######## i2cmb_cmd_sequencer ########
==> i2cmb_cmd_sequencer/util_map.png <==
The die is cut into 9 by 9 equal tiles; white is low, dark blue is high, 0 to 100% covered.
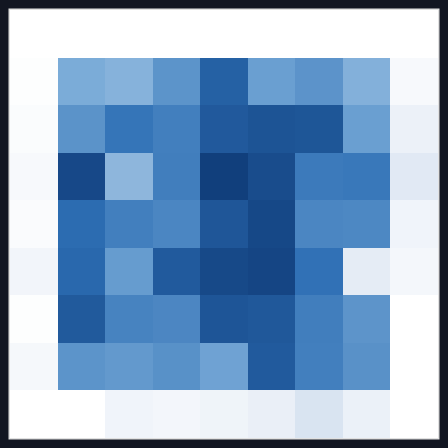

[src/rtl/i2cmb_env_pkg.sv]
// Shared definitions for the I2CMB command sequencer: register map, CMDR codes and bits,
// response status codes, sequencer states and the CMDR status decode.
// No ports; imported by i2cmb_wb_xfer and i2cmb_cmd_sequencer.
package i2cmb_env_pkg;

  // I2CMB register map
  localparam logic [1:0] CSR_ADDR  = 2'd0;
  localparam logic [1:0] DPR_ADDR  = 2'd1;
  localparam logic [1:0] CMDR_ADDR = 2'd2;
  localparam logic [1:0] FSMR_ADDR = 2'd3;

  // CSR: core enable (E) + interrupt enable (IE)
  localparam logic [7:0] CSR_ENABLE_VAL = 8'hC0;

  // CMDR status bit positions
  localparam int CMDR_DON = 7;
  localparam int CMDR_NAK = 6;
  localparam int CMDR_AL  = 5;
  localparam int CMDR_ERR = 4;
  localparam int CMDR_R   = 3;

  typedef enum logic [2:0] {
    OP_NONE     = 3'b000,
    OP_WRITE    = 3'b001,
    OP_READ_ACK = 3'b010,
    OP_READ_NAK = 3'b011,
    OP_START    = 3'b100,
    OP_STOP     = 3'b101,
    OP_SET_BUS  = 3'b110,
    OP_RSVD     = 3'b111
  } i2c_op_t;

  typedef enum logic [2:0] {
    STAT_DONE     = 3'd0,
    STAT_NAK      = 3'd1,
    STAT_ARB_LOST = 3'd2,
    STAT_ERR      = 3'd3,
    STAT_TIMEOUT  = 3'd4,
    STAT_BAD_OP   = 3'd5
  } seq_status_t;

  typedef enum logic [2:0] {
    S_EN_CORE,
    S_IDLE,
    S_WR_DPR,
    S_WR_CMDR,
    S_WAIT_IRQ,
    S_RD_CMDR,
    S_RD_DPR,
    S_RESP
  } seq_state_t;

  // Error-type bits win over completion; a CMDR with no status bit at all is
  // treated as an error since the IRQ should only fire with one of them set.
  function automatic seq_status_t decode_cmdr(input logic [7:0] v);
    if (v[CMDR_ERR] || v[CMDR_R]) return STAT_ERR;
    else if (v[CMDR_AL])          return STAT_ARB_LOST;
    else if (v[CMDR_NAK])         return STAT_NAK;
    else if (v[CMDR_DON])         return STAT_DONE;
    else                          return STAT_ERR;
  endfunction

endpackage

[src/rtl/i2cmb_wb_xfer.sv]
// Single-access Wishbone master: one registered read or write per request.
// Ports: req_i/we_i/adr_i/wdata_i request; done_o (ack cycle) with rdata_o; cyc/stb/we/adr/dat bus.
// Latency: bus asserted the cycle after req_i is sampled; done_o in the ack cycle. Requests are
// ignored while an access is in flight or finishing, which forces one idle cycle between accesses.
module i2cmb_wb_xfer #(
  parameter int ADDR_WIDTH = 2,
  parameter int DATA_WIDTH = 8
) (
  input  logic                  clk_i,
  input  logic                  rst_i,
  input  logic                  req_i,
  input  logic                  we_i,
  input  logic [ADDR_WIDTH-1:0] adr_i,
  input  logic [DATA_WIDTH-1:0] wdata_i,
  output logic                  done_o,
  output logic [DATA_WIDTH-1:0] rdata_o,
  output logic                  cyc_o,
  output logic                  stb_o,
  output logic                  we_o,
  output logic [ADDR_WIDTH-1:0] adr_o,
  output logic [DATA_WIDTH-1:0] dat_o,
  input  logic [DATA_WIDTH-1:0] dat_i,
  input  logic                  ack_i
);

  logic                  cyc_q, cyc_d;
  logic                  we_q, we_d;
  logic [ADDR_WIDTH-1:0] adr_q, adr_d;
  logic [DATA_WIDTH-1:0] dat_q, dat_d;

  always_comb begin
    cyc_d = cyc_q;
    we_d  = we_q;
    adr_d = adr_q;
    dat_d = dat_q;
    if (cyc_q) begin
      // Hold everything stable until ack; then return the bus to all-zero.
      if (ack_i) begin
        cyc_d = 1'b0;
        we_d  = 1'b0;
        adr_d = '0;
        dat_d = '0;
      end
    end else if (req_i) begin
      cyc_d = 1'b1;
      we_d  = we_i;
      adr_d = adr_i;
      dat_d = we_i ? wdata_i : '0;
    end
  end

  always_ff @(posedge clk_i) begin
    if (!rst_i) begin
      cyc_q <= 1'b0;
      we_q  <= 1'b0;
      adr_q <= '0;
      dat_q <= '0;
    end else begin
      cyc_q <= cyc_d;
      we_q  <= we_d;
      adr_q <= adr_d;
      dat_q <= dat_d;
    end
  end

  assign cyc_o   = cyc_q;
  assign stb_o   = cyc_q;
  assign we_o    = we_q;
  assign adr_o   = adr_q;
  assign dat_o   = dat_q;
  assign done_o  = cyc_q & ack_i;
  assign rdata_o = dat_i;

endmodule

[src/rtl/i2cmb_cmd_sequencer.sv]
// Wishbone master that enables the I2CMB core, then runs one byte-level I2C command at a time
// (DPR write, CMDR write, IRQ wait, CMDR read, DPR read) and returns a decoded status + read byte.
// Ports: cmd_valid_i/cmd_ready_o/cmd_op_i/cmd_data_i command in; rsp_valid_o pulse with
// rsp_status_o/rsp_data_o; cyc/stb/we/adr/dat/ack Wishbone master; irq_i from the core.
// Latency (zero-wait slave, immediate IRQ, counting the acceptance cycle): START/STOP 5,
// WRITE/SET_BUS 7, READ_* 7, bad opcode 2. cmd_ready_o only in IDLE; client holds cmd_valid_i.
module i2cmb_cmd_sequencer
  import i2cmb_env_pkg::*;
#(
  parameter int ADDR_WIDTH  = 2,
  parameter int DATA_WIDTH  = 8,
  parameter int IRQ_TIMEOUT = 4096
) (
  input  logic                  clk_i,
  input  logic                  rst_i,
  input  logic                  cmd_valid_i,
  output logic                  cmd_ready_o,
  input  logic [2:0]            cmd_op_i,
  input  logic [DATA_WIDTH-1:0] cmd_data_i,
  output logic                  rsp_valid_o,
  output logic [2:0]            rsp_status_o,
  output logic [DATA_WIDTH-1:0] rsp_data_o,
  output logic                  cyc_o,
  output logic                  stb_o,
  output logic                  we_o,
  output logic [ADDR_WIDTH-1:0] adr_o,
  output logic [DATA_WIDTH-1:0] dat_o,
  input  logic [DATA_WIDTH-1:0] dat_i,
  input  logic                  ack_i,
  input  logic                  irq_i
);

  localparam int CNT_W = (IRQ_TIMEOUT > 1) ? $clog2(IRQ_TIMEOUT) : 1;
  localparam logic [CNT_W-1:0] CNT_LAST = CNT_W'(IRQ_TIMEOUT - 1);

  seq_state_t            state_q, state_d;
  i2c_op_t               op_q, op_d;
  logic [DATA_WIDTH-1:0] data_q, data_d;
  logic [CNT_W-1:0]      cnt_q, cnt_d;
  seq_status_t           rsp_status_q, rsp_status_d;
  logic [DATA_WIDTH-1:0] rsp_data_q, rsp_data_d;

  logic                  x_req, x_we, x_done;
  logic [ADDR_WIDTH-1:0] x_adr;
  logic [DATA_WIDTH-1:0] x_wdata, x_rdata;
  seq_status_t           cmdr_stat;
  logic                  op_is_read;

  assign cmdr_stat  = decode_cmdr(x_rdata[7:0]);
  assign op_is_read = (op_q == OP_READ_ACK) || (op_q == OP_READ_NAK);

  always_comb begin
    state_d      = state_q;
    op_d         = op_q;
    data_d       = data_q;
    cnt_d        = cnt_q;
    rsp_status_d = rsp_status_q;
    rsp_data_d   = rsp_data_q;

    unique case (state_q)
      S_EN_CORE: if (x_done) state_d = S_IDLE;
      S_IDLE: begin
        if (cmd_valid_i) begin
          op_d   = i2c_op_t'(cmd_op_i);
          data_d = cmd_data_i;
          unique case (i2c_op_t'(cmd_op_i))
            OP_NONE, OP_RSVD: begin
              state_d      = S_RESP;
              rsp_status_d = STAT_BAD_OP;
              rsp_data_d   = '0;
            end
            OP_WRITE, OP_SET_BUS: state_d = S_WR_DPR;
            default:              state_d = S_WR_CMDR;
          endcase
        end
      end
      S_WR_DPR: if (x_done) state_d = S_WR_CMDR;
      S_WR_CMDR: begin
        if (x_done) begin
          state_d = S_WAIT_IRQ;
          cnt_d   = '0;
        end
      end
      S_WAIT_IRQ: begin
        if (irq_i) begin
          state_d = S_RD_CMDR;
        end else if (cnt_q == CNT_LAST) begin
          state_d      = S_RESP;
          rsp_status_d = STAT_TIMEOUT;
          rsp_data_d   = '0;
        end else begin
          cnt_d = cnt_q + 1'b1;
        end
      end
      S_RD_CMDR: begin
        if (x_done) begin
          if (op_is_read && (cmdr_stat == STAT_DONE)) begin
            state_d = S_RD_DPR;
          end else begin
            state_d      = S_RESP;
            rsp_status_d = cmdr_stat;
            rsp_data_d   = '0;
          end
        end
      end
      S_RD_DPR: begin
        if (x_done) begin
          state_d      = S_RESP;
          rsp_status_d = STAT_DONE;
          rsp_data_d   = x_rdata;
        end
      end
      S_RESP:  state_d = S_IDLE;
      default: state_d = S_EN_CORE;
    endcase

    // Request the access belonging to the state being entered so the bus goes
    // up on the entry edge. If the previous access is still finishing, the
    // xfer unit drops the request and it is re-presented the next cycle.
    x_req   = 1'b0;
    x_we    = 1'b0;
    x_adr   = '0;
    x_wdata = '0;
    unique case (state_d)
      S_EN_CORE: begin
        x_req   = 1'b1;
        x_we    = 1'b1;
        x_adr   = ADDR_WIDTH'(CSR_ADDR);
        x_wdata = DATA_WIDTH'(CSR_ENABLE_VAL);
      end
      S_WR_DPR: begin
        x_req   = 1'b1;
        x_we    = 1'b1;
        x_adr   = ADDR_WIDTH'(DPR_ADDR);
        x_wdata = data_d;
      end
      S_WR_CMDR: begin
        x_req   = 1'b1;
        x_we    = 1'b1;
        x_adr   = ADDR_WIDTH'(CMDR_ADDR);
        x_wdata = DATA_WIDTH'(op_d);
      end
      S_RD_CMDR: begin
        x_req = 1'b1;
        x_adr = ADDR_WIDTH'(CMDR_ADDR);
      end
      S_RD_DPR: begin
        x_req = 1'b1;
        x_adr = ADDR_WIDTH'(DPR_ADDR);
      end
      default: x_req = 1'b0;
    endcase
  end

  always_ff @(posedge clk_i) begin
    if (!rst_i) begin
      state_q      <= S_EN_CORE;
      op_q         <= OP_NONE;
      data_q       <= '0;
      cnt_q        <= '0;
      rsp_status_q <= STAT_DONE;
      rsp_data_q   <= '0;
    end else begin
      state_q      <= state_d;
      op_q         <= op_d;
      data_q       <= data_d;
      cnt_q        <= cnt_d;
      rsp_status_q <= rsp_status_d;
      rsp_data_q   <= rsp_data_d;
    end
  end

  i2cmb_wb_xfer #(
    .ADDR_WIDTH(ADDR_WIDTH),
    .DATA_WIDTH(DATA_WIDTH)
  ) u_xfer (
    .clk_i   (clk_i),
    .rst_i   (rst_i),
    .req_i   (x_req),
    .we_i    (x_we),
    .adr_i   (x_adr),
    .wdata_i (x_wdata),
    .done_o  (x_done),
    .rdata_o (x_rdata),
    .cyc_o   (cyc_o),
    .stb_o   (stb_o),
    .we_o    (we_o),
    .adr_o   (adr_o),
    .dat_o   (dat_o),
    .dat_i   (dat_i),
    .ack_i   (ack_i)
  );

  assign cmd_ready_o  = (state_q == S_IDLE);
  assign rsp_valid_o  = (state_q == S_RESP);
  assign rsp_status_o = rsp_status_q;
  assign rsp_data_o   = rsp_data_q;

endmodule

[config.mk]
export PLATFORM = sky130hd
export DESIGN_NAME = i2cmb_cmd_sequencer
export DESIGN_NICKNAME = d
export VERILOG_FILES = /design/src/rtl/i2cmb_env_pkg.sv /design/src/rtl/i2cmb_wb_xfer.sv /design/src/rtl/i2cmb_cmd_sequencer.sv
export SDC_FILE = /design/constraint.sdc
export NUM_CORES = 1
export LEC_CHECK = 0
export CORE_MARGIN = 8
export CORE_UTILIZATION = 46
export CTS_CLUSTER_DIAMETER = 120
export CTS_CLUSTER_SIZE = 8
export DETAILED_ROUTE_END_ITERATION = 8
export GPL_TIMING_DRIVEN = 0
export PLACE_DENSITY_LB_ADDON = 0.15
export SETUP_SLACK_MARGIN = 0.1
export SYNTH_ARGS = -nofsm -noshare
export SYNTH_HDL_FRONTEND = slang
export SYNTH_SLANG_ARGS = --single-unit
[constraint.sdc]
create_clock -name clk_i -period 2.3 [get_ports clk_i]
set_input_delay 0.46 -clock clk_i [delete_from_list [all_inputs] [get_ports clk_i]]
set_output_delay 0.46 -clock clk_i [all_outputs]
set_load 0.005 [all_outputs]
######## piso_256bit ########
## config.mk

```make
export PLATFORM = sky130hd
export DESIGN_NAME = piso_256bit
export DESIGN_NICKNAME = d
export VERILOG_FILES = /design/src/rtl/piso_256bit_pkg.sv /design/src/rtl/piso_256bit.sv
export SDC_FILE = /design/constraint.sdc
export NUM_CORES = 1
export LEC_CHECK = 0
export ABC_CLOCK_PERIOD_IN_PS = 9100
export CAP_MARGIN = 20
export CELL_PAD_IN_SITES_DETAIL_PLACEMENT = 2
export CELL_PAD_IN_SITES_GLOBAL_PLACEMENT = 2
export CORE_MARGIN = 2
export CORE_UTILIZATION = 32
export DETAILED_ROUTE_END_ITERATION = 12
export HOLD_SLACK_MARGIN = 0.06
export PLACE_DENSITY_LB_ADDON = 0.1
export SYNTH_ARGS = -nofsm -noshare
export SYNTH_HDL_FRONTEND = slang
export SYNTH_SLANG_ARGS = --single-unit
```

## constraint.sdc

```tcl
create_clock -name clk -period 9.1 [get_ports clk]
set_input_delay 0.91 -clock clk [delete_from_list [all_inputs] [get_ports clk]]
set_output_delay 0.91 -clock clk [all_outputs]
set_load 0.02 [all_outputs]
```

## src/rtl/piso_256bit_pkg.sv

```systemverilog
//==============================================================================
// Module      : piso_pkg
// Description : Shared constants, state encoding and slot helper for the
//               256-bit word to 10-bit sample unpacker.
// Revision    : 1.0 - initial release
//==============================================================================
`default_nettype none

package piso_pkg;

   localparam int SLOTS    = 25;
   localparam int SAMPLE_W = 10;
   localparam int FLAG_W   = 6;
   localparam int PIX_W    = 16;
   localparam int DATA_W   = 250;
   localparam int WORD_W   = 256;
   localparam int SLOT_W   = 5;
   localparam int LSB_W    = 9;

   localparam logic [SLOT_W-1:0] LAST_SLOT = SLOT_W'(SLOTS - 1);
   localparam logic [PIX_W-1:0]  SLOTS_PIX = PIX_W'(SLOTS);

   typedef enum logic [0:0] {
      IDLE  = 1'b0,
      SHIFT = 1'b1
   } state_t;

   // Bit offset of sample slot i inside the data field
   function automatic logic [LSB_W-1:0] slot_lsb(input logic [SLOT_W-1:0] i);
      return LSB_W'(i) * LSB_W'(SAMPLE_W);
   endfunction

endpackage

`default_nettype wire

```

## src/rtl/piso_256bit.sv

```systemverilog
//==============================================================================
// Module      : piso_256bit
// Description : Unpacks 256-bit DDR3 readback words (6-bit frame flag plus
//               25 x 10-bit slots) into a handshaked sample stream with
//               start/end-of-frame markers. Frame-end words carry their
//               samples in the top slots, so the last slot of every word is
//               always slot 24.
//               Optional macro PISO_FLAG_CHECK_EN enables the sticky frame
//               flag consistency checker driving err_flag.
// Revision    : 1.0 - initial release
//==============================================================================
`default_nettype none

module piso_256bit
   import piso_pkg::*;
(
   input  logic                clk,
   input  logic                nrst,
   input  logic [PIX_W-1:0]    frame_pixels,
   input  logic [WORD_W-1:0]   word_in,
   input  logic                word_valid,
   output logic                word_ready,
   output logic [SAMPLE_W-1:0] sample_out,
   output logic                sample_valid,
   input  logic                sample_ready,
   output logic                sample_sof,
   output logic                sample_eof,
   output logic [FLAG_W-1:0]   frame_tag,
   output logic                err_flag,
   input  logic                err_clr
);

   state_t              r_state;
   logic [WORD_W-1:0]   r_word;
   logic [SLOT_W-1:0]   r_slot;
   logic [PIX_W-1:0]    r_cnt;
   logic [PIX_W-1:0]    r_len;

   logic                w_hs_sample;
   logic                w_last_hs;
   logic                w_hs_word;
   logic                w_eof;
   logic [PIX_W-1:0]    w_cnt_next;
   logic [PIX_W-1:0]    w_len_sel;
   logic [PIX_W-1:0]    w_rem;
   logic [SLOT_W-1:0]   w_start;
   logic                w_frame_end;

   assign sample_valid = (r_state == SHIFT);
   assign sample_out   = r_word[slot_lsb(r_slot) +: SAMPLE_W];
   assign w_eof        = (r_cnt == (r_len - PIX_W'(1)));
   assign sample_sof   = sample_valid && (r_cnt == '0);
   assign sample_eof   = sample_valid && w_eof;
   assign frame_tag    = r_word[WORD_W-1 -: FLAG_W];

   assign w_hs_sample  = sample_valid && sample_ready;
   assign w_last_hs    = w_hs_sample && (r_slot == LAST_SLOT);
   // A new word may load in the same cycle the last slot drains (no bubble)
   assign word_ready   = nrst && ((r_state == IDLE) || w_last_hs);
   assign w_hs_word    = word_valid && word_ready;

   // Pixel count after this cycle's handshake, used to size an incoming word
   always_comb begin
      w_cnt_next = r_cnt;
      if (w_hs_sample) begin
         w_cnt_next = w_eof ? '0 : (r_cnt + PIX_W'(1));
      end
      w_len_sel   = (w_cnt_next == '0) ? frame_pixels : r_len;
      w_rem       = w_len_sel - w_cnt_next;
      w_frame_end = (w_rem <= SLOTS_PIX);
      // A zero remainder only arises from an illegal frame length; treat as full
      if ((w_rem >= SLOTS_PIX) || (w_rem == '0)) begin
         w_start = '0;
      end else begin
         w_start = SLOT_W'(SLOTS) - w_rem[SLOT_W-1:0];
      end
   end

   // Main IDLE/SHIFT sequencer: word load, slot advance and pixel counting
   always_ff @(posedge clk) begin
      if (!nrst) begin
         r_state <= IDLE;
         r_word  <= '0;
         r_slot  <= '0;
         r_cnt   <= '0;
         r_len   <= '0;
      end else begin
         r_cnt <= w_cnt_next;
         if (w_hs_word) begin
            r_word  <= word_in;
            r_slot  <= w_start;
            r_len   <= w_len_sel;
            r_state <= SHIFT;
         end else if (w_hs_sample) begin
            if (r_slot == LAST_SLOT) begin
               r_state <= IDLE;
            end else begin
               r_slot <= r_slot + SLOT_W'(1);
            end
         end
      end
   end

`ifdef PISO_FLAG_CHECK_EN
   logic                r_err;
   logic                r_have_prev;
   logic [FLAG_W-1:0]   r_prev;
   logic [FLAG_W-1:0]   w_flag;
   logic [FLAG_W-1:0]   w_expect;
   logic                w_err_evt;

   assign w_flag   = word_in[WORD_W-1 -: FLAG_W];
   // Flag sequence runs 1..63 then wraps back to 1
   assign w_expect = (r_prev == '1) ? FLAG_W'(1) : (r_prev + FLAG_W'(1));

   // Flag consistency rules evaluated on every accepted word
   always_comb begin
      w_err_evt = 1'b0;
      if (w_hs_word) begin
         if (!w_frame_end && (w_flag != '0)) begin
            w_err_evt = 1'b1;
         end
         if (w_frame_end && (w_flag == '0)) begin
            w_err_evt = 1'b1;
         end
         if (w_frame_end && (w_flag != '0) && r_have_prev && (w_flag != w_expect)) begin
            w_err_evt = 1'b1;
         end
      end
   end

   // Sticky error (event beats clear) and last-seen frame flag tracking
   always_ff @(posedge clk) begin
      if (!nrst) begin
         r_err       <= 1'b0;
         r_have_prev <= 1'b0;
         r_prev      <= '0;
      end else begin
         if (w_err_evt) begin
            r_err <= 1'b1;
         end else if (err_clr) begin
            r_err <= 1'b0;
         end
         if (w_hs_word && w_frame_end && (w_flag != '0)) begin
            r_prev      <= w_flag;
            r_have_prev <= 1'b1;
         end
      end
   end

   assign err_flag = r_err;
`else
   assign err_flag = err_clr & 1'b0;
`endif

endmodule

`default_nettype wire

```

######## fifo_rd_stream ########
File: config.mk
export PLATFORM = sky130hd
export DESIGN_NAME = fifo_rd_stream
export DESIGN_NICKNAME = d
export VERILOG_FILES = /design/src/rtl/fifo_rd_stream.sv
export SDC_FILE = /design/constraint.sdc
export NUM_CORES = 1
export LEC_CHECK = 0
export CORE_MARGIN = 3
export CORE_UTILIZATION = 45
export CTS_CLUSTER_SIZE = 30
export DETAILED_ROUTE_END_ITERATION = 7
export PLACE_DENSITY = 0.72
export SLEW_MARGIN = 20
export SYNTH_ARGS = -nofsm -noshare
export SYNTH_HDL_FRONTEND = slang
export SYNTH_SLANG_ARGS = --single-unit
File: constraint.sdc
create_clock -name clk_i -period 2.7 [get_ports clk_i]
set_clock_uncertainty 0.05 [all_clocks]
set_input_delay 0.54 -clock clk_i [delete_from_list [all_inputs] [get_ports clk_i]]
set_output_delay 0.54 -clock clk_i [all_outputs]
set_load 0.02 [all_outputs]
File: src/rtl/fifo_rd_stream.sv
// fifo_rd_stream
// Read-side drain engine for the fifo block. Pops words from a
// first-word-fall-through FIFO read port and presents them on a
// valid/ready streaming master interface. A two-entry output buffer
// (head + skid) lets the pop strobe depend only on registered state.
// This keeps rd_o free of any combinational path from m_ready_i while
// still sustaining one word per cycle.
//
// Ports:
//   clk_i      - clock, all state updates on the rising edge
//   rst_i      - synchronous active-high reset
//   empty_i    - FIFO empty flag
//   r_data_i   - FIFO head word, valid whenever empty_i=0
//   rd_o       - FIFO pop strobe, head removed at the edge where rd_o=1
//   flush_i    - discard all buffered words
//   m_valid_o  - stream word valid
//   m_ready_i  - downstream ready
//   m_data_o   - stream word
//   xfer_cnt_o - count of completed stream transfers (wraps)

module fifo_rd_stream #(
  parameter int WordLength = 8,
  parameter int CntBits    = 16
) (
  input  logic                  clk_i,
  input  logic                  rst_i,
  input  logic                  empty_i,
  input  logic [WordLength-1:0] r_data_i,
  output logic                  rd_o,
  input  logic                  flush_i,
  output logic                  m_valid_o,
  input  logic                  m_ready_i,
  output logic [WordLength-1:0] m_data_o,
  output logic [CntBits-1:0]    xfer_cnt_o
);

  // EMPTY: no word buffered, ONE: head valid, TWO: head and skid valid
  typedef enum logic [1:0] {
    EMPTY = 2'd0,
    ONE   = 2'd1,
    TWO   = 2'd2
  } state_t;

  localparam logic [CntBits-1:0] CntOne = CntBits'(1);

  state_t                r_state;
  state_t                w_stateNext;
  logic [WordLength-1:0] r_head;
  logic [WordLength-1:0] w_headNext;
  logic [WordLength-1:0] r_skid;
  logic [WordLength-1:0] w_skidNext;
  logic [CntBits-1:0]    r_cnt;
  logic                  w_pop;
  logic                  w_cons;

  // The pop decision uses only registered state plus the FIFO flag and
  // the flush/reset controls. Refusing to pop in TWO bounds the words
  // taken during backpressure to the two buffer slots.
  assign w_pop  = ~empty_i & (r_state != TWO) & ~flush_i & ~rst_i;
  assign w_cons = m_valid_o & m_ready_i;

  assign rd_o       = w_pop;
  assign m_valid_o  = (r_state != EMPTY);
  assign m_data_o   = r_head;
  assign xfer_cnt_o = r_cnt;

  // Next-state and buffer-load decisions. A flush wins over any pop or
  // consume. The head keeps its old value, so m_data_o holds the last
  // word once the buffer drains or is flushed.
  always_comb begin
    w_stateNext = r_state;
    w_headNext  = r_head;
    w_skidNext  = r_skid;
    if (flush_i) begin
      w_stateNext = EMPTY;
    end else begin
      unique case (r_state)
        EMPTY: begin
          if (w_pop) begin
            w_stateNext = ONE;
            w_headNext  = r_data_i;
          end
        end
        ONE: begin
          if (w_pop && w_cons) begin
            w_headNext = r_data_i;
          end else if (w_pop) begin
            w_stateNext = TWO;
            w_skidNext  = r_data_i;
          end else if (w_cons) begin
            w_stateNext = EMPTY;
          end
        end
        TWO: begin
          if (w_cons) begin
            w_stateNext = ONE;
            w_headNext  = r_skid;
          end
        end
        default: begin
          w_stateNext = EMPTY;
        end
      endcase
    end
  end

  // State and buffer registers
  always_ff @(posedge clk_i) begin
    if (rst_i) begin
      r_state <= EMPTY;
      r_head  <= '0;
      r_skid  <= '0;
    end else begin
      r_state <= w_stateNext;
      r_head  <= w_headNext;
      r_skid  <= w_skidNext;
    end
  end

  // Transfer counter. A transfer that coincides with a flush still
  // counts. Flush never clears the counter.
  always_ff @(posedge clk_i) begin
    if (rst_i) begin
      r_cnt <= '0;
    end else if (w_cons) begin
      r_cnt <= r_cnt + CntOne;
    end
  end

endmodule

==> fifo_rd_stream/util_map.png <==
The die is cut into 6 by 6 equal tiles; white is low, dark blue is high, 0 to 100% covered.
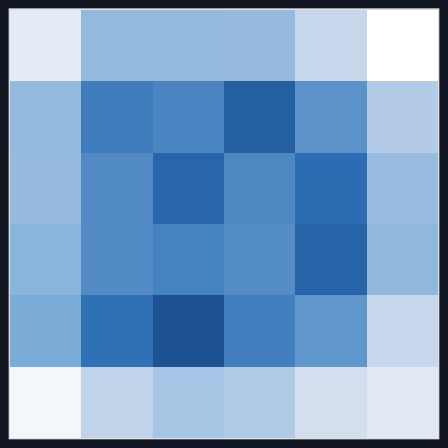
tiles over 75% full	14%
fullest tile	87%
mean over tiles	48%
nearly empty tiles	2.8%
floorplan utilization: 48.93%
core box area: 3153 sq um
fin util: 65.04%

==> out/results.ini, fifo_rd_stream <==
[status]
status = finished, final reports clean

[global_routing]
grtUsageTotal_pct = 17.14
met1_usage_pct = 16.95

[min_path]
holdPathStages = 2

[final_layout]
comb_share_pct = 38.93
instances_no_fill = 251
drive_gt1_share_pct = 9.662
final_nets = 220

[synthesis]
synth_area_leader_cell = dfxtp_1
syn_nets = 178
syn_area_per_cell_sq_um = 9.407
synth_chip_area_sq_um = 1543
topCombFamilyByArea = simple AND/OR/NAND/NOR gates
syn-instance-count = 164
ys_sh_xor_pct = 5.677
synth_top_flop_cell = dfxtp_1
synth-seq-cells = 34

[setup_path]
worst_path_largest_cell_delay_ps = 610
cpLargestDelayFamily = buffers and inverters
crit_cells = 5
endpoint_kind = primary output
cp_cell_sequence = clkdlybuf4s50_1 > nor2_1 > nand2_1 > nor2_1 > clkdlybuf4s50_1
startpoint = flush_i
r2r-end = m_data_o[6]$_SDFFE_PP0P_

[power]
seq_power_mw = 0.520
top_power_group = sequential cells
switching_power_mw = 0.2311

[timing]
holdWs_ps = 462.8
rsz0062_at_grt = false
worst_pin_slew_ps = 537.5
tns_ps = 0

[detailed_routing]
vias_per_cell = 5.343
wl_um = 3342

[flow_run]
max_cap_violations = 0

[place]
placed_cell_area_sq_um = 1976

[clocking]
cts_resized = 0
numClockSinks = 34
cts_max_level = 2

[die]
ioPinCount = 39

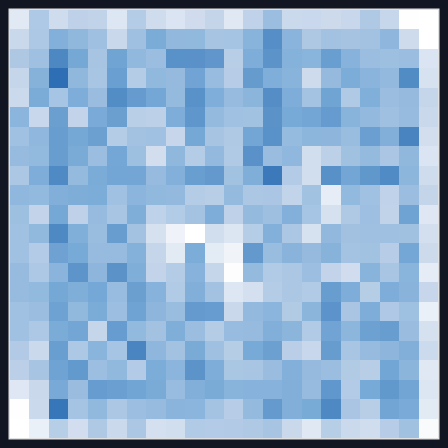
(piso_256bit/util_map.png)
The die is cut into 22 by 22 equal tiles; white is low, dark blue is high, 0 to 100% covered.
fullest tile	75%
nearly empty tiles	1.4%
mean over tiles	39%
floorplan utilization: 32.48%
core box area: 44320 sq um
fin util: 42.66%

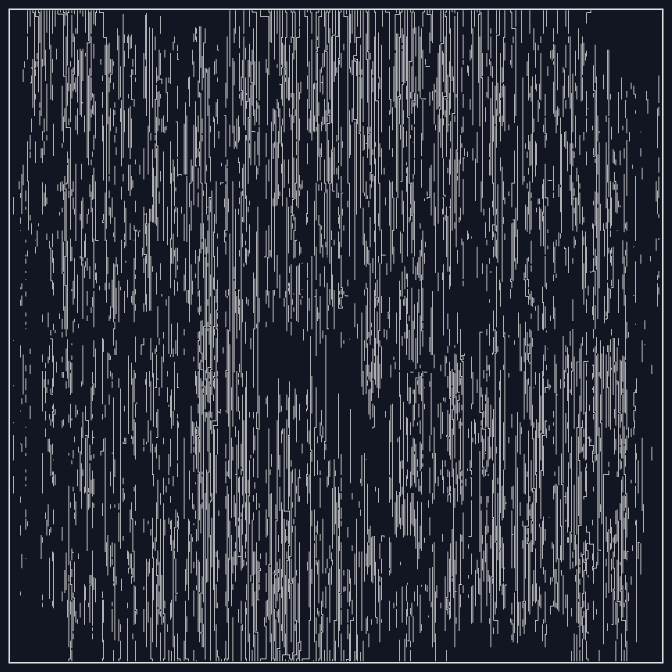
(piso_256bit/m2.png)
share of all routed wire	49%
main direction	vertical
nets with wire on the layer	2025
wire length on this layer	27.0 mm
via count: 13.33k
final WL: 54650 um

==> out/results.ini, piso_256bit <==
[setup_path]
start_kind = register
cp_cell_sequence = inv_1 > ha_1 > or3b_1 > or4_1 > a32oi_1 > nor3b_1 > or4b_1 > and2_4 > mux2i_1 > ha_1 > inv_1 > fa_1 > a211o_1 > a211o_1 > a31o_2 > or4b_2 > mux2i_1 > o31ai_1 > nor4b_1 > nand3_1 > a21oi_1
startpoint = r_len[0]$_SDFFE_PN0P_
crit_required_ps = 9560
crit_cells = 21
worst_path_largest_cell_delay_ps = 890

[die]
ioPinCount = 298
die_h_um = 216.1

[global_routing]
antenna_found_initial = 8

[min_path]
hold_start = r_word[182]$_SDFFE_PN0P_
holdPathEnd = r_word[182]$_SDFFE_PN0P_

[synthesis]
topCombFamilyByArea = simple AND/OR/NAND/NOR gates
async_reset_ff_share_pct = 0
common_cells = 564 x nand2_1, 294 x dfxtp_1, 288 x o21ai_0
edf_count = 0

[final_layout]
diodes = 5
nFillCells = 4960
mostFrequentLayoutCell = nand2_1
area_growth_pct = 31.34
seq_share_pct = 31.17

[status]
status = finished, final reports clean

[clocking]
numClockSinks = 294
hold_buffers = 0

[power]
top_power_group = clock
power_leakage_nw = 6.836
powerClk_mw = 1.56
power_density_nw_per_um2 = 191.7
power.total_mw = 3.623

[timing]
period_used_pct = 74.71
rsz0062_at_grt = false

[detailed_routing]
ant_nets = 0
wl_per_cell_um = 21.21

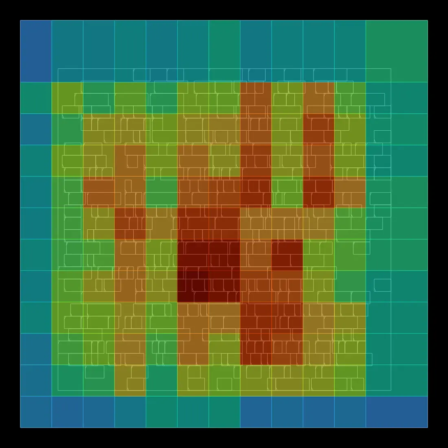
(i2cmb_cmd_sequencer/congestion_map.png)
met2 Use GR: 28.89%
Most Crowded Layer GR: met2

## Picture notes: i2cmb_cmd_sequencer/util_map.png
densest ninth of the die	center
tiles over 75% full	22%
fullest tile	94%
floorplan utilization: 48.02%
fin util: 68.38%

==> out/results.ini, i2cmb_cmd_sequencer <==
[status]
status = finished, final reports clean

[die]
ioPinCount = 50
core_area_sq_um = 5172
nWellTaps = 70

[final_layout]
seq_area_sq_um = 993.5
lay_top_cells = 43 x dfxtp_1, 43 x clkdlybuf4s50_1, 25 x nand2_1, 17 x nand3_1, 16 x nor2_1
nFillCells = 435
largest_reg_flops = 12
dominant_cells = logic gates
clock_buffers = 7
diodes = 0
final_area_sq_um = 3537

[setup_path]
reg2reg_from = cnt_q[0]$_SDFFE_PN0P_
crit_cells = 9

[global_routing]
grt.overflow.total = 0
use_met3_pct = 4.044
grt_max_degree = 15
antenna_found_initial = 0

[synthesis]
syn_nets = 311
edf_count = 0
synth_area_leader_cell = dfxtp_1
syn_area_per_cell_sq_um = 8.684
synthMuxAreaShare_pct = 7.204

[clocking]
max-clock-path-buffers = 2
numClockSinks = 49
cts_buffers = 5
cts_tree = built
clk_latency_ps = 300
root_buffer = clkbuf_8

[power]
p_int_mw = 1.921
switching_power_mw = 1.014

[detailed_routing]
ant_nets = 0
vias_per_cell = 5.428

[timing]
worst_pin_slew_ps = 514.6
finClkSkew_ps = 11.22
period_used_pct = 97.23

[place]
post-dp-hpwl_um = 4448

[min_path]
hp-class = register to register


==> screenshots <==
Gate families picked out.
shot_01.png
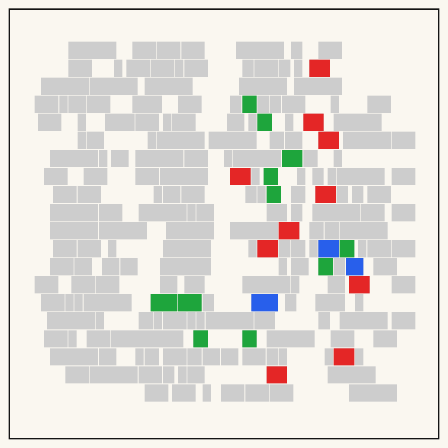
shot_02.png
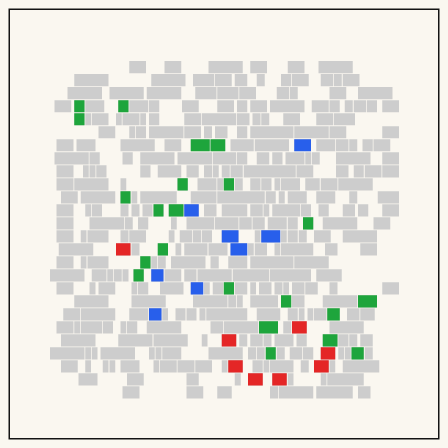
shot_03.png
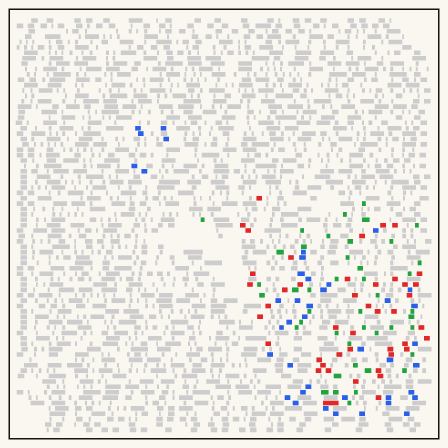
- most cells: shot_03.png
- fewest cells: shot_01.png
For i2cmb_cmd_sequencer, see shot_02.png.
For piso_256bit, see shot_03.png.
For fifo_rd_stream, see shot_01.png.


######## updown_count_controller_flat ########
File: config.mk
export PLATFORM = sky130hd
export DESIGN_NAME = updown_count_controller_flat
export DESIGN_NICKNAME = d
export VERILOG_FILES = /design/src/rtl/updown_count_controller_if.sv /design/src/rtl/updown_count_controller.sv /design/src/flat_wrapper.sv
export SDC_FILE = /design/constraint.sdc
export NUM_CORES = 1
export LEC_CHECK = 0
export CELL_PAD_IN_SITES_DETAIL_PLACEMENT = 0
export CELL_PAD_IN_SITES_GLOBAL_PLACEMENT = 2
export CORE_MARGIN = 1.5
export CORE_UTILIZATION = 31
export DETAILED_ROUTE_END_ITERATION = 10
export DONT_BUFFER_PORTS = 1
export PLACE_DENSITY = 0.79
export SYNTH_ARGS = -nofsm -noshare
export SYNTH_HDL_FRONTEND = slang
export SYNTH_SLANG_ARGS = --single-unit
File: constraint.sdc
create_clock -name clk -period 1.98 [get_ports clk]
set_input_delay 0.396 -clock clk [delete_from_list [all_inputs] [get_ports clk]]
set_output_delay 0.396 -clock clk [all_outputs]
set_load 0.02 [all_outputs]
File: src/rtl/updown_count_controller_if.sv
// Command/status bundle between a requester and the up/down count controller.
// The requester drives the command and the step controls; the controller returns counter status.
interface updown_count_controller_if #(
  parameter int n = 3
) ();
  logic         cmd_valid;
  logic         cmd_ready;
  logic [n-1:0] cmd_target;
  logic         tick;
  logic         pause;
  logic         abort;
  logic [n-1:0] Q;
  logic         sel;
  logic         busy;
  logic         done;
  logic [n-1:0] remaining;

  modport master (
    output cmd_valid, cmd_target, tick, pause, abort,
    input  cmd_ready, Q, sel, busy, done, remaining
  );

  modport slave (
    input  cmd_valid, cmd_target, tick, pause, abort,
    output cmd_ready, Q, sel, busy, done, remaining
  );
endinterface

File: src/rtl/updown_count_controller.sv
// Sequencer that steps an n-bit up/down counter toward commanded targets,
// one step per enabled tick, with a one-cycle done pulse on completion.
module updown_count_controller #(
  parameter int           n         = 3,
  parameter logic [n-1:0] RESET_VAL = '0
) (
  input  logic                      clk,
  input  logic                      reset,
  updown_count_controller_if.slave  bus
);

  typedef enum logic [1:0] {IDLE, RUN, DONE} state_t;

  localparam logic [n-1:0] ONE = n'(1);

  state_t       state;
  logic [n-1:0] q_r;
  logic [n-1:0] remaining_r;
  logic         sel_r;
  logic         busy_r;
  logic         done_r;
  logic         cmd_ready_r;

  always_ff @(posedge clk) begin
    if (reset) begin
      state       <= IDLE;
      q_r         <= RESET_VAL;
      remaining_r <= '0;
      sel_r       <= 1'b1;
      busy_r      <= 1'b0;
      done_r      <= 1'b0;
      cmd_ready_r <= 1'b1;
    end else begin
      case (state)
        IDLE: begin
          // abort has no meaning here; a coincident command is still taken
          if (bus.cmd_valid) begin
            cmd_ready_r <= 1'b0;
            if (bus.cmd_target == q_r) begin
              done_r <= 1'b1;
              state  <= DONE;
            end else if (bus.cmd_target > q_r) begin
              sel_r       <= 1'b1;
              remaining_r <= bus.cmd_target - q_r;
              busy_r      <= 1'b1;
              state       <= RUN;
            end else begin
              sel_r       <= 1'b0;
              remaining_r <= q_r - bus.cmd_target;
              busy_r      <= 1'b1;
              state       <= RUN;
            end
          end
        end

        RUN: begin
          if (bus.abort) begin
            remaining_r <= '0;
            busy_r      <= 1'b0;
            cmd_ready_r <= 1'b1;
            state       <= IDLE;
          end else if (!bus.pause && bus.tick) begin
            // step count is bounded by the distance, so q_r cannot wrap
            q_r         <= sel_r ? q_r + ONE : q_r - ONE;
            remaining_r <= remaining_r - ONE;
            if (remaining_r == ONE) begin
              busy_r <= 1'b0;
              done_r <= 1'b1;
              state  <= DONE;
            end
          end
        end

        DONE: begin
          done_r      <= 1'b0;
          cmd_ready_r <= 1'b1;
          state       <= IDLE;
        end

        default: begin
          state       <= IDLE;
          busy_r      <= 1'b0;
          done_r      <= 1'b0;
          cmd_ready_r <= 1'b1;
        end
      endcase
    end
  end

  assign bus.Q         = q_r;
  assign bus.sel       = sel_r;
  assign bus.busy      = busy_r;
  assign bus.done      = done_r;
  assign bus.remaining = remaining_r;
  assign bus.cmd_ready = cmd_ready_r;

endmodule

File: src/flat_wrapper.sv
// flat-port wrapper written by rule: the top's interface ports become plain ports
module updown_count_controller_flat 
#(
  parameter int           n         = 3,
  parameter logic [n-1:0] RESET_VAL = '0
)
  (clk, reset, bus_cmd_valid, bus_cmd_target, bus_tick, bus_pause, bus_abort, bus_cmd_ready, bus_Q, bus_sel, bus_busy, bus_done, bus_remaining);
  updown_count_controller_if #(.n(n)) bus_i ();
  input  logic clk;
  input  logic reset;
  input wire logic [$bits(bus_i.cmd_valid)-1:0] bus_cmd_valid;
  input wire logic [$bits(bus_i.cmd_target)-1:0] bus_cmd_target;
  input wire logic [$bits(bus_i.tick)-1:0] bus_tick;
  input wire logic [$bits(bus_i.pause)-1:0] bus_pause;
  input wire logic [$bits(bus_i.abort)-1:0] bus_abort;
  output wire logic [$bits(bus_i.cmd_ready)-1:0] bus_cmd_ready;
  output wire logic [$bits(bus_i.Q)-1:0] bus_Q;
  output wire logic [$bits(bus_i.sel)-1:0] bus_sel;
  output wire logic [$bits(bus_i.busy)-1:0] bus_busy;
  output wire logic [$bits(bus_i.done)-1:0] bus_done;
  output wire logic [$bits(bus_i.remaining)-1:0] bus_remaining;
  assign bus_i.cmd_valid = bus_cmd_valid;
  assign bus_i.cmd_target = bus_cmd_target;
  assign bus_i.tick = bus_tick;
  assign bus_i.pause = bus_pause;
  assign bus_i.abort = bus_abort;
  assign bus_cmd_ready = bus_i.cmd_ready;
  assign bus_Q = bus_i.Q;
  assign bus_sel = bus_i.sel;
  assign bus_busy = bus_i.busy;
  assign bus_done = bus_i.done;
  assign bus_remaining = bus_i.remaining;
  updown_count_controller #(.n(n), .RESET_VAL(RESET_VAL)) u_core (.clk(clk), .reset(reset), .bus(bus_i));
endmodule
######## ctrl_random_check ########
## config.mk

```make
export PLATFORM = sky130hd
export DESIGN_NAME = ctrl_random_check
export DESIGN_NICKNAME = d
export VERILOG_FILES = /design/src/rtl/ctrl_random_check.sv
export SDC_FILE = /design/constraint.sdc
export NUM_CORES = 1
export LEC_CHECK = 0
export CORE_MARGIN = 1
export CORE_UTILIZATION = 46
export CTS_CLUSTER_SIZE = 24
export DETAILED_ROUTE_END_ITERATION = 10
export GPL_ROUTABILITY_DRIVEN = 1
export PLACE_DENSITY = 0.74
export SYNTH_ARGS = -nofsm -noshare
export SYNTH_HDL_FRONTEND = slang
export SYNTH_SLANG_ARGS = --single-unit
export TNS_END_PERCENT = 1
```

## constraint.sdc

```tcl
create_clock -name clk -period 20.2 [get_ports clk]
set_input_delay 2.02 -clock clk [delete_from_list [all_inputs] [get_ports clk]]
set_output_delay 2.02 -clock clk [all_outputs]
set_load 0.01 [all_outputs]
```

## src/rtl/ctrl_random_check.sv

```systemverilog
// Receive-side checker for the 64-bit LFSR matrix stream (lock, mismatch pulse, error count).
// Define CTRL_RANDOM_CHECK_FIRST_ERR_EN to add first-error lane capture outputs.
module ctrl_random_check #(
  parameter int WEIGHT_BW   = 8,
  parameter int NUM_PE_ROWS = 8,
  parameter int MATRIX_SIZE = 8,
  parameter int LOCK_BEATS  = 4,
  parameter int LOSS_THRESH = 4,
  parameter int COUNT_W     = 16,
  localparam int DW = WEIGHT_BW * NUM_PE_ROWS * MATRIX_SIZE
) (
  input  logic               clk,
  input  logic               reset,
  input  logic [DW-1:0]      data_in,
  input  logic               data_valid,
  input  logic               err_clr,
  output logic               locked,
  output logic               err_pulse,
  output logic [COUNT_W-1:0] err_count
`ifdef CTRL_RANDOM_CHECK_FIRST_ERR_EN
  ,
  output logic [$clog2(DW/WEIGHT_BW)-1:0] first_err_lane,
  output logic                            first_err_vld
`endif
);

  localparam int MRW = $clog2(LOCK_BEATS + 1);
  localparam int LRW = $clog2(LOSS_THRESH + 1);

  typedef enum logic [1:0] {
    HUNT,
    VERIFY,
    LOCKED
  } state_t;

  state_t             state_q;
  logic [DW-1:0]      exp_q;
  logic [DW-1:0]      exp_d;
  logic [MRW-1:0]     match_run_q;
  logic [LRW-1:0]     miss_run_q;
  logic               locked_q;
  logic               err_pulse_q;
  logic [COUNT_W-1:0] err_count_q;
  logic [COUNT_W-1:0] err_count_d;
  logic [63:0]        lo;
  logic               match;
  logic               count_hit;

  // Next window: shift up one word, newest word is one LFSR step on.
  assign lo    = data_in[63:0];
  assign exp_d = {data_in[DW-65:0], lo[62:0],
                  lo[63] ^ lo[62] ^ lo[60] ^ lo[59]};
  assign match = (data_in == exp_q);
  assign count_hit = data_valid && (state_q == LOCKED) && !match;

  always_comb begin
    err_count_d = err_count_q;
    if (err_clr) begin
      err_count_d = COUNT_W'(count_hit);
    end else if (count_hit && (err_count_q != '1)) begin
      err_count_d = err_count_q + 1'b1;
    end
  end

  always_ff @(posedge clk or posedge reset) begin
    if (reset) begin
      state_q     <= HUNT;
      exp_q       <= '0;
      match_run_q <= '0;
      miss_run_q  <= '0;
      locked_q    <= 1'b0;
      err_pulse_q <= 1'b0;
    end else begin
      err_pulse_q <= count_hit;
      if (data_valid) begin
        unique case (state_q)
          HUNT: begin
            // An all-zero word is a fixed point of the LFSR; never lock onto it.
            if (lo != 64'd0) begin
              exp_q       <= exp_d;
              match_run_q <= '0;
              state_q     <= VERIFY;
            end
          end
          VERIFY: begin
            exp_q <= exp_d;
            if (!match) begin
              state_q <= HUNT;
            end else if (match_run_q == MRW'(LOCK_BEATS - 1)) begin
              state_q     <= LOCKED;
              locked_q    <= 1'b1;
              miss_run_q  <= '0;
              match_run_q <= '0;
            end else begin
              match_run_q <= match_run_q + 1'b1;
            end
          end
          LOCKED: begin
            exp_q <= exp_d;
            if (match) begin
              miss_run_q <= '0;
            end else if (miss_run_q == LRW'(LOSS_THRESH - 1)) begin
              state_q    <= HUNT;
              locked_q   <= 1'b0;
              miss_run_q <= '0;
            end else begin
              miss_run_q <= miss_run_q + 1'b1;
            end
          end
          default: state_q <= HUNT;
        endcase
      end
    end
  end

  always_ff @(posedge clk or posedge reset) begin
    if (reset) begin
      err_count_q <= '0;
    end else begin
      err_count_q <= err_count_d;
    end
  end

  assign locked    = locked_q;
  assign err_pulse = err_pulse_q;
  assign err_count = err_count_q;

`ifdef CTRL_RANDOM_CHECK_FIRST_ERR_EN
  localparam int LANES = DW / WEIGHT_BW;
  localparam int LW    = $clog2(LANES);

  logic [DW-1:0] diff;
  logic [LW-1:0] lane_d;
  logic [LW-1:0] lane_q;
  logic          fe_vld_q;

  assign diff = data_in ^ exp_q;

  // Scan high to low so the lowest differing lane wins.
  always_comb begin
    lane_d = '0;
    for (int i = LANES - 1; i >= 0; i--) begin
      if (|diff[i*WEIGHT_BW +: WEIGHT_BW]) begin
        lane_d = LW'(i);
      end
    end
  end

  always_ff @(posedge clk or posedge reset) begin
    if (reset) begin
      lane_q   <= '0;
      fe_vld_q <= 1'b0;
    end else if (err_clr) begin
      lane_q   <= count_hit ? lane_d : '0;
      fe_vld_q <= count_hit;
    end else if (count_hit && !fe_vld_q) begin
      lane_q   <= lane_d;
      fe_vld_q <= 1'b1;
    end
  end

  assign first_err_lane = lane_q;
  assign first_err_vld  = fe_vld_q;
`endif

endmodule

```


==> gallery <==
Placement density heat map.
picture 1
The die is cut into 11 by 11 equal tiles; white is low, dark blue is high, 0 to 100% covered.
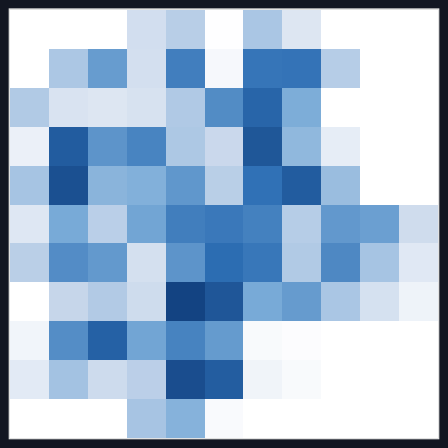
picture 2
The die is cut into 23 by 23 equal tiles; white is low, dark blue is high, 0 to 100% covered.
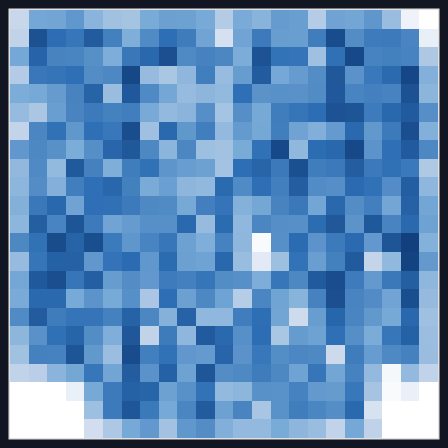
Picture 2 comes from ctrl_random_check.
Picture 1 comes from updown_count_controller_flat.
Of these, highest utilization: picture 2

Key to picture 1:
mean over tiles	32%
fullest tile	92%
emptiest ninth of the die	south-east

==> ctrl_random_check/layers.png <==
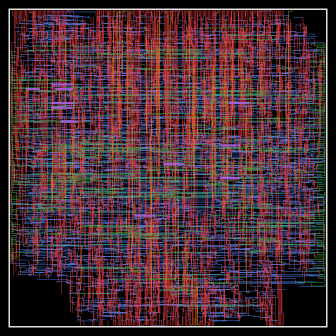
color	layer	wire length
red	M2	45.9 mm
orange	M4	4500 um
green	M3	9320 um
purple	M5	138 um
blue	M1	40.8 mm
final WL: 100700 um
total track usage: 37.95%
via count: 18.10k
WL/cell: 32.70 um

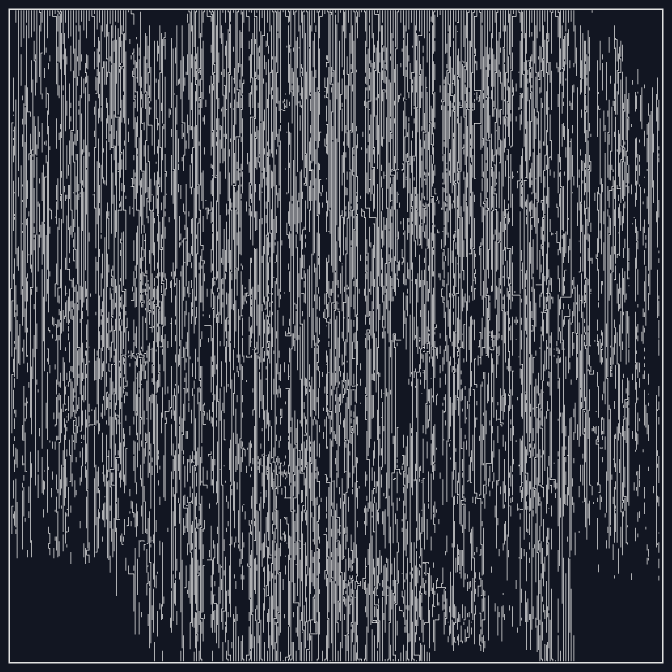
(ctrl_random_check/m2.png)
wire length on this layer	45.9 mm
main direction	vertical
met2 Use GR: 58.53%

==> out/results.ini, ctrl_random_check <==
[status]
status = finished, final reports clean

[synthesis]
ys_sh_xor_pct = 18.92
synth.most_common_cell = dfrtp_1
topCombFamilyByArea = multiplexers
ys_sh_aoi_pct = 1.240
yosysUniqueCellTypes = 44
syn-instance-count = 1812
syn_area_sq_um = 23700
ys_warn_count = 0

[final_layout]
largest_register = exp_q
buffer_area_share_pct = 17.29
seq_share_pct = 37.73
largest_reg_flops = 449
num-multi-input-gates = 1272

[global_routing]
grt_pass1_vias = 18535
antenna_found_initial = 33
grt_pass1_wl_um = 137700

[power]
top_power_group = sequential cells
power_leakage_nw = 12.79

[timing]
worst_slack_ps = 13910
slew_headroom_pct = 16.85
period_needed_ps = 6287
rsz0062_at_grt = false

[setup_path]
cpLargestDelayFamily = buffers and inverters
critPathMaxFanout = 187
crit_cells = 10

[die]
ioPinCount = 534
nWellTaps = 672
chipArea_sq_um = 52440

[clocking]
path_clk_slew_ps = 60
clk_latency_ps = 620

[place]
pre_cts_ws_ps = 13430
dp_cells = 2971

[min_path]
holdPathEnd = miss_run_q[2]$_DFFE_PP0P_

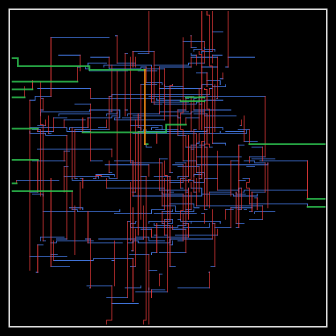
(updown_count_controller_flat/layers.png)
color	layer	wire length
green	M3	108 um
orange	M4	12.9 um
red	M2	990 um
blue	M1	928 um

==> out/results.ini, updown_count_controller_flat <==
[timing]
fmax_ghz = 0.5308

[synthesis]
yosysSeqAreaShare_pct = 28.70
topCombFamilyByArea = AND-OR/OR-AND gates

[global_routing]
use_met3_pct = 5.914
grt.overflow.total = 0

[clocking]
max-clock-path-buffers = 2
path_clk_slew_ps = 80

[status]
status = finished, final reports clean

[die]
die_w_um = 54.97

[power]
p_clk_share_pct = 31.1
power_leakage_nw = 0.4384

[final_layout]
seq_area_sq_um = 245.2
combGateArea_sq_um = 570.5
lay_top_cells = 12 x inv_1, 10 x dfxtp_1, 9 x a21oi_1
drive_gt1_share_pct = 20.00
area_growth_pct = 18.68

[detailed_routing]
met2_length_um = 989

[setup_path]
critPathMaxFanout = 4

[min_path]
hp-class = input port to register


######## vga_timing_pipe ########
$ cat src/rtl/vga_pkg.sv
// Shared VGA constants: standard timing sets, colour constants, test-mode encodings
// and the tag record that travels down the alignment delay line.
package vga_pkg;

    // 1280x1024 @ 60 Hz
    localparam int SXGA_H_DISP  = 1280;
    localparam int SXGA_H_FRONT = 48;
    localparam int SXGA_H_SYNC  = 112;
    localparam int SXGA_H_BACK  = 248;
    localparam int SXGA_V_DISP  = 1024;
    localparam int SXGA_V_FRONT = 1;
    localparam int SXGA_V_SYNC  = 3;
    localparam int SXGA_V_BACK  = 38;

    // 640x480 @ 60 Hz
    localparam int VGA_H_DISP  = 640;
    localparam int VGA_H_FRONT = 16;
    localparam int VGA_H_SYNC  = 96;
    localparam int VGA_H_BACK  = 48;
    localparam int VGA_V_DISP  = 480;
    localparam int VGA_V_FRONT = 10;
    localparam int VGA_V_SYNC  = 2;
    localparam int VGA_V_BACK  = 33;

    localparam logic [11:0] COL_WHITE   = 12'hFFF;
    localparam logic [11:0] COL_RED     = 12'hF00;
    localparam logic [11:0] COL_MAGENTA = 12'hF0F;
    localparam logic [11:0] COL_YELLOW  = 12'hFF0;
    localparam logic [11:0] COL_GREEN   = 12'h0F0;
    localparam logic [11:0] COL_BLUE    = 12'h00F;
    localparam logic [11:0] COL_CYAN    = 12'h0FF;
    localparam logic [11:0] COL_BLACK   = 12'h000;
    localparam logic [11:0] COL_GREY    = 12'h888;

    typedef enum logic [1:0] {
        MODE_EXT   = 2'd0,
        MODE_BARS  = 2'd1,
        MODE_GRID  = 2'd2,
        MODE_SOLID = 2'd3
    } test_mode_e;

    typedef struct packed {
        logic        de;
        logic        hs;
        logic        vs;
        logic        fs;
        logic        ls;
        logic        ext;
        logic [11:0] col;
    } pix_tag_t;

    function automatic logic [11:0] bar_colour(input logic [2:0] idx);
        case (idx)
            3'd0:    return COL_WHITE;
            3'd1:    return COL_RED;
            3'd2:    return COL_MAGENTA;
            3'd3:    return COL_YELLOW;
            3'd4:    return COL_GREEN;
            3'd5:    return COL_BLUE;
            3'd6:    return COL_CYAN;
            default: return COL_BLACK;
        endcase
    endfunction

endpackage

$ cat src/rtl/vga_pattern_gen.sv
// Built-in test pattern source. Bar index comes from a sub-counter that follows x,
// so no divider is needed for x / (H_DISP/8).
module vga_pattern_gen
    import vga_pkg::*;
#(
    parameter int H_DISP = SXGA_H_DISP,
    parameter int CNT_W  = 11
) (
    input  logic             CLK,
    input  logic             RST,
    input  logic [CNT_W-1:0] x,
    input  logic [4:0]       y,
    input  logic             valid,
    input  test_mode_e       mode,
    output logic [11:0]      colour
);

    localparam logic [CNT_W-1:0] BW_M1 = CNT_W'(H_DISP / 8 - 1);

    logic [CNT_W-1:0] bar_cnt, cur_cnt;
    logic [2:0]       bar_idx, cur_idx;

    // x == 0 restarts the bar walk, which also covers line wrap and reset release
    always_comb begin
        cur_cnt = bar_cnt;
        cur_idx = bar_idx;
        if (x == '0) begin
            cur_cnt = '0;
            cur_idx = '0;
        end
    end

    always_ff @(posedge CLK) begin
        if (RST) begin
            bar_cnt <= '0;
            bar_idx <= '0;
        end else if (cur_cnt == BW_M1) begin
            bar_cnt <= '0;
            bar_idx <= (cur_idx == 3'd7) ? 3'd7 : cur_idx + 3'd1;
        end else begin
            bar_cnt <= cur_cnt + CNT_W'(1);
            bar_idx <= cur_idx;
        end
    end

    always_comb begin
        colour = COL_BLACK;
        if (valid) begin
            case (mode)
                MODE_BARS:  colour = bar_colour(cur_idx);
                MODE_GRID:  colour = ((x[4:0] == 5'd0) || (y == 5'd0)) ? COL_WHITE : COL_BLACK;
                MODE_SOLID: colour = COL_GREY;
                default:    colour = COL_BLACK;
            endcase
        end
    end

endmodule

$ cat src/rtl/vga_timing_pipe.sv
// VGA timing generator: issues pixel requests, aligns sync/DE/pattern to the
// PIX_LAT source latency, and registers the final output pixel.
module vga_timing_pipe
    import vga_pkg::*;
#(
    parameter int   H_DISP  = SXGA_H_DISP,
    parameter int   H_FRONT = SXGA_H_FRONT,
    parameter int   H_SYNC  = SXGA_H_SYNC,
    parameter int   H_BACK  = SXGA_H_BACK,
    parameter int   V_DISP  = SXGA_V_DISP,
    parameter int   V_FRONT = SXGA_V_FRONT,
    parameter int   V_SYNC  = SXGA_V_SYNC,
    parameter int   V_BACK  = SXGA_V_BACK,
    parameter logic H_POL   = 1'b1,
    parameter logic V_POL   = 1'b1,
    parameter int   PIX_LAT = 1,
    parameter int   CNT_W   = 11
) (
    input  logic             CLK,
    input  logic             RST,
    input  logic [1:0]       TEST_MODE,
    input  logic [11:0]      RGB,
    output logic [CNT_W-1:0] REQ_X,
    output logic [CNT_W-1:0] REQ_Y,
    output logic             REQ_VALID,
    output logic             VGA_HSYNC,
    output logic             VGA_VSYNC,
    output logic             VGA_DE,
    output logic [3:0]       VGA_RED,
    output logic [3:0]       VGA_GREEN,
    output logic [3:0]       VGA_BLUE,
    output logic             FRAME_START,
    output logic             LINE_START
);

    localparam int H_TOTAL = H_DISP + H_FRONT + H_SYNC + H_BACK;
    localparam int V_TOTAL = V_DISP + V_FRONT + V_SYNC + V_BACK;

    localparam logic [CNT_W-1:0] H_LAST = CNT_W'(H_TOTAL - 1);
    localparam logic [CNT_W-1:0] V_LAST = CNT_W'(V_TOTAL - 1);
    localparam logic [CNT_W-1:0] H_ACT  = CNT_W'(H_DISP);
    localparam logic [CNT_W-1:0] V_ACT  = CNT_W'(V_DISP);
    localparam logic [CNT_W-1:0] H_SS   = CNT_W'(H_DISP + H_FRONT);
    localparam logic [CNT_W-1:0] H_SE   = CNT_W'(H_DISP + H_FRONT + H_SYNC);
    localparam logic [CNT_W-1:0] V_SS   = CNT_W'(V_DISP + V_FRONT);
    localparam logic [CNT_W-1:0] V_SE   = CNT_W'(V_DISP + V_FRONT + V_SYNC);

    logic [CNT_W-1:0] hcnt, vcnt;
    logic             frame0;
    test_mode_e       mode_q, mode_eff;
    logic [11:0]      pat_col, pix_col;
    pix_tag_t         tag_req, tag_out;

    always_ff @(posedge CLK) begin
        if (RST) begin
            hcnt <= '0;
            vcnt <= '0;
        end else if (hcnt == H_LAST) begin
            hcnt <= '0;
            vcnt <= (vcnt == V_LAST) ? '0 : vcnt + CNT_W'(1);
        end else begin
            hcnt <= hcnt + CNT_W'(1);
        end
    end

    assign REQ_X     = hcnt;
    assign REQ_Y     = vcnt;
    assign REQ_VALID = (hcnt < H_ACT) && (vcnt < V_ACT);
    assign frame0    = (hcnt == '0) && (vcnt == '0);

    // The frame's first pixel already uses the freshly sampled mode, so a whole
    // frame is rendered in one mode and a change never tears mid-frame.
    assign mode_eff = frame0 ? test_mode_e'(TEST_MODE) : mode_q;

    always_ff @(posedge CLK) begin
        if (RST)         mode_q <= MODE_EXT;
        else if (frame0) mode_q <= test_mode_e'(TEST_MODE);
    end

    vga_pattern_gen #(
        .H_DISP (H_DISP),
        .CNT_W  (CNT_W)
    ) u_pat (
        .CLK    (CLK),
        .RST    (RST),
        .x      (hcnt),
        .y      (vcnt[4:0]),
        .valid  (REQ_VALID),
        .mode   (mode_eff),
        .colour (pat_col)
    );

    always_comb begin
        tag_req     = '0;
        tag_req.de  = REQ_VALID;
        tag_req.hs  = (hcnt >= H_SS) && (hcnt < H_SE);
        tag_req.vs  = (vcnt >= V_SS) && (vcnt < V_SE);
        tag_req.fs  = frame0;
        tag_req.ls  = (hcnt == '0) && (vcnt < V_ACT);
        tag_req.ext = (mode_eff == MODE_EXT);
        tag_req.col = pat_col;
    end

    generate
        if (PIX_LAT > 0) begin : g_dly
            pix_tag_t tag_pipe [PIX_LAT];
            always_ff @(posedge CLK) begin
                if (RST) begin
                    for (int k = 0; k < PIX_LAT; k++) tag_pipe[k] <= '0;
                end else begin
                    tag_pipe[0] <= tag_req;
                    for (int k = 1; k < PIX_LAT; k++) tag_pipe[k] <= tag_pipe[k-1];
                end
            end
            assign tag_out = tag_pipe[PIX_LAT-1];
        end else begin : g_nodly
            assign tag_out = tag_req;
        end
    endgenerate

    always_comb begin
        pix_col = '0;
        if (tag_out.de) pix_col = tag_out.ext ? RGB : tag_out.col;
    end

    always_ff @(posedge CLK) begin
        if (RST) begin
            VGA_HSYNC   <= ~H_POL;
            VGA_VSYNC   <= ~V_POL;
            VGA_DE      <= 1'b0;
            VGA_RED     <= '0;
            VGA_GREEN   <= '0;
            VGA_BLUE    <= '0;
            FRAME_START <= 1'b0;
            LINE_START  <= 1'b0;
        end else begin
            VGA_HSYNC   <= tag_out.hs ? H_POL : ~H_POL;
            VGA_VSYNC   <= tag_out.vs ? V_POL : ~V_POL;
            VGA_DE      <= tag_out.de;
            VGA_RED     <= pix_col[11:8];
            VGA_GREEN   <= pix_col[7:4];
            VGA_BLUE    <= pix_col[3:0];
            FRAME_START <= tag_out.fs;
            LINE_START  <= tag_out.ls;
        end
    end

endmodule

$ cat config.mk
export PLATFORM = sky130hd
export DESIGN_NAME = vga_timing_pipe
export DESIGN_NICKNAME = d
export VERILOG_FILES = /design/src/rtl/vga_pkg.sv /design/src/rtl/vga_pattern_gen.sv /design/src/rtl/vga_timing_pipe.sv
export SDC_FILE = /design/constraint.sdc
export NUM_CORES = 1
export LEC_CHECK = 0
export ABC_AREA = 1
export CAP_MARGIN = 10
export CORE_ASPECT_RATIO = 0.8
export CORE_MARGIN = 10
export CORE_UTILIZATION = 50
export CTS_CLUSTER_SIZE = 14
export DETAILED_ROUTE_END_ITERATION = 8
export GPL_ROUTABILITY_DRIVEN = 1
export PLACE_DENSITY = 0.84
export SYNTH_ARGS = -nofsm -noshare
export SYNTH_HDL_FRONTEND = slang
export SYNTH_SLANG_ARGS = --single-unit
$ cat constraint.sdc
create_clock -name CLK -period 4.9 [get_ports CLK]
set_input_delay 0.98 -clock CLK [delete_from_list [all_inputs] [get_ports CLK]]
set_output_delay 0.98 -clock CLK [all_outputs]
set_load 0.05 [all_outputs]
######## gcl_gate_ctrl ########
**src/rtl/gcl_gate_ctrl.sv**
```systemverilog
// gcl_gate_ctrl: time-aware gate controller for the TSN priority scheduler.
// Walks a programmable gate control list (gate mask + duration per entry)
// while in_gcl_test_start is high. It presents the per-queue valid vector
// to the scheduler as (gate mask & queue non-empty), registered.
//
// Ports:
//   clk, rst_n            clock, asynchronous active-low reset
//   in_gcl_wr_en/addr/gate/dur   table write port (one entry per cycle)
//   in_gcl_len            active entry count, latched on start
//   in_gcl_test_start     level: 1 = run list, 0 = idle
//   in_gcl_queue_nempty   per-queue non-empty flags
//   out_gcl_valid         gated valid vector
//   out_gcl_gate_state    current gate mask
//   out_gcl_entry_idx     active entry index
//   out_gcl_cycle_start   one-cycle pulse when entry 0 becomes active
module gcl_gate_ctrl #(
  parameter int unsigned GCL_DEPTH = 8,
  parameter int unsigned DUR_W     = 16
) (
  input  logic                         clk,
  input  logic                         rst_n,
  input  logic                         in_gcl_wr_en,
  input  logic [$clog2(GCL_DEPTH)-1:0] in_gcl_wr_addr,
  input  logic [7:0]                   in_gcl_wr_gate,
  input  logic [DUR_W-1:0]             in_gcl_wr_dur,
  input  logic [$clog2(GCL_DEPTH):0]   in_gcl_len,
  input  logic                         in_gcl_test_start,
  input  logic [7:0]                   in_gcl_queue_nempty,
  output logic [7:0]                   out_gcl_valid,
  output logic [7:0]                   out_gcl_gate_state,
  output logic [$clog2(GCL_DEPTH)-1:0] out_gcl_entry_idx,
  output logic                         out_gcl_cycle_start
);

  localparam int unsigned IDX_W     = $clog2(GCL_DEPTH);
  localparam int unsigned LEN_W     = IDX_W + 1;
  localparam logic [7:0]  GATE_OPEN = 8'hFF;

  typedef enum logic {
    ST_IDLE = 1'b0,
    ST_RUN  = 1'b1
  } state_t;

  state_t             state_q, state_d;
  logic [7:0]         gate_q, gate_d;
  logic [IDX_W-1:0]   idx_q, idx_d;
  logic [DUR_W-1:0]   cnt_q, cnt_d;
  logic [LEN_W-1:0]   len_q, len_d;
  logic               cs_q, cs_d;
  logic [7:0]         valid_q;

  logic [7:0]         gate_tbl [GCL_DEPTH];
  logic [DUR_W-1:0]   dur_tbl  [GCL_DEPTH];

  logic [LEN_W-1:0]   len_clamp_c;
  logic [IDX_W-1:0]   nidx_c;
  logic [DUR_W-1:0]   dur0_c;
  logic [DUR_W-1:0]   durn_c;

  // Gate control list storage; writes accepted in any state
  always_ff @(posedge clk or negedge rst_n) begin
    if (!rst_n) begin
      for (int k = 0; k < GCL_DEPTH; k++) begin
        gate_tbl[k] <= GATE_OPEN;
        dur_tbl[k]  <= DUR_W'(1);
      end
    end else if (in_gcl_wr_en) begin
      gate_tbl[in_gcl_wr_addr] <= in_gcl_wr_gate;
      dur_tbl[in_gcl_wr_addr]  <= in_gcl_wr_dur;
    end
  end

  // Length clamp to [1, GCL_DEPTH]
  always_comb begin
    len_clamp_c = in_gcl_len;
    if (in_gcl_len == '0) begin
      len_clamp_c = LEN_W'(1);
    end else if (in_gcl_len > LEN_W'(GCL_DEPTH)) begin
      len_clamp_c = LEN_W'(GCL_DEPTH);
    end
  end

  // Next entry index, wrapping at the latched length
  assign nidx_c = ((LEN_W'(idx_q) + LEN_W'(1)) == len_q) ? '0 : idx_q + IDX_W'(1);

  // Loaded durations with zero treated as one; reads see pre-write contents
  assign dur0_c = (dur_tbl[0] == '0) ? DUR_W'(1) : dur_tbl[0];
  assign durn_c = (dur_tbl[nidx_c] == '0) ? DUR_W'(1) : dur_tbl[nidx_c];

  // Next-state and registered-output logic
  always_comb begin
    state_d = state_q;
    gate_d  = gate_q;
    idx_d   = idx_q;
    cnt_d   = cnt_q;
    len_d   = len_q;
    cs_d    = 1'b0;
    case (state_q)
      ST_IDLE: begin
        gate_d = GATE_OPEN;
        idx_d  = '0;
        cnt_d  = '0;
        if (in_gcl_test_start) begin
          state_d = ST_RUN;
          len_d   = len_clamp_c;
          gate_d  = gate_tbl[0];
          cnt_d   = dur0_c;
          idx_d   = '0;
          cs_d    = 1'b1;
        end
      end
      ST_RUN: begin
        if (!in_gcl_test_start) begin
          // Stop wins over advancing
          state_d = ST_IDLE;
          gate_d  = GATE_OPEN;
          idx_d   = '0;
          cnt_d   = '0;
        end else if (cnt_q == DUR_W'(1)) begin
          gate_d = gate_tbl[nidx_c];
          cnt_d  = durn_c;
          idx_d  = nidx_c;
          cs_d   = (nidx_c == '0);
        end else begin
          cnt_d = cnt_q - DUR_W'(1);
        end
      end
      default: begin
        state_d = ST_IDLE;
      end
    endcase
  end

  // State and output registers
  always_ff @(posedge clk or negedge rst_n) begin
    if (!rst_n) begin
      state_q <= ST_IDLE;
      gate_q  <= GATE_OPEN;
      idx_q   <= '0;
      cnt_q   <= '0;
      len_q   <= LEN_W'(1);
      cs_q    <= 1'b0;
      valid_q <= '0;
    end else begin
      state_q <= state_d;
      gate_q  <= gate_d;
      idx_q   <= idx_d;
      cnt_q   <= cnt_d;
      len_q   <= len_d;
      cs_q    <= cs_d;
      valid_q <= gate_q & in_gcl_queue_nempty;
    end
  end

  assign out_gcl_valid       = valid_q;
  assign out_gcl_gate_state  = gate_q;
  assign out_gcl_entry_idx   = idx_q;
  assign out_gcl_cycle_start = cs_q;

endmodule
```
**config.mk**
```make
export PLATFORM = sky130hd
export DESIGN_NAME = gcl_gate_ctrl
export DESIGN_NICKNAME = d
export VERILOG_FILES = /design/src/rtl/gcl_gate_ctrl.sv
export SDC_FILE = /design/constraint.sdc
export NUM_CORES = 1
export LEC_CHECK = 0
export ABC_AREA = 0
export CORE_MARGIN = 5
export CORE_UTILIZATION = 48
export DETAILED_ROUTE_END_ITERATION = 12
export PLACE_DENSITY = 0.67
export SLEW_MARGIN = 25
export SYNTH_ARGS = -nofsm -noshare
export SYNTH_HDL_FRONTEND = slang
export SYNTH_SLANG_ARGS = --single-unit
export TNS_END_PERCENT = 5
```
**constraint.sdc**
```tcl
create_clock -name clk -period 3.7 [get_ports clk]
set_input_delay 0.37 -clock clk [delete_from_list [all_inputs] [get_ports clk]]
set_output_delay 0.37 -clock clk [all_outputs]
set_load 0.05 [all_outputs]
```
######## collision_ctrl ########
$ cat config.mk
export PLATFORM = sky130hd
export DESIGN_NAME = collision_ctrl
export DESIGN_NICKNAME = d
export VERILOG_FILES = /design/src/rtl/collision_ctrl.sv
export SDC_FILE = /design/constraint.sdc
export NUM_CORES = 1
export LEC_CHECK = 0
export ABC_CLOCK_PERIOD_IN_PS = 10500
export CORE_UTILIZATION = 61
export DETAILED_ROUTE_END_ITERATION = 7
export PLACE_DENSITY = 0.95
export SLEW_MARGIN = 20
export SYNTH_ARGS = -nofsm -noshare
export SYNTH_HDL_FRONTEND = slang
export SYNTH_SLANG_ARGS = --single-unit
$ cat constraint.sdc
create_clock -name clk -period 10.5 [get_ports clk]
set_clock_uncertainty 0.1 [all_clocks]
set_input_delay 1.05 -clock clk [delete_from_list [all_inputs] [get_ports clk]]
set_output_delay 1.05 -clock clk [all_outputs]
set_load 0.02 [all_outputs]
$ cat src/rtl/collision_ctrl.sv
// Player-versus-hostile collision detector with a lives/invulnerability/game-over FSM.
// Overlap is checked against all objects in parallel, but only in frame_tick cycles.
module collision_ctrl #(
  parameter int N_OBJ      = 4,
  parameter int W          = 12,
  parameter int HALF_X     = 70,
  parameter int HALF_Y     = 90,
  parameter int LIVES      = 3,
  parameter int INVULN_CYC = 1000,
  localparam int IDX_W     = (N_OBJ > 1) ? $clog2(N_OBJ) : 1
) (
  input  logic                 clk,
  input  logic                 rst,
  input  logic                 frame_tick,
  input  logic [N_OBJ*W-1:0]   obj_x,
  input  logic [N_OBJ*W-1:0]   obj_y,
  input  logic [N_OBJ-1:0]     obj_valid,
  input  logic [W-1:0]         plane_x,
  input  logic [W-1:0]         plane_y,
  input  logic                 restart,
  output logic                 hit_pulse,
  output logic [IDX_W-1:0]     hit_idx,
  output logic [3:0]           lives,
  output logic                 invuln,
  output logic                 crash
);

  localparam int          CNT_W    = (INVULN_CYC > 1) ? $clog2(INVULN_CYC) : 1;
  localparam logic [W:0]  LIM_X    = (W+1)'(HALF_X);
  localparam logic [W:0]  LIM_Y    = (W+1)'(HALF_Y);
  localparam logic [3:0]  LIVES_LD = 4'(LIVES);

  typedef enum logic [1:0] {PLAY, INVULN, OVER} state_t;

  state_t             state;
  logic [CNT_W-1:0]   cnt;
  logic [N_OBJ-1:0]   raw_hit;
  logic [IDX_W-1:0]   sel;
  logic               any_hit;

  // One extra bit keeps the difference exact, so coordinates never wrap around.
  function automatic logic [W:0] abs_diff(input logic [W-1:0] a, input logic [W-1:0] b);
    logic signed [W:0] d;
    d = $signed({1'b0, a}) - $signed({1'b0, b});
    return d[W] ? -d : d;
  endfunction

  // NOTE: every variable assigned in always_comb gets a default first, so no latch is inferred.
  always_comb begin
    raw_hit = '0;
    for (int i = 0; i < N_OBJ; i++) begin
      raw_hit[i] = obj_valid[i]
                 && (abs_diff(plane_x, obj_x[i*W +: W]) <= LIM_X)
                 && (abs_diff(plane_y, obj_y[i*W +: W]) <  LIM_Y);
    end
  end

  // Scan downwards so the lowest hitting index is the one left standing.
  always_comb begin
    sel = '0;
    for (int i = N_OBJ - 1; i >= 0; i--) begin
      if (raw_hit[i]) sel = IDX_W'(i);
    end
  end

  assign any_hit = |raw_hit;

  // NOTE: sequential state uses non-blocking assignments only, so every register
  // samples the pre-edge values of its neighbours.
  always_ff @(posedge clk) begin
    if (rst) begin
      state     <= PLAY;
      lives     <= LIVES_LD;
      hit_pulse <= 1'b0;
      hit_idx   <= '0;
      invuln    <= 1'b0;
      crash     <= 1'b0;
      cnt       <= '0;
    end else if (restart) begin
      state     <= PLAY;
      lives     <= LIVES_LD;
      hit_pulse <= 1'b0;
      invuln    <= 1'b0;
      crash     <= 1'b0;
      cnt       <= '0;
    end else begin
      hit_pulse <= 1'b0;
      case (state)
        PLAY: begin
          if (frame_tick && any_hit) begin
            lives     <= lives - 4'd1;
            hit_idx   <= sel;
            hit_pulse <= 1'b1;
            if (lives == 4'd1) begin
              state <= OVER;
              crash <= 1'b1;
            end else begin
              state  <= INVULN;
              invuln <= 1'b1;
              cnt    <= CNT_W'(INVULN_CYC - 1);
            end
          end
        end
        INVULN: begin
          if (cnt == '0) begin
            state  <= PLAY;
            invuln <= 1'b0;
          end else begin
            cnt <= cnt - 1'b1;
          end
        end
        OVER:    ;
        default: state <= PLAY;
      endcase
    end
  end

endmodule
######## epcs_flash_reader_flat ########
## src/rtl/epcs_pkg.sv

```systemverilog
// ---------------------------------------------------------------------------
// epcs_pkg
// Shared definitions for the EPCS serial flash reader:
//   - READ_OPCODE : serial flash READ command byte
//   - BIT_CNT_W   : width of the frame bit counter (up to 64 bits per frame)
//   - FRAME_FULL / FRAME_DATA : frame lengths (opcode+address+data / data only)
//   - epcs_state_t : reader FSM state encoding
//   - byte_reorder : maps the serial receive order onto the little-endian bus word
// ---------------------------------------------------------------------------
package epcs_pkg;

    localparam logic [7:0] READ_OPCODE = 8'h03;

    localparam int BIT_CNT_W = 7;
    localparam logic [BIT_CNT_W-1:0] FRAME_FULL = 7'd64;
    localparam logic [BIT_CNT_W-1:0] FRAME_DATA = 7'd32;

    // ST_HOLD is only reachable when burst continuation is compiled in.
    typedef enum logic [2:0] {
        ST_IDLE     = 3'd0,
        ST_CS_SETUP = 3'd1,
        ST_SHIFT    = 3'd2,
        ST_DONE     = 3'd3,
        ST_CS_HIGH  = 3'd4,
        ST_HOLD     = 3'd5
    } epcs_state_t;

    // The first byte off the wire (lowest flash address) lands in rx[31:24];
    // the bus expects it in [7:0].
    function automatic logic [31:0] byte_reorder(input logic [31:0] rx);
        return {rx[7:0], rx[15:8], rx[23:16], rx[31:24]};
    endfunction

endpackage

```

## src/rtl/epcs_flash_reader_if.sv

```systemverilog
// ---------------------------------------------------------------------------
// epcs_flash_reader_if
// PicoRV32 native-bus slice seen by the flash reader.
//   sel        : mem_valid qualified by the flash window decode
//   mem_addr   : byte address within the flash (bits [1:0] ignored)
//   mem_wstrb  : nonzero marks a write
//   mem_ready  : one-cycle completion pulse
//   mem_rdata  : read data, valid while mem_ready is high
//
// Handshake: the initiator raises sel with a stable mem_addr/mem_wstrb and
// holds them until it sees mem_ready=1 on a clock edge; that edge completes
// the transfer. mem_ready is a single-cycle pulse and never repeats on the
// following cycle. The responder samples sel only while idle.
// ---------------------------------------------------------------------------
interface epcs_flash_reader_if;
    logic        sel;
    logic [23:0] mem_addr;
    logic [3:0]  mem_wstrb;
    logic        mem_ready;
    logic [31:0] mem_rdata;

    modport master (output sel, mem_addr, mem_wstrb, input mem_ready, mem_rdata);
    modport slave  (input sel, mem_addr, mem_wstrb, output mem_ready, mem_rdata);
endinterface

```

## src/rtl/epcs_spi_shifter.sv

```systemverilog
// ---------------------------------------------------------------------------
// epcs_spi_shifter
// SPI mode-0 frame engine. A go pulse starts a frame of frame_len dclk
// periods; each period is CLK_DIV cycles low followed by CLK_DIV cycles high.
// tx_word is shifted out MSB first, followed by zeros; data0 is shifted into
// rx_word on the clk_sys edge where dclk rises, so rx_word holds the last 32
// bits received. done pulses on the edge that ends the final high phase.
// Ports:
//   clk_sys, reset_n : clock, async active-low reset
//   go               : start a frame (only while idle)
//   frame_len        : number of dclk periods in the frame
//   tx_word          : bits to send first, MSB first
//   data0            : serial data from the flash
//   dclk, asdo       : SPI clock (idle low) and serial data to the flash
//   done             : frame complete
//   rx_word          : last 32 received bits, first received in the MSB
// ---------------------------------------------------------------------------
module epcs_spi_shifter
    import epcs_pkg::*;
#(
    parameter int CLK_DIV = 2
) (
    input  logic                 clk_sys,
    input  logic                 reset_n,
    input  logic                 go,
    input  logic [BIT_CNT_W-1:0] frame_len,
    input  logic [31:0]          tx_word,
    input  logic                 data0,
    output logic                 dclk,
    output logic                 asdo,
    output logic                 done,
    output logic [31:0]          rx_word
);

    localparam int DIV_W = (CLK_DIV > 1) ? $clog2(CLK_DIV) : 1;
    localparam logic [DIV_W-1:0] DIV_LAST = DIV_W'(CLK_DIV - 1);

    logic                 busy;
    logic                 dclk_q;
    logic                 asdo_q;
    logic [DIV_W-1:0]     div_cnt;
    logic [BIT_CNT_W-1:0] bit_cnt;
    logic [BIT_CNT_W-1:0] last_bit;
    logic [31:0]          tx_sr;
    logic [31:0]          rx_sr;
    logic                 tick;

    assign tick = (div_cnt == DIV_LAST);

    always_ff @(posedge clk_sys or negedge reset_n) begin
        if (!reset_n) begin
            busy     <= 1'b0;
            dclk_q   <= 1'b0;
            asdo_q   <= 1'b0;
            div_cnt  <= '0;
            bit_cnt  <= '0;
            last_bit <= '0;
            tx_sr    <= '0;
            rx_sr    <= '0;
        end else if (go) begin
            // First bit goes out now so it is stable for the whole first low phase.
            busy     <= 1'b1;
            dclk_q   <= 1'b0;
            asdo_q   <= tx_word[31];
            div_cnt  <= '0;
            bit_cnt  <= '0;
            last_bit <= frame_len - 7'd1;
            tx_sr    <= {tx_word[30:0], 1'b0};
        end else if (busy) begin
            if (!tick) begin
                div_cnt <= div_cnt + DIV_W'(1);
            end else begin
                div_cnt <= '0;
                if (!dclk_q) begin
                    dclk_q <= 1'b1;
                    rx_sr  <= {rx_sr[30:0], data0};
                end else begin
                    dclk_q  <= 1'b0;
                    bit_cnt <= bit_cnt + 7'd1;
                    if (bit_cnt == last_bit) begin
                        busy   <= 1'b0;
                        asdo_q <= 1'b0;
                    end else begin
                        asdo_q <= tx_sr[31];
                        tx_sr  <= {tx_sr[30:0], 1'b0};
                    end
                end
            end
        end
    end

    assign done    = busy && tick && dclk_q && (bit_cnt == last_bit);
    assign dclk    = dclk_q;
    assign asdo    = asdo_q;
    assign rx_word = rx_sr;

endmodule

```

## src/rtl/epcs_flash_reader.sv

```systemverilog
// ---------------------------------------------------------------------------
// epcs_flash_reader
// Read-only PicoRV32 bus responder returning 32-bit words from the EPCS
// configuration flash using the READ (0x03) command in SPI mode 0.
// Writes are acknowledged one cycle after acceptance and discarded.
// Ports:
//   clk_sys, reset_n : clock, async active-low reset
//   bus              : native-bus slice (sel/mem_addr/mem_wstrb in,
//                      mem_ready/mem_rdata out)
//   dclk, ncs, asdo  : flash clock, chip select (active low), serial out
//   data0            : serial data from the flash
//   state_dbg        : current FSM state
// Parameters:
//   CLK_DIV        : clk_sys cycles per dclk half-period (>=1)
//   CS_HIGH_CYCLES : minimum ncs-high time between transactions (>=1)
// Build option EPCS_FLASH_BURST_EN: after a read ncs stays low in ST_HOLD; a
// read of the next word then clocks out only 32 data bits. Anything else
// raises ncs for CS_HIGH_CYCLES before being handled from idle.
// ---------------------------------------------------------------------------
module epcs_flash_reader
    import epcs_pkg::*;
#(
    parameter int CLK_DIV        = 2,
    parameter int CS_HIGH_CYCLES = 8
) (
    input  logic                   clk_sys,
    input  logic                   reset_n,
    epcs_flash_reader_if.slave     bus,
    output logic                   dclk,
    output logic                   ncs,
    output logic                   asdo,
    input  logic                   data0,
    output epcs_state_t            state_dbg
);

    localparam logic [15:0] SETUP_LAST = 16'(CLK_DIV - 1);
    localparam logic [15:0] HIGH_LAST  = 16'(CS_HIGH_CYCLES - 1);

    epcs_state_t state, state_n;
    logic [15:0] cnt, cnt_n;
    logic        ncs_q, ncs_n;
    logic [23:0] addr_q, addr_n;
    logic [31:0] rdata_q, rdata_n;

    logic                 go;
    logic [BIT_CNT_W-1:0] frame_len;
    logic [31:0]          tx_word;
    logic                 sh_done;
    logic [31:0]          rx_word;

    logic        req_rd;
    logic        req_wr;
    logic [23:0] word_addr;

    assign req_wr    = bus.sel && (bus.mem_wstrb != 4'd0);
    assign req_rd    = bus.sel && (bus.mem_wstrb == 4'd0);
    assign word_addr = bus.mem_addr & 24'hFF_FFFC;

    always_ff @(posedge clk_sys or negedge reset_n) begin
        if (!reset_n) begin
            state   <= ST_IDLE;
            cnt     <= '0;
            ncs_q   <= 1'b1;
            addr_q  <= '0;
            rdata_q <= '0;
        end else begin
            state   <= state_n;
            cnt     <= cnt_n;
            ncs_q   <= ncs_n;
            addr_q  <= addr_n;
            rdata_q <= rdata_n;
        end
    end

    always_comb begin
        state_n   = state;
        cnt_n     = cnt;
        ncs_n     = ncs_q;
        addr_n    = addr_q;
        rdata_n   = rdata_q;
        go        = 1'b0;
        frame_len = FRAME_FULL;
        tx_word   = {READ_OPCODE, addr_q};

        case (state)
            ST_IDLE: begin
                if (req_wr) begin
                    rdata_n = '0;
                    state_n = ST_DONE;
                end else if (req_rd) begin
                    addr_n  = word_addr;
                    ncs_n   = 1'b0;
                    cnt_n   = '0;
                    state_n = ST_CS_SETUP;
                end
            end

            ST_CS_SETUP: begin
                if (cnt == SETUP_LAST) begin
                    go      = 1'b1;
                    state_n = ST_SHIFT;
                end else begin
                    cnt_n = cnt + 16'd1;
                end
            end

            ST_SHIFT: begin
                if (sh_done) begin
                    rdata_n = byte_reorder(rx_word);
`ifndef EPCS_FLASH_BURST_EN
                    ncs_n   = 1'b1;
`endif
                    state_n = ST_DONE;
                end
            end

            ST_DONE: begin
                cnt_n = '0;
`ifdef EPCS_FLASH_BURST_EN
                // ncs still low means a read just finished: keep the flash
                // streaming in case the next word is requested.
                state_n = ncs_q ? ST_CS_HIGH : ST_HOLD;
`else
                state_n = ST_CS_HIGH;
`endif
            end

            ST_CS_HIGH: begin
                if (cnt == HIGH_LAST) begin
                    state_n = ST_IDLE;
                end else begin
                    cnt_n = cnt + 16'd1;
                end
            end

`ifdef EPCS_FLASH_BURST_EN
            ST_HOLD: begin
                if (req_rd && (word_addr == addr_q + 24'd4)) begin
                    addr_n    = word_addr;
                    go        = 1'b1;
                    frame_len = FRAME_DATA;
                    tx_word   = '0;
                    state_n   = ST_SHIFT;
                end else if (bus.sel) begin
                    // Not a continuation: close the frame. The initiator still
                    // holds the request, so idle picks it up afterwards.
                    ncs_n   = 1'b1;
                    cnt_n   = '0;
                    state_n = ST_CS_HIGH;
                end
            end
`endif

            default: begin
                state_n = ST_IDLE;
            end
        endcase
    end

    epcs_spi_shifter #(
        .CLK_DIV (CLK_DIV)
    ) u_shifter (
        .clk_sys   (clk_sys),
        .reset_n   (reset_n),
        .go        (go),
        .frame_len (frame_len),
        .tx_word   (tx_word),
        .data0     (data0),
        .dclk      (dclk),
        .asdo      (asdo),
        .done      (sh_done),
        .rx_word   (rx_word)
    );

    assign bus.mem_ready = (state == ST_DONE);
    assign bus.mem_rdata = rdata_q;
    assign ncs           = ncs_q;
    assign state_dbg     = state;

endmodule

```

## src/flat_wrapper.sv

```systemverilog
// flat-port wrapper written by rule: the top's interface ports become plain ports
module epcs_flash_reader_flat import epcs_pkg::*;
#(
    parameter int CLK_DIV        = 2,
    parameter int CS_HIGH_CYCLES = 8
)
  (clk_sys, reset_n, dclk, ncs, asdo, data0, state_dbg, bus_sel, bus_mem_addr, bus_mem_wstrb, bus_mem_ready, bus_mem_rdata);
  epcs_flash_reader_if bus_i ();
  input  logic clk_sys;
  input  logic reset_n;
  output logic dclk;
  output logic ncs;
  output logic asdo;
  input  logic data0;
  output epcs_state_t state_dbg;
  input wire logic [$bits(bus_i.sel)-1:0] bus_sel;
  input wire logic [$bits(bus_i.mem_addr)-1:0] bus_mem_addr;
  input wire logic [$bits(bus_i.mem_wstrb)-1:0] bus_mem_wstrb;
  output wire logic [$bits(bus_i.mem_ready)-1:0] bus_mem_ready;
  output wire logic [$bits(bus_i.mem_rdata)-1:0] bus_mem_rdata;
  assign bus_i.sel = bus_sel;
  assign bus_i.mem_addr = bus_mem_addr;
  assign bus_i.mem_wstrb = bus_mem_wstrb;
  assign bus_mem_ready = bus_i.mem_ready;
  assign bus_mem_rdata = bus_i.mem_rdata;
  epcs_flash_reader #(.CLK_DIV(CLK_DIV), .CS_HIGH_CYCLES(CS_HIGH_CYCLES)) u_core (.clk_sys(clk_sys), .reset_n(reset_n), .bus(bus_i), .dclk(dclk), .ncs(ncs), .asdo(asdo), .data0(data0), .state_dbg(state_dbg));
endmodule
```

## config.mk

```make
export PLATFORM = sky130hd
export DESIGN_NAME = epcs_flash_reader_flat
export DESIGN_NICKNAME = d
export VERILOG_FILES = /design/src/rtl/epcs_pkg.sv /design/src/rtl/epcs_flash_reader_if.sv /design/src/rtl/epcs_spi_shifter.sv /design/src/rtl/epcs_flash_reader.sv /design/src/flat_wrapper.sv
export SDC_FILE = /design/constraint.sdc
export NUM_CORES = 1
export LEC_CHECK = 0
export CORE_MARGIN = 5
export CORE_UTILIZATION = 58
export DETAILED_ROUTE_END_ITERATION = 16
export GPL_TIMING_DRIVEN = 0
export PLACE_DENSITY = 0.85
export REMOVE_ABC_BUFFERS = 1
export SLEW_MARGIN = 20
export SYNTH_ARGS = -nofsm -noshare
export SYNTH_HDL_FRONTEND = slang
export SYNTH_HIERARCHICAL = 1
export SYNTH_SLANG_ARGS = --single-unit
```

## constraint.sdc

```tcl
create_clock -name clk_sys -period 4 [get_ports clk_sys]
set_input_delay 0.8 -clock clk_sys [delete_from_list [all_inputs] [get_ports clk_sys]]
set_output_delay 0.8 -clock clk_sys [all_outputs]
set_load 0.02 [all_outputs]
```

==> epcs_flash_reader_flat/gates.png <==
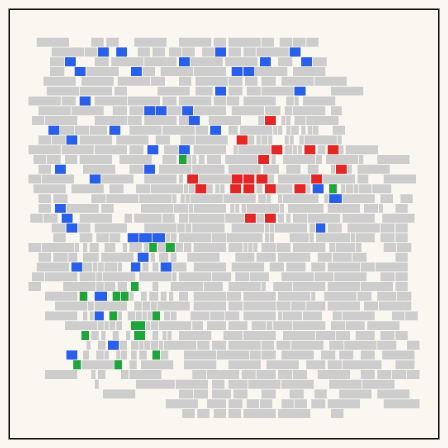
color	family	cells	most used
green	and/or cells	16	and3_1
blue	non-inverting ao/oa cells	45	a22o_1
red	xor and xnor cells	19	xor2_1

==> out/results.ini, epcs_flash_reader_flat <==
[timing]
finalHoldViolCount = 0
worst_slack_ps = 277.1
period_needed_ps = 3723
setup_viol = 0

[min_path]
hp-class = input port to asynchronous set/reset pin

[final_layout]
lay_top_cells = 154 x dfrtp_1, 85 x mux2_2, 67 x clkdlybuf4s50_1, 32 x a22o_1, 31 x nor2_1
signal_buffers = 80
diodes = 0
area_growth_pct = 23.60
nFillCells = 723
seq_share_pct = 45.44
num-multi-input-gates = 361

[setup_path]
r2r_slack_ps = 280
r2r.worst_path.cells = 10
r2r-end = u_core/u_shifter/tx_sr[14]$_DFFE_PN0P_
critical-path-slowest-cell = a41oi_4

[synthesis]
topCombFamilyByArea = multiplexers
synthMuxAreaShare_pct = 20.52
syn-instance-count = 527
synth_area_leader_cell = dfrtp_1

[global_routing]
grt.overflow.total = 0
use_met3_pct = 6.398
met1_usage_pct = 28.69

[power]
vdd_drop_max_uv = 458.9
switching_power_mw = 1.682

[status]
status = finished, final reports clean

[die]
ioPinCount = 71

[place]
placed_cell_area_sq_um = 7944

[detailed_routing]
route.detailed.drc = 0

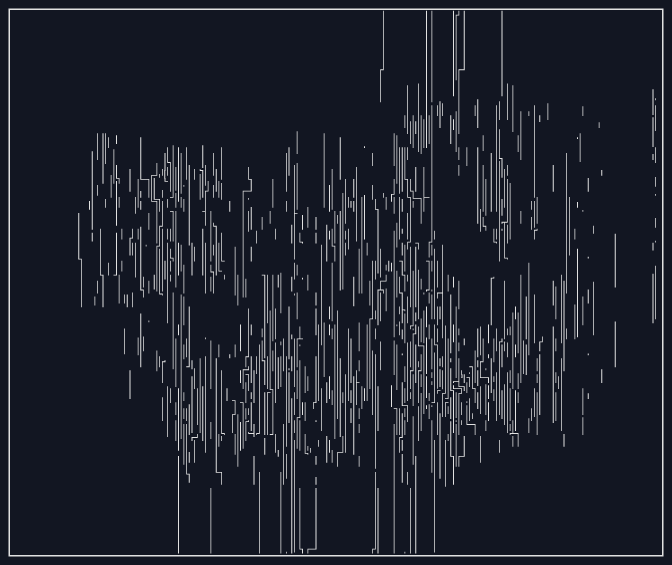
(vga_timing_pipe/m2.png)
share of all routed wire	45%
longest straight run	26.4 um
wire length on this layer	3600 um
nets with wire on the layer	437
via count: 3150
final WL: 8054 um
met2 Use GR: 25.68%

==> out/results.ini, vga_timing_pipe <==
[final_layout]
comb_share_pct = 41.27
diodes = 0
buffer_area_share_pct = 13.35
num-multi-input-gates = 316
seq_share_pct = 32.53
mostFrequentLayoutCell = nand2_1

[synthesis]
yosysSeqAreaShare_pct = 40.27
ys_cells = 453
ys_sh_adder_pct = 3.757
ys_sh_xor_pct = 2.104

[clocking]
cts_resized = 0
path_clk_slew_ps = 80
cts_tree = built

[die]
core_area_sq_um = 6441
die_w_um = 111.3

[setup_path]
worstPathArrival_ps = 2070
crit_required_ps = 3920
critPathMaxFanout = 9
startpoint = REQ_X[8]$_SDFF_PP0_
reg2reg_from = REQ_X[0]$_SDFF_PP0_

[timing]
finalHoldViolCount = 0
fmax_ghz = 0.3276
tns_ps = 0

[detailed_routing]
ant_nets = 0
wl_per_cell_um = 13.47

[power]
swShare_pct = 28.81
seq_power_mw = 0.581
top_power_group = sequential cells
switching_power_mw = 0.3488

[status]
status = finished, final reports clean

[place]
dp_cells = 582

[global_routing]
antenna_found_initial = 0

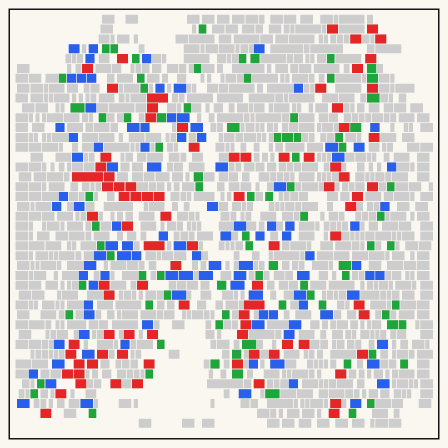
(collision_ctrl/gates.png)
color	family	cells	where
blue	non-inverting ao/oa cells	101	widely spread
green	and/or cells	83	widely spread
red	xor and xnor cells	87	widely spread
Finished Layout Cells: 1444
Comb/total area: 73.76%
most frequent logic cell in the layout: clkdlybuf4s50_1

==> out/results.ini, collision_ctrl <==
[clocking]
hold_buffers = 0
cts_resized = 0

[synthesis]
yosysUniqueCellTypes = 107
synth.most_common_cell = inv_1
edf_count = 0
ys_warn_count = 0
synth_top_area_share_pct = 15.66
synth.top_cells.by_area = ha_1 16%, inv_1 6.0%, a21oi_1 5.3%

[detailed_routing]
wl_met1_um = 10140
firstDrtPassIters = 5
met2_length_um = 10950

[setup_path]
crit_required_ps = 10500
endpoint_kind = register
cpLargestDelayFamily = simple AND/OR/NAND/NOR gates
crit_top_cell = nand3_1
r2r.worst_path.cells = 8

[min_path]
holdPathEnd = cnt[1]$_SDFFE_PP0P_
hp-class = register to register
holdPathStages = 2

[status]
status = finished, final reports clean

[global_routing]
antenna_found_initial = 1
use_met3_pct = 3.571
met1_usage_pct = 41.87

[power]
powerClk_mw = 0.0796
swShare_pct = 48.21
p_clk_share_pct = 10.2
power.total_mw = 0.7774

[final_layout]
final_nets = 1508
biggestRegsByFlops = cnt (10), lives (4)
final_area_sq_um = 9802
flops = 21

[place]
dp_cells = 1440

[die]
core_area_sq_um = 13190

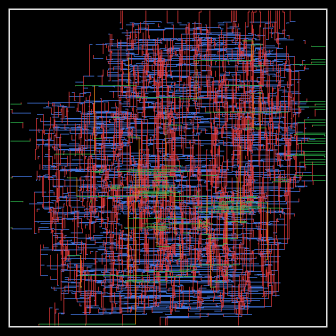
(gcl_gate_ctrl/layers.png)
color	layer	wire length
blue	M1	13100 um
orange	M4	577 um
red	M2	12800 um
green	M3	1430 um
total track usage: 21.23%
final WL: 27900 um
via count: 7903
WL/cell: 21.04 um

==> out/results.ini, gcl_gate_ctrl <==
[status]
status = finished, final reports clean

[setup_path]
startpoint = out_gcl_entry_idx[1]$_DFFE_PN0P_
cpLargestDelayFamily = AND-OR/OR-AND gates
cp_cell_sequence = ha_1 > xor3_1 > buf_4 > o21a_1 > nand2_1 > o22ai_1 > o32ai_1 > o21ai_0
worst_path_largest_cell_delay_ps = 860

[timing]
period_used_pct = 92.85
rsz0062_at_grt = false

[power]
comb-power_mw = 1.56
top_power_group = sequential cells
switching_power_mw = 2.072

[final_layout]
clk_share_pct = 6.421
num-nonclk-inverters = 11
area_growth_pct = 16.71
buffer_area_share_pct = 6.697
final_area_sq_um = 13150
biggestRegsByFlops = dur_tbl (128), gate_tbl (64), cnt_q (16)
combGateArea_sq_um = 5054

[global_routing]
grt.busiest_layer = met2

[synthesis]
synthSimpleGateAreaFrac_pct = 8.282
topCombFamilyByArea = multiplexers
yosysUniqueCellTypes = 60
edf_count = 0
synth_area_leader_cell = dfrtp_1

[detailed_routing]
route.detailed.drc = 0

[clocking]
cts_buffers = 26
root_buffer = clkbuf_16

[flow_run]
tool_warnings = 27

[place]
dp_cells = 1281
placed_cell_area_sq_um = 12300

[die]
rows = 56
ioPinCount = 63


######## fifo_write_arbiter ########
==> fifo_write_arbiter/util_map.png <==
The die is cut into 7 by 7 equal tiles; white is low, dark blue is high, 0 to 100% covered.
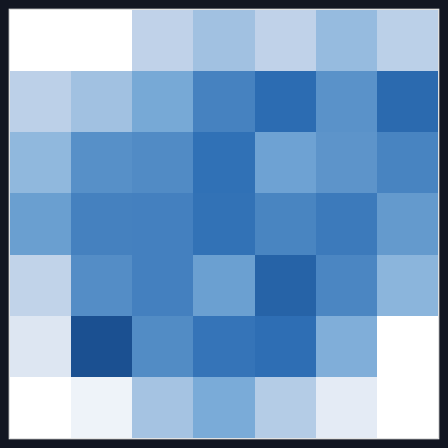

### src/rtl/fifo_write_arbiter_pkg.sv
// Shared definitions for the FIFO write-port arbiter: word width, default
// sizing and the arbiter state encoding.
package definitions;

  localparam int DATASIZE     = 8;
  localparam int NREQ_DEF     = 4;
  localparam int MAXBURST_DEF = 8;

  typedef enum logic {ARB_IDLE, ARB_BURST} arb_state_t;

endpackage

### src/rtl/fifo_write_arbiter_rr_pick.sv
// Combinational round-robin picker. Searches the candidate set (req minus
// excl) starting one position after `last`, wrapping modulo NREQ.
module rr_pick import definitions::*; #(
  parameter int NREQ = NREQ_DEF,
  localparam int IW = $clog2(NREQ)
) (
  input  logic [NREQ-1:0] req,
  input  logic [IW-1:0]   last,
  input  logic [NREQ-1:0] excl,
  output logic [NREQ-1:0] win_oh,
  output logic [IW-1:0]   win_idx,
  output logic            found
);

  logic [NREQ-1:0] cand;
  logic [IW-1:0]   pos;

  assign cand = req & ~excl;

  // First candidate at or after last+1 wins; later hits are ignored.
  always_comb begin
    win_oh  = '0;
    win_idx = '0;
    found   = 1'b0;
    pos     = '0;
    for (int k = 1; k <= NREQ; k++) begin
      pos = IW'((int'(last) + k) % NREQ);
      if (!found && cand[pos]) begin
        found       = 1'b1;
        win_idx     = pos;
        win_oh[pos] = 1'b1;
      end
    end
  end

endmodule

### src/rtl/fifo_write_arbiter.sv
// Round-robin burst arbiter for the FIFO write port. One producer owns the
// port per burst; beats are written whenever the owner has data and the
// FIFO is not full. Bursts end on req_last, on MAXBURST beats, or when the
// owner drops req, and the next owner is chosen in that same cycle.
module fifo_write_arbiter #(
  parameter int NREQ     = definitions::NREQ_DEF,
  parameter int MAXBURST = definitions::MAXBURST_DEF,
  parameter int DATASIZE = definitions::DATASIZE,
  localparam int IW = $clog2(NREQ)
) (
  input  logic                           wclk,
  input  logic                           wrst_n,
  input  logic [NREQ-1:0]                req,
  input  logic [NREQ-1:0][DATASIZE-1:0]  req_data,
  input  logic [NREQ-1:0]                req_last,
  output logic [NREQ-1:0]                gnt,
  output logic [NREQ-1:0]                accept,
  output logic                           wen,
  output logic [DATASIZE-1:0]            wdata,
  input  logic                           wfull,
  output logic [IW-1:0]                  owner,
  output logic                           busy
);

  import definitions::*;

  localparam int CW = $clog2(MAXBURST) + 1;

  arb_state_t      state_reg;
  logic [NREQ-1:0] gnt_reg;
  logic [IW-1:0]   owner_reg;
  logic [IW-1:0]   last_reg;
  logic [CW-1:0]   count_reg;

  logic            owner_req;
  logic            beat;
  logic            burst_done;
  logic [CW-1:0]   count_next;
  logic [NREQ-1:0] others;
  logic [NREQ-1:0] excl;
  logic [NREQ-1:0] pick_oh;
  logic [IW-1:0]   pick_idx;
  logic            pick_found;

  assign busy  = (state_reg == ARB_BURST);
  assign gnt   = gnt_reg;
  assign owner = owner_reg;

  // Beat path: the owner's word goes straight to the FIFO when it is not full.
  assign owner_req  = req[owner_reg];
  assign beat       = busy & owner_req & ~wfull;
  assign wen        = beat;
  assign wdata      = busy ? req_data[owner_reg] : '0;
  assign accept     = NREQ'(beat) << owner_reg;
  assign count_next = count_reg + CW'(1);

  assign burst_done = busy & (~owner_req |
                      (beat & (req_last[owner_reg] | (count_next == CW'(MAXBURST)))));

  // The departing owner is excluded unless nobody else wants the port.
  // gnt_reg is zero when idle, so no exclusion applies there.
  assign others = req & ~gnt_reg;
  assign excl   = (|others) ? gnt_reg : '0;

  rr_pick #(.NREQ(NREQ)) u_pick (
    .req     (req),
    .last    (last_reg),
    .excl    (excl),
    .win_oh  (pick_oh),
    .win_idx (pick_idx),
    .found   (pick_found)
  );

  // Arbiter FSM: grant, burst counting and same-cycle re-arbitration.
  always_ff @(posedge wclk or negedge wrst_n) begin
    if (!wrst_n) begin
      state_reg <= ARB_IDLE;
      gnt_reg   <= '0;
      owner_reg <= '0;
      last_reg  <= IW'(NREQ - 1);
      count_reg <= '0;
    end else begin
      case (state_reg)
        ARB_IDLE: begin
          if (pick_found) begin
            state_reg <= ARB_BURST;
            gnt_reg   <= pick_oh;
            owner_reg <= pick_idx;
            last_reg  <= pick_idx;
            count_reg <= '0;
          end
        end
        ARB_BURST: begin
          if (burst_done) begin
            count_reg <= '0;
            if (pick_found) begin
              gnt_reg   <= pick_oh;
              owner_reg <= pick_idx;
              last_reg  <= pick_idx;
            end else begin
              state_reg <= ARB_IDLE;
              gnt_reg   <= '0;
            end
          end else if (beat) begin
            count_reg <= count_next;
          end
        end
        default: begin
          state_reg <= ARB_IDLE;
          gnt_reg   <= '0;
        end
      endcase
    end
  end

endmodule

### config.mk
export PLATFORM = sky130hd
export DESIGN_NAME = fifo_write_arbiter
export DESIGN_NICKNAME = d
export VERILOG_FILES = /design/src/rtl/fifo_write_arbiter_pkg.sv /design/src/rtl/fifo_write_arbiter_rr_pick.sv /design/src/rtl/fifo_write_arbiter.sv
export SDC_FILE = /design/constraint.sdc
export NUM_CORES = 1
export LEC_CHECK = 0
export ABC_AREA = 1
export CORE_UTILIZATION = 31
export CTS_CLUSTER_DIAMETER = 80
export DETAILED_ROUTE_END_ITERATION = 8
export HOLD_SLACK_MARGIN = 0.12
export PLACE_DENSITY_LB_ADDON = 0.3
export SLEW_MARGIN = 20
export SYNTH_ARGS = -nofsm -noshare
export SYNTH_HDL_FRONTEND = slang
export SYNTH_SLANG_ARGS = --single-unit
export TNS_END_PERCENT = 50
### constraint.sdc
create_clock -name wclk -period 2 [get_ports wclk]
set_clock_uncertainty 0.05 [all_clocks]
set_input_delay 0.2 -clock wclk [delete_from_list [all_inputs] [get_ports wclk]]
set_output_delay 0.2 -clock wclk [all_outputs]
set_load 0.02 [all_outputs]
######## regfile_wb_arbiter ########
$ cat src/rtl/regfile_wb_arbiter_pkg.sv
// Shared defaults and grant-pointer encoding for the register-file
// write-back arbiter.
package regfile_wb_arbiter_pkg;

    localparam int NREGS_DEFAULT = 16;
    localparam int AW_DEFAULT    = 4;
    localparam int DW_DEFAULT    = 32;

    typedef enum logic {
        ALU_LAST = 1'b0,
        MEM_LAST = 1'b1
    } grant_ptr_t;

endpackage

$ cat src/rtl/regfile_wb_arbiter_rr_arbiter2.sv
// Two-way round-robin arbiter: req[0]/gnt[0] is the ALU, req[1]/gnt[1] the
// load unit. The pointer remembers the last winner and moves only on a grant.
module rr_arbiter2
    import regfile_wb_arbiter_pkg::*;
(
    input  logic       clk,
    input  logic       reset,
    input  logic [1:0] req,
    output logic [1:0] gnt
);

    grant_ptr_t ptr;
    grant_ptr_t ptr_next;

    // Grant decode; under contention the side that did not win last goes first.
    always_comb begin
        gnt = 2'b00;
        case (req)
            2'b01:   gnt = 2'b01;
            2'b10:   gnt = 2'b10;
            2'b11:   gnt = (ptr == MEM_LAST) ? 2'b01 : 2'b10;
            default: gnt = 2'b00;
        endcase
    end

    // Next pointer value follows whoever actually transferred this cycle.
    always_comb begin
        ptr_next = ptr;
        if (gnt[0]) begin
            ptr_next = ALU_LAST;
        end else if (gnt[1]) begin
            ptr_next = MEM_LAST;
        end else begin
            ptr_next = ptr;
        end
    end

    // Pointer register.
    always_ff @(posedge clk or posedge reset) begin
        if (reset) begin
            ptr <= MEM_LAST;
        end else begin
            ptr <= ptr_next;
        end
    end

endmodule

$ cat src/rtl/regfile_wb_arbiter.sv
// Register-file write-back arbiter: merges ALU and load results onto one
// write port and tracks per-register outstanding claims from decode.
module regfile_wb_arbiter
    import regfile_wb_arbiter_pkg::*;
#(
    parameter int NREGS = NREGS_DEFAULT,
    parameter int AW    = AW_DEFAULT,
    parameter int DW    = DW_DEFAULT
) (
    input  logic             clk,
    input  logic             reset,
    input  logic             alu_valid,
    output logic             alu_ready,
    input  logic [AW-1:0]    alu_addr,
    input  logic [DW-1:0]    alu_data,
    input  logic             mem_valid,
    output logic             mem_ready,
    input  logic [AW-1:0]    mem_addr,
    input  logic [DW-1:0]    mem_data,
    input  logic             claim_valid,
    output logic             claim_ready,
    input  logic [AW-1:0]    claim_addr,
    output logic             regwBoolean,
    output logic [AW-1:0]    rwselector,
    output logic [DW-1:0]    rwdata,
    output logic [NREGS-1:0] busy_mask
);

    logic [1:0]       req;
    logic [1:0]       gnt;
    logic             wb_fire;
    logic [AW-1:0]    wb_sel;
    logic [DW-1:0]    wb_data;
    logic             claim_busy;
    logic             claim_fire;
    logic [NREGS-1:0] busy_next;

    // Masking requests with reset keeps every ready low while reset is held.
    assign req = {mem_valid & ~reset, alu_valid & ~reset};

    rr_arbiter2 u_arb (
        .clk   (clk),
        .reset (reset),
        .req   (req),
        .gnt   (gnt)
    );

    assign alu_ready = gnt[0];
    assign mem_ready = gnt[1];
    assign wb_fire   = gnt[0] | gnt[1];
    assign wb_sel    = gnt[0] ? alu_addr : mem_addr;
    assign wb_data   = gnt[0] ? alu_data : mem_data;

    // Busy lookup for the claimed register.
    always_comb begin
        claim_busy = 1'b0;
        for (int i = 0; i < NREGS; i++) begin
            if (claim_addr == AW'(i)) begin
                claim_busy = busy_mask[i];
            end else begin
                claim_busy = claim_busy;
            end
        end
    end

    // A same-cycle write-back to the claimed register frees it in time.
    assign claim_ready = ~reset & (~claim_busy | (wb_fire & (wb_sel == claim_addr)));
    assign claim_fire  = claim_valid & claim_ready;

    // Clear on write-back first, then set on claim so a same-edge claim wins.
    always_comb begin
        busy_next = busy_mask;
        for (int i = 0; i < NREGS; i++) begin
            if (wb_fire && (wb_sel == AW'(i))) begin
                busy_next[i] = 1'b0;
            end else begin
                busy_next[i] = busy_next[i];
            end
            if (claim_fire && (claim_addr == AW'(i))) begin
                busy_next[i] = 1'b1;
            end else begin
                busy_next[i] = busy_next[i];
            end
        end
    end

    // Registered write port and busy mask; select/data hold when idle.
    always_ff @(posedge clk or posedge reset) begin
        if (reset) begin
            regwBoolean <= 1'b0;
            rwselector  <= {AW{1'b0}};
            rwdata      <= {DW{1'b0}};
            busy_mask   <= {NREGS{1'b0}};
        end else begin
            regwBoolean <= wb_fire;
            if (wb_fire) begin
                rwselector <= wb_sel;
                rwdata     <= wb_data;
            end else begin
                rwselector <= rwselector;
                rwdata     <= rwdata;
            end
            busy_mask <= busy_next;
        end
    end

endmodule

$ cat config.mk
export PLATFORM = sky130hd
export DESIGN_NAME = regfile_wb_arbiter
export DESIGN_NICKNAME = d
export VERILOG_FILES = /design/src/rtl/regfile_wb_arbiter_pkg.sv /design/src/rtl/regfile_wb_arbiter_rr_arbiter2.sv /design/src/rtl/regfile_wb_arbiter.sv
export SDC_FILE = /design/constraint.sdc
export NUM_CORES = 1
export LEC_CHECK = 0
export CAP_MARGIN = 40
export CORE_UTILIZATION = 30
export DETAILED_ROUTE_END_ITERATION = 8
export GPL_TIMING_DRIVEN = 1
export SLEW_MARGIN = 10
export SYNTH_ARGS = -nofsm -noshare
export SYNTH_HDL_FRONTEND = slang
export SYNTH_HIERARCHICAL = 1
export SYNTH_SLANG_ARGS = --single-unit
$ cat constraint.sdc
create_clock -name clk -period 4.4 [get_ports clk]
set_input_delay 0.88 -clock clk [delete_from_list [all_inputs] [get_ports clk]]
set_output_delay 0.88 -clock clk [all_outputs]
set_load 0.01 [all_outputs]
######## mdio_target ########
## src/rtl/mdio_pkg.sv

```systemverilog
// mdio_pkg: Clause 22 MDIO constants, field widths and FSM encoding shared by controller and target
package mdio_pkg;
  localparam logic [1:0] OP_WRITE = 2'b01;
  localparam logic [1:0] OP_READ  = 2'b10;
  localparam logic [1:0] ST       = 2'b01;
  localparam int PHYAD_W = 5;
  localparam int REGAD_W = 5;
  localparam int DATA_W  = 16;
  localparam int TA_W    = 2;
  typedef enum logic [3:0] {
    S_IDLE, S_START, S_OP, S_PHYAD, S_REGAD, S_TA, S_WDATA, S_RDATA, S_SKIP
  } state_t;
endpackage

```

## src/rtl/mdio_sync_edge.sv

```systemverilog
// mdio_sync_edge: 2-flop synchroniser; EDGE=1 returns a registered rising-edge pulse, EDGE=0 the synced level
module mdio_sync_edge #(
  parameter bit EDGE = 1'b1
) (
  input  logic clk,
  input  logic reset,
  input  logic d,
  output logic q
);
  logic [1:0] s;
  logic prev, pulse;
  always_ff @(posedge clk or negedge reset)
    if (!reset) begin
      s <= '0;
      prev <= 1'b0;
      pulse <= 1'b0;
    end else begin
      s <= {s[0], d};
      prev <= s[1];
      pulse <= s[1] & ~prev;
    end
  assign q = EDGE ? pulse : s[1];
endmodule

```

## src/rtl/mdio_target.sv

```systemverilog
// mdio_target: Clause 22 MDIO PHY-side target; decodes frames, strobes writes and serialises read data
module mdio_target
  import mdio_pkg::*;
#(
  parameter logic [PHYAD_W-1:0] PHY_ADDR = 5'd0,
  parameter int PREAMBLE_LEN = 32
) (
  input  logic                clk,
  input  logic                reset,
  input  logic                mdc,
  input  logic                mdio_out,
  input  logic                mdio_oe,
  output logic                mdio_in,
  output logic                mdio_in_oe,
  output logic [REGAD_W-1:0]  addr,
  output logic [DATA_W-1:0]   wr_data,
  output logic                wr_stb,
  input  logic [DATA_W-1:0]   rd_data,
  output logic                frame_err
);
  state_t state, state_n;
  logic tick, bus, match, rd, cap;
  logic err_n, wr_n, ld_n, rs_n, in_n, oe_n;
  logic [4:0] cnt;
  logic [5:0] pre;
  logic [DATA_W-1:0] sh, rsr;
  logic [1:0] pair;

  mdio_sync_edge #(.EDGE(1'b1)) u_mdc (.clk(clk), .reset(reset), .d(mdc), .q(tick));
  mdio_sync_edge #(.EDGE(1'b0)) u_bus (.clk(clk), .reset(reset), .d(mdio_oe ? mdio_out : 1'b1), .q(bus));

  // two-bit fields (OP, TA) are judged on their second bit using the previous bit held in sh[0]
  assign pair = {sh[0], bus};

  always_comb begin
    state_n = state;
    err_n = 1'b0;
    wr_n = 1'b0;
    ld_n = 1'b0;
    rs_n = 1'b0;
    in_n = mdio_in;
    oe_n = mdio_in_oe;
    if (tick)
      case (state)
        S_IDLE:  if (!bus && 32'(pre) >= PREAMBLE_LEN) state_n = S_START;
        S_START: begin
          state_n = bus == ST[0] ? S_OP : S_IDLE;
          err_n = bus != ST[0];
        end
        S_OP: if (cnt[0]) begin
          state_n = (pair == OP_WRITE || pair == OP_READ) ? S_PHYAD : S_IDLE;
          err_n = !(pair == OP_WRITE || pair == OP_READ);
        end
        S_PHYAD: if (cnt == 5'd4) state_n = S_REGAD;
        S_REGAD: if (cnt == 5'd4) begin
          state_n = match ? S_TA : S_SKIP;
          ld_n = match;
        end
        S_TA:
          if (!cnt[0]) begin
            in_n = 1'b0;
            oe_n = rd;
          end else if (rd) begin
            state_n = S_RDATA;
            in_n = rsr[DATA_W-1];
            rs_n = 1'b1;
          end else begin
            state_n = pair == 2'b10 ? S_WDATA : S_IDLE;
            err_n = pair != 2'b10;
          end
        S_WDATA: if (cnt == 5'd15) begin
          state_n = S_IDLE;
          wr_n = 1'b1;
        end
        S_RDATA:
          if (cnt == 5'd15) begin
            state_n = S_IDLE;
            in_n = 1'b0;
            oe_n = 1'b0;
          end else begin
            in_n = rsr[DATA_W-1];
            rs_n = 1'b1;
          end
        S_SKIP: if (cnt == 5'd17) state_n = S_IDLE;
        default: state_n = S_IDLE;
      endcase
  end

  always_ff @(posedge clk or negedge reset)
    if (!reset) begin
      state <= S_IDLE;
      cnt <= '0;
      pre <= '0;
      sh <= '0;
      rsr <= '0;
      match <= 1'b0;
      rd <= 1'b0;
      cap <= 1'b0;
      addr <= '0;
      wr_data <= '0;
      wr_stb <= 1'b0;
      frame_err <= 1'b0;
      mdio_in <= 1'b0;
      mdio_in_oe <= 1'b0;
    end else begin
      state <= state_n;
      frame_err <= err_n;
      wr_stb <= wr_n;
      mdio_in <= in_n;
      mdio_in_oe <= oe_n;
      cap <= ld_n & rd;
      cnt <= state_n != state ? 5'd0 : cnt + {4'd0, tick};
      if (state != S_IDLE) pre <= '0;
      else if (tick) pre <= bus ? pre + {5'd0, ~&pre} : '0;
      if (tick) sh <= {sh[DATA_W-2:0], bus};
      if (tick && state == S_OP) rd <= pair == OP_READ;
      if (tick && state == S_PHYAD && cnt == 5'd4) match <= {sh[3:0], bus} == PHY_ADDR;
      if (ld_n) addr <= {sh[3:0], bus};
      if (wr_n) wr_data <= {sh[DATA_W-2:0], bus};
      // rd_data follows addr combinationally, so it is captured the clk after addr loads
      if (cap) rsr <= rd_data;
      else if (rs_n) rsr <= {rsr[DATA_W-2:0], 1'b0};
    end
endmodule

```

## config.mk

```make
export PLATFORM = sky130hd
export DESIGN_NAME = mdio_target
export DESIGN_NICKNAME = d
export VERILOG_FILES = /design/src/rtl/mdio_pkg.sv /design/src/rtl/mdio_sync_edge.sv /design/src/rtl/mdio_target.sv
export SDC_FILE = /design/constraint.sdc
export NUM_CORES = 1
export LEC_CHECK = 0
export CAP_MARGIN = 40
export CORE_MARGIN = 5
export CORE_UTILIZATION = 44
export DETAILED_ROUTE_END_ITERATION = 8
export PLACE_DENSITY = 0.64
export SETUP_SLACK_MARGIN = 0.1
export SLEW_MARGIN = 20
export SYNTH_ARGS = -nofsm -noshare
export SYNTH_HDL_FRONTEND = slang
export SYNTH_SLANG_ARGS = --single-unit
```

## constraint.sdc

```tcl
create_clock -name clk -period 3.3 [get_ports clk]
set_clock_uncertainty 0.2 [all_clocks]
set_input_delay 0.825 -clock clk [delete_from_list [all_inputs] [get_ports clk]]
set_output_delay 0.825 -clock clk [all_outputs]
set_load 0.02 [all_outputs]
```

==> fifo_write_arbiter/gates.png <==
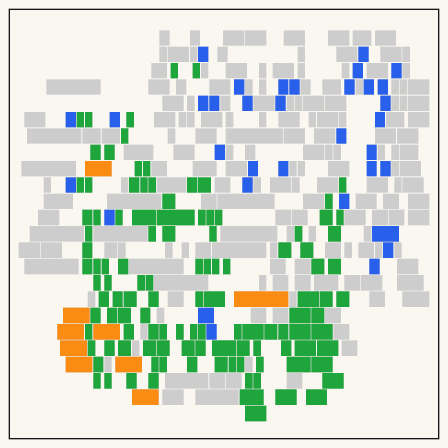
color	family	cells	most used
orange	fa/ha/maj cells	9	ha_1
green	nand cells	115	nand2_1
blue	aoi and oai cells	34	o21ai_0
most frequent logic cell in the layout: nand2_1
Finished Layout Cells: 380
Comb/total area: 46.95%

Notes on fifo_write_arbiter/util_map.png above:
tiles over 75% full	8.2%
nearly empty tiles	10%
mean over tiles	48%

==> out/results.ini, fifo_write_arbiter <==
[synthesis]
async_reset_ff_share_pct = 100.0
synth_top_area_share_pct = 18.49
yosysUniqueCellTypes = 30
synthSimpleGateAreaFrac_pct = 49.50
synthMuxAreaShare_pct = 0

[final_layout]
final_nets = 381
combGateArea_sq_um = 1164
flops = 13
seq_share_pct = 13.28
signal_buffers = 90

[die]
chipArea_sq_um = 5084
rows = 24

[timing]
period_needed_ps = 1888
drv_slew = 0
period_used_pct = 94.42
tns_ps = 0

[setup_path]
crit_cells = 16
start_kind = input port
crit_top_cell = nand2_1

[clocking]
numClockSinks = 13
cts_max_level = 1

[power]
vdd_drop_max_uv = 880.1
power_frac_seq_pct = 11.3
comb-power_mw = 3.54
switching_power_mw = 2.283

[status]
violations = design-rule violations
status = complete, but fails checks

[detailed_routing]
route.detailed.drc = 6

[place]
post-dp-hpwl_um = 3709
placed_cell_area_sq_um = 2361

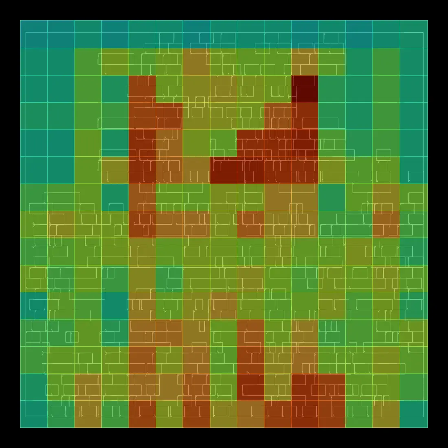
(regfile_wb_arbiter/congestion_map.png)
fin util: 47.82%
met1 GRT Util: 22.00%
total track usage: 17.94%
Most Crowded Layer GR: met2

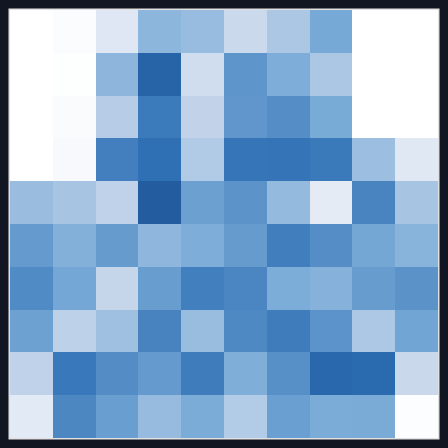
(regfile_wb_arbiter/util_map.png)
The die is cut into 10 by 10 equal tiles; white is low, dark blue is high, 0 to 100% covered.
mean over tiles	43%
fullest tile	82%
nearly empty tiles	13%

==> out/results.ini, regfile_wb_arbiter <==
[final_layout]
lay_top_cells = 136 x clkdlybuf4s50_1, 53 x o21ai_0, 53 x dfrtp_1, 47 x nand2_1, 41 x mux2i_1
dominant_cells = logic gates
signal_buffers = 150
clock_buffers = 5

[setup_path]
endpoint_kind = primary output
critPathMaxFanout = 13
cp_cell_sequence = clkdlybuf4s50_1 > nand2_4 > or4_1 > a311o_1 > o21ai_1 > clkdlybuf4s50_1

[status]
status = finished, final reports clean

[power]
power_frac_seq_pct = 42.0
p_int_mw = 1.098
switching_power_mw = 0.4855
power.total_mw = 1.583

[synthesis]
synth-seq-cells = 54

[clocking]
max-clock-path-buffers = 2
root_buffer = clkbuf_8
cts_resized = 0

[detailed_routing]
wl_um = 9524

[min_path]
holdPathEnd = u_arb/ptr$_DFFE_PP1P_

[global_routing]
use_met2_pct = 31.30

[die]
ioPinCount = 137
nWellTaps = 133

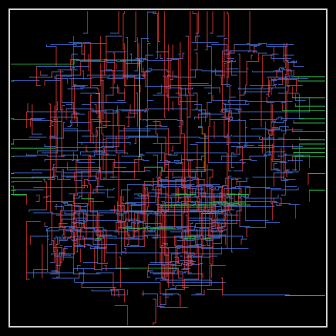
(mdio_target/layers.png)
color	layer	wire length
green	M3	430 um
red	M2	3370 um
orange	M4	71.6 um
blue	M1	3530 um
total track usage: 15.26%
final WL: 7400 um
via count: 2574

==> out/results.ini, mdio_target <==
[detailed_routing]
dr.max_layer_used = met4
vias_per_cell = 5.363
ant_nets = 0
wl_per_cell_um = 15.42

[final_layout]
num-multi-input-gates = 223
drive_gt1_share_pct = 18.40
diodes = 0
dominant_cells = sequential cells
signal_buffers = 50
biggestRegsByFlops = rsr (16), wr_data (16), sh (15)

[die]
core_area_sq_um = 8258
initCoreUtil_pct = 45.24
rows = 33

[clocking]
cts_tree = built

[place]
pre_cts_ws_ps = 787.6

[global_routing]
met1_usage_pct = 21.63
use_met3_pct = 2.935

[power]
power_frac_seq_pct = 54.6
comb-power_mw = 0.295

[synthesis]
syn_area_per_cell_sq_um = 11.43
async_reset_ff_share_pct = 100.0
common_cells = 80 x dfrtp_1, 35 x nand2_1, 31 x mux2_2
synth_area_leader_cell = dfrtp_1
yosysSeqAreaShare_pct = 53.58
edf_count = 0

[timing]
setup_viol = 0
fmax_ghz = 0.3917
period_used_pct = 77.37

[status]
status = finished, final reports clean



==> layout pictures side by side <==
Metal layers overlaid.
panel A
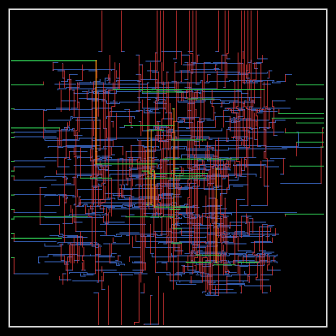
panel B
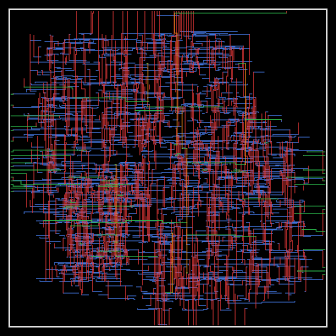
panel C
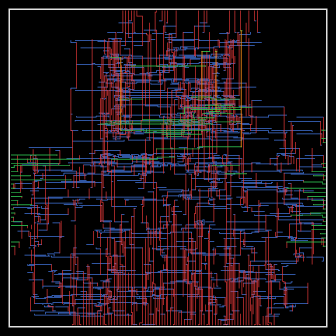
panel D
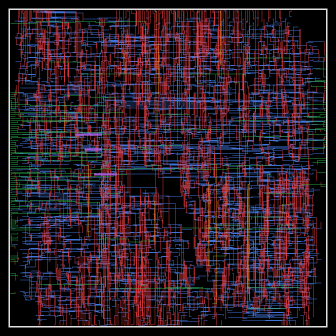
panel E
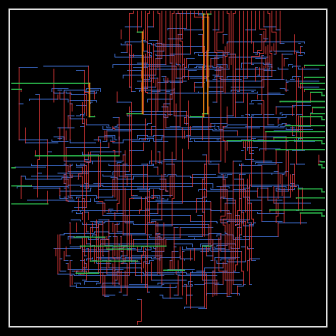
panel F
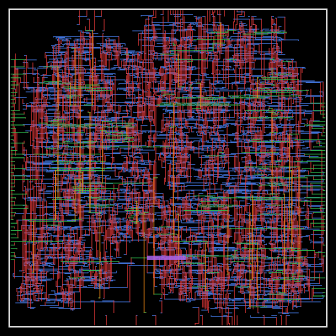
For epcs_flash_reader_flat, see panel B.
For collision_ctrl, see panel F.
For fifo_write_arbiter, see panel E.
For i2cmb_cmd_sequencer, see panel A.
For piso_256bit, see panel D.
For regfile_wb_arbiter, see panel C.


## Gallery

Routing congestion.
image #1
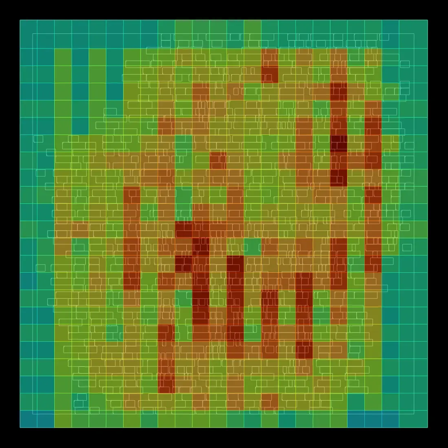
image #2
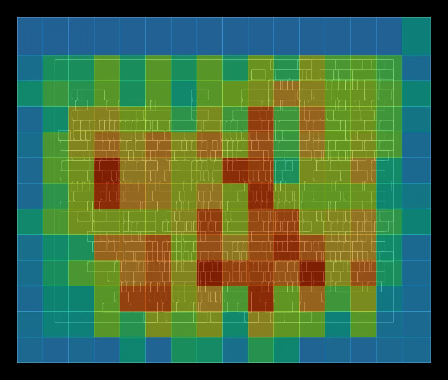
image #3
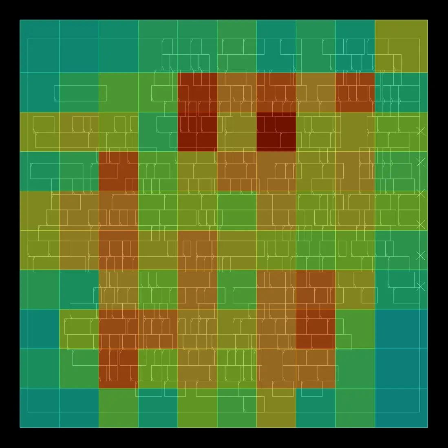
image #4
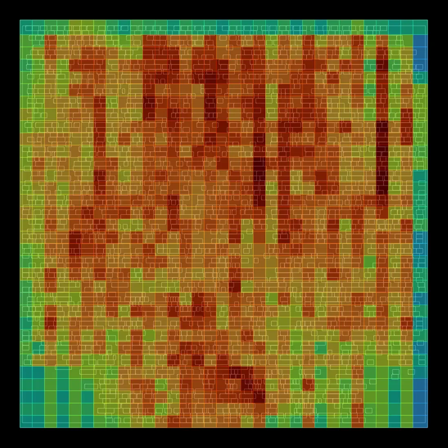
image #5
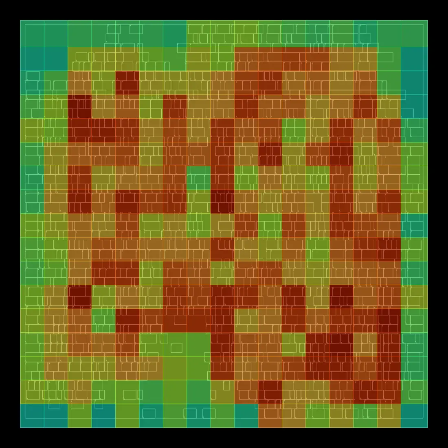
image #6
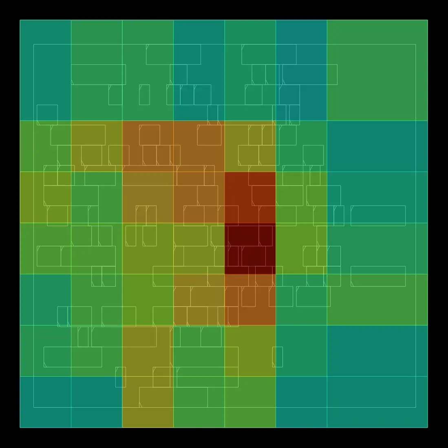
| from | picture |
|---|---|
| vga_timing_pipe | image #2 |
| updown_count_controller_flat | image #6 |
| ctrl_random_check | image #4 |
| collision_ctrl | image #5 |
| gcl_gate_ctrl | image #1 |
| fifo_write_arbiter | image #3 |
The one with the most wire per cell is image #4.
The one with the highest utilization is image #5.

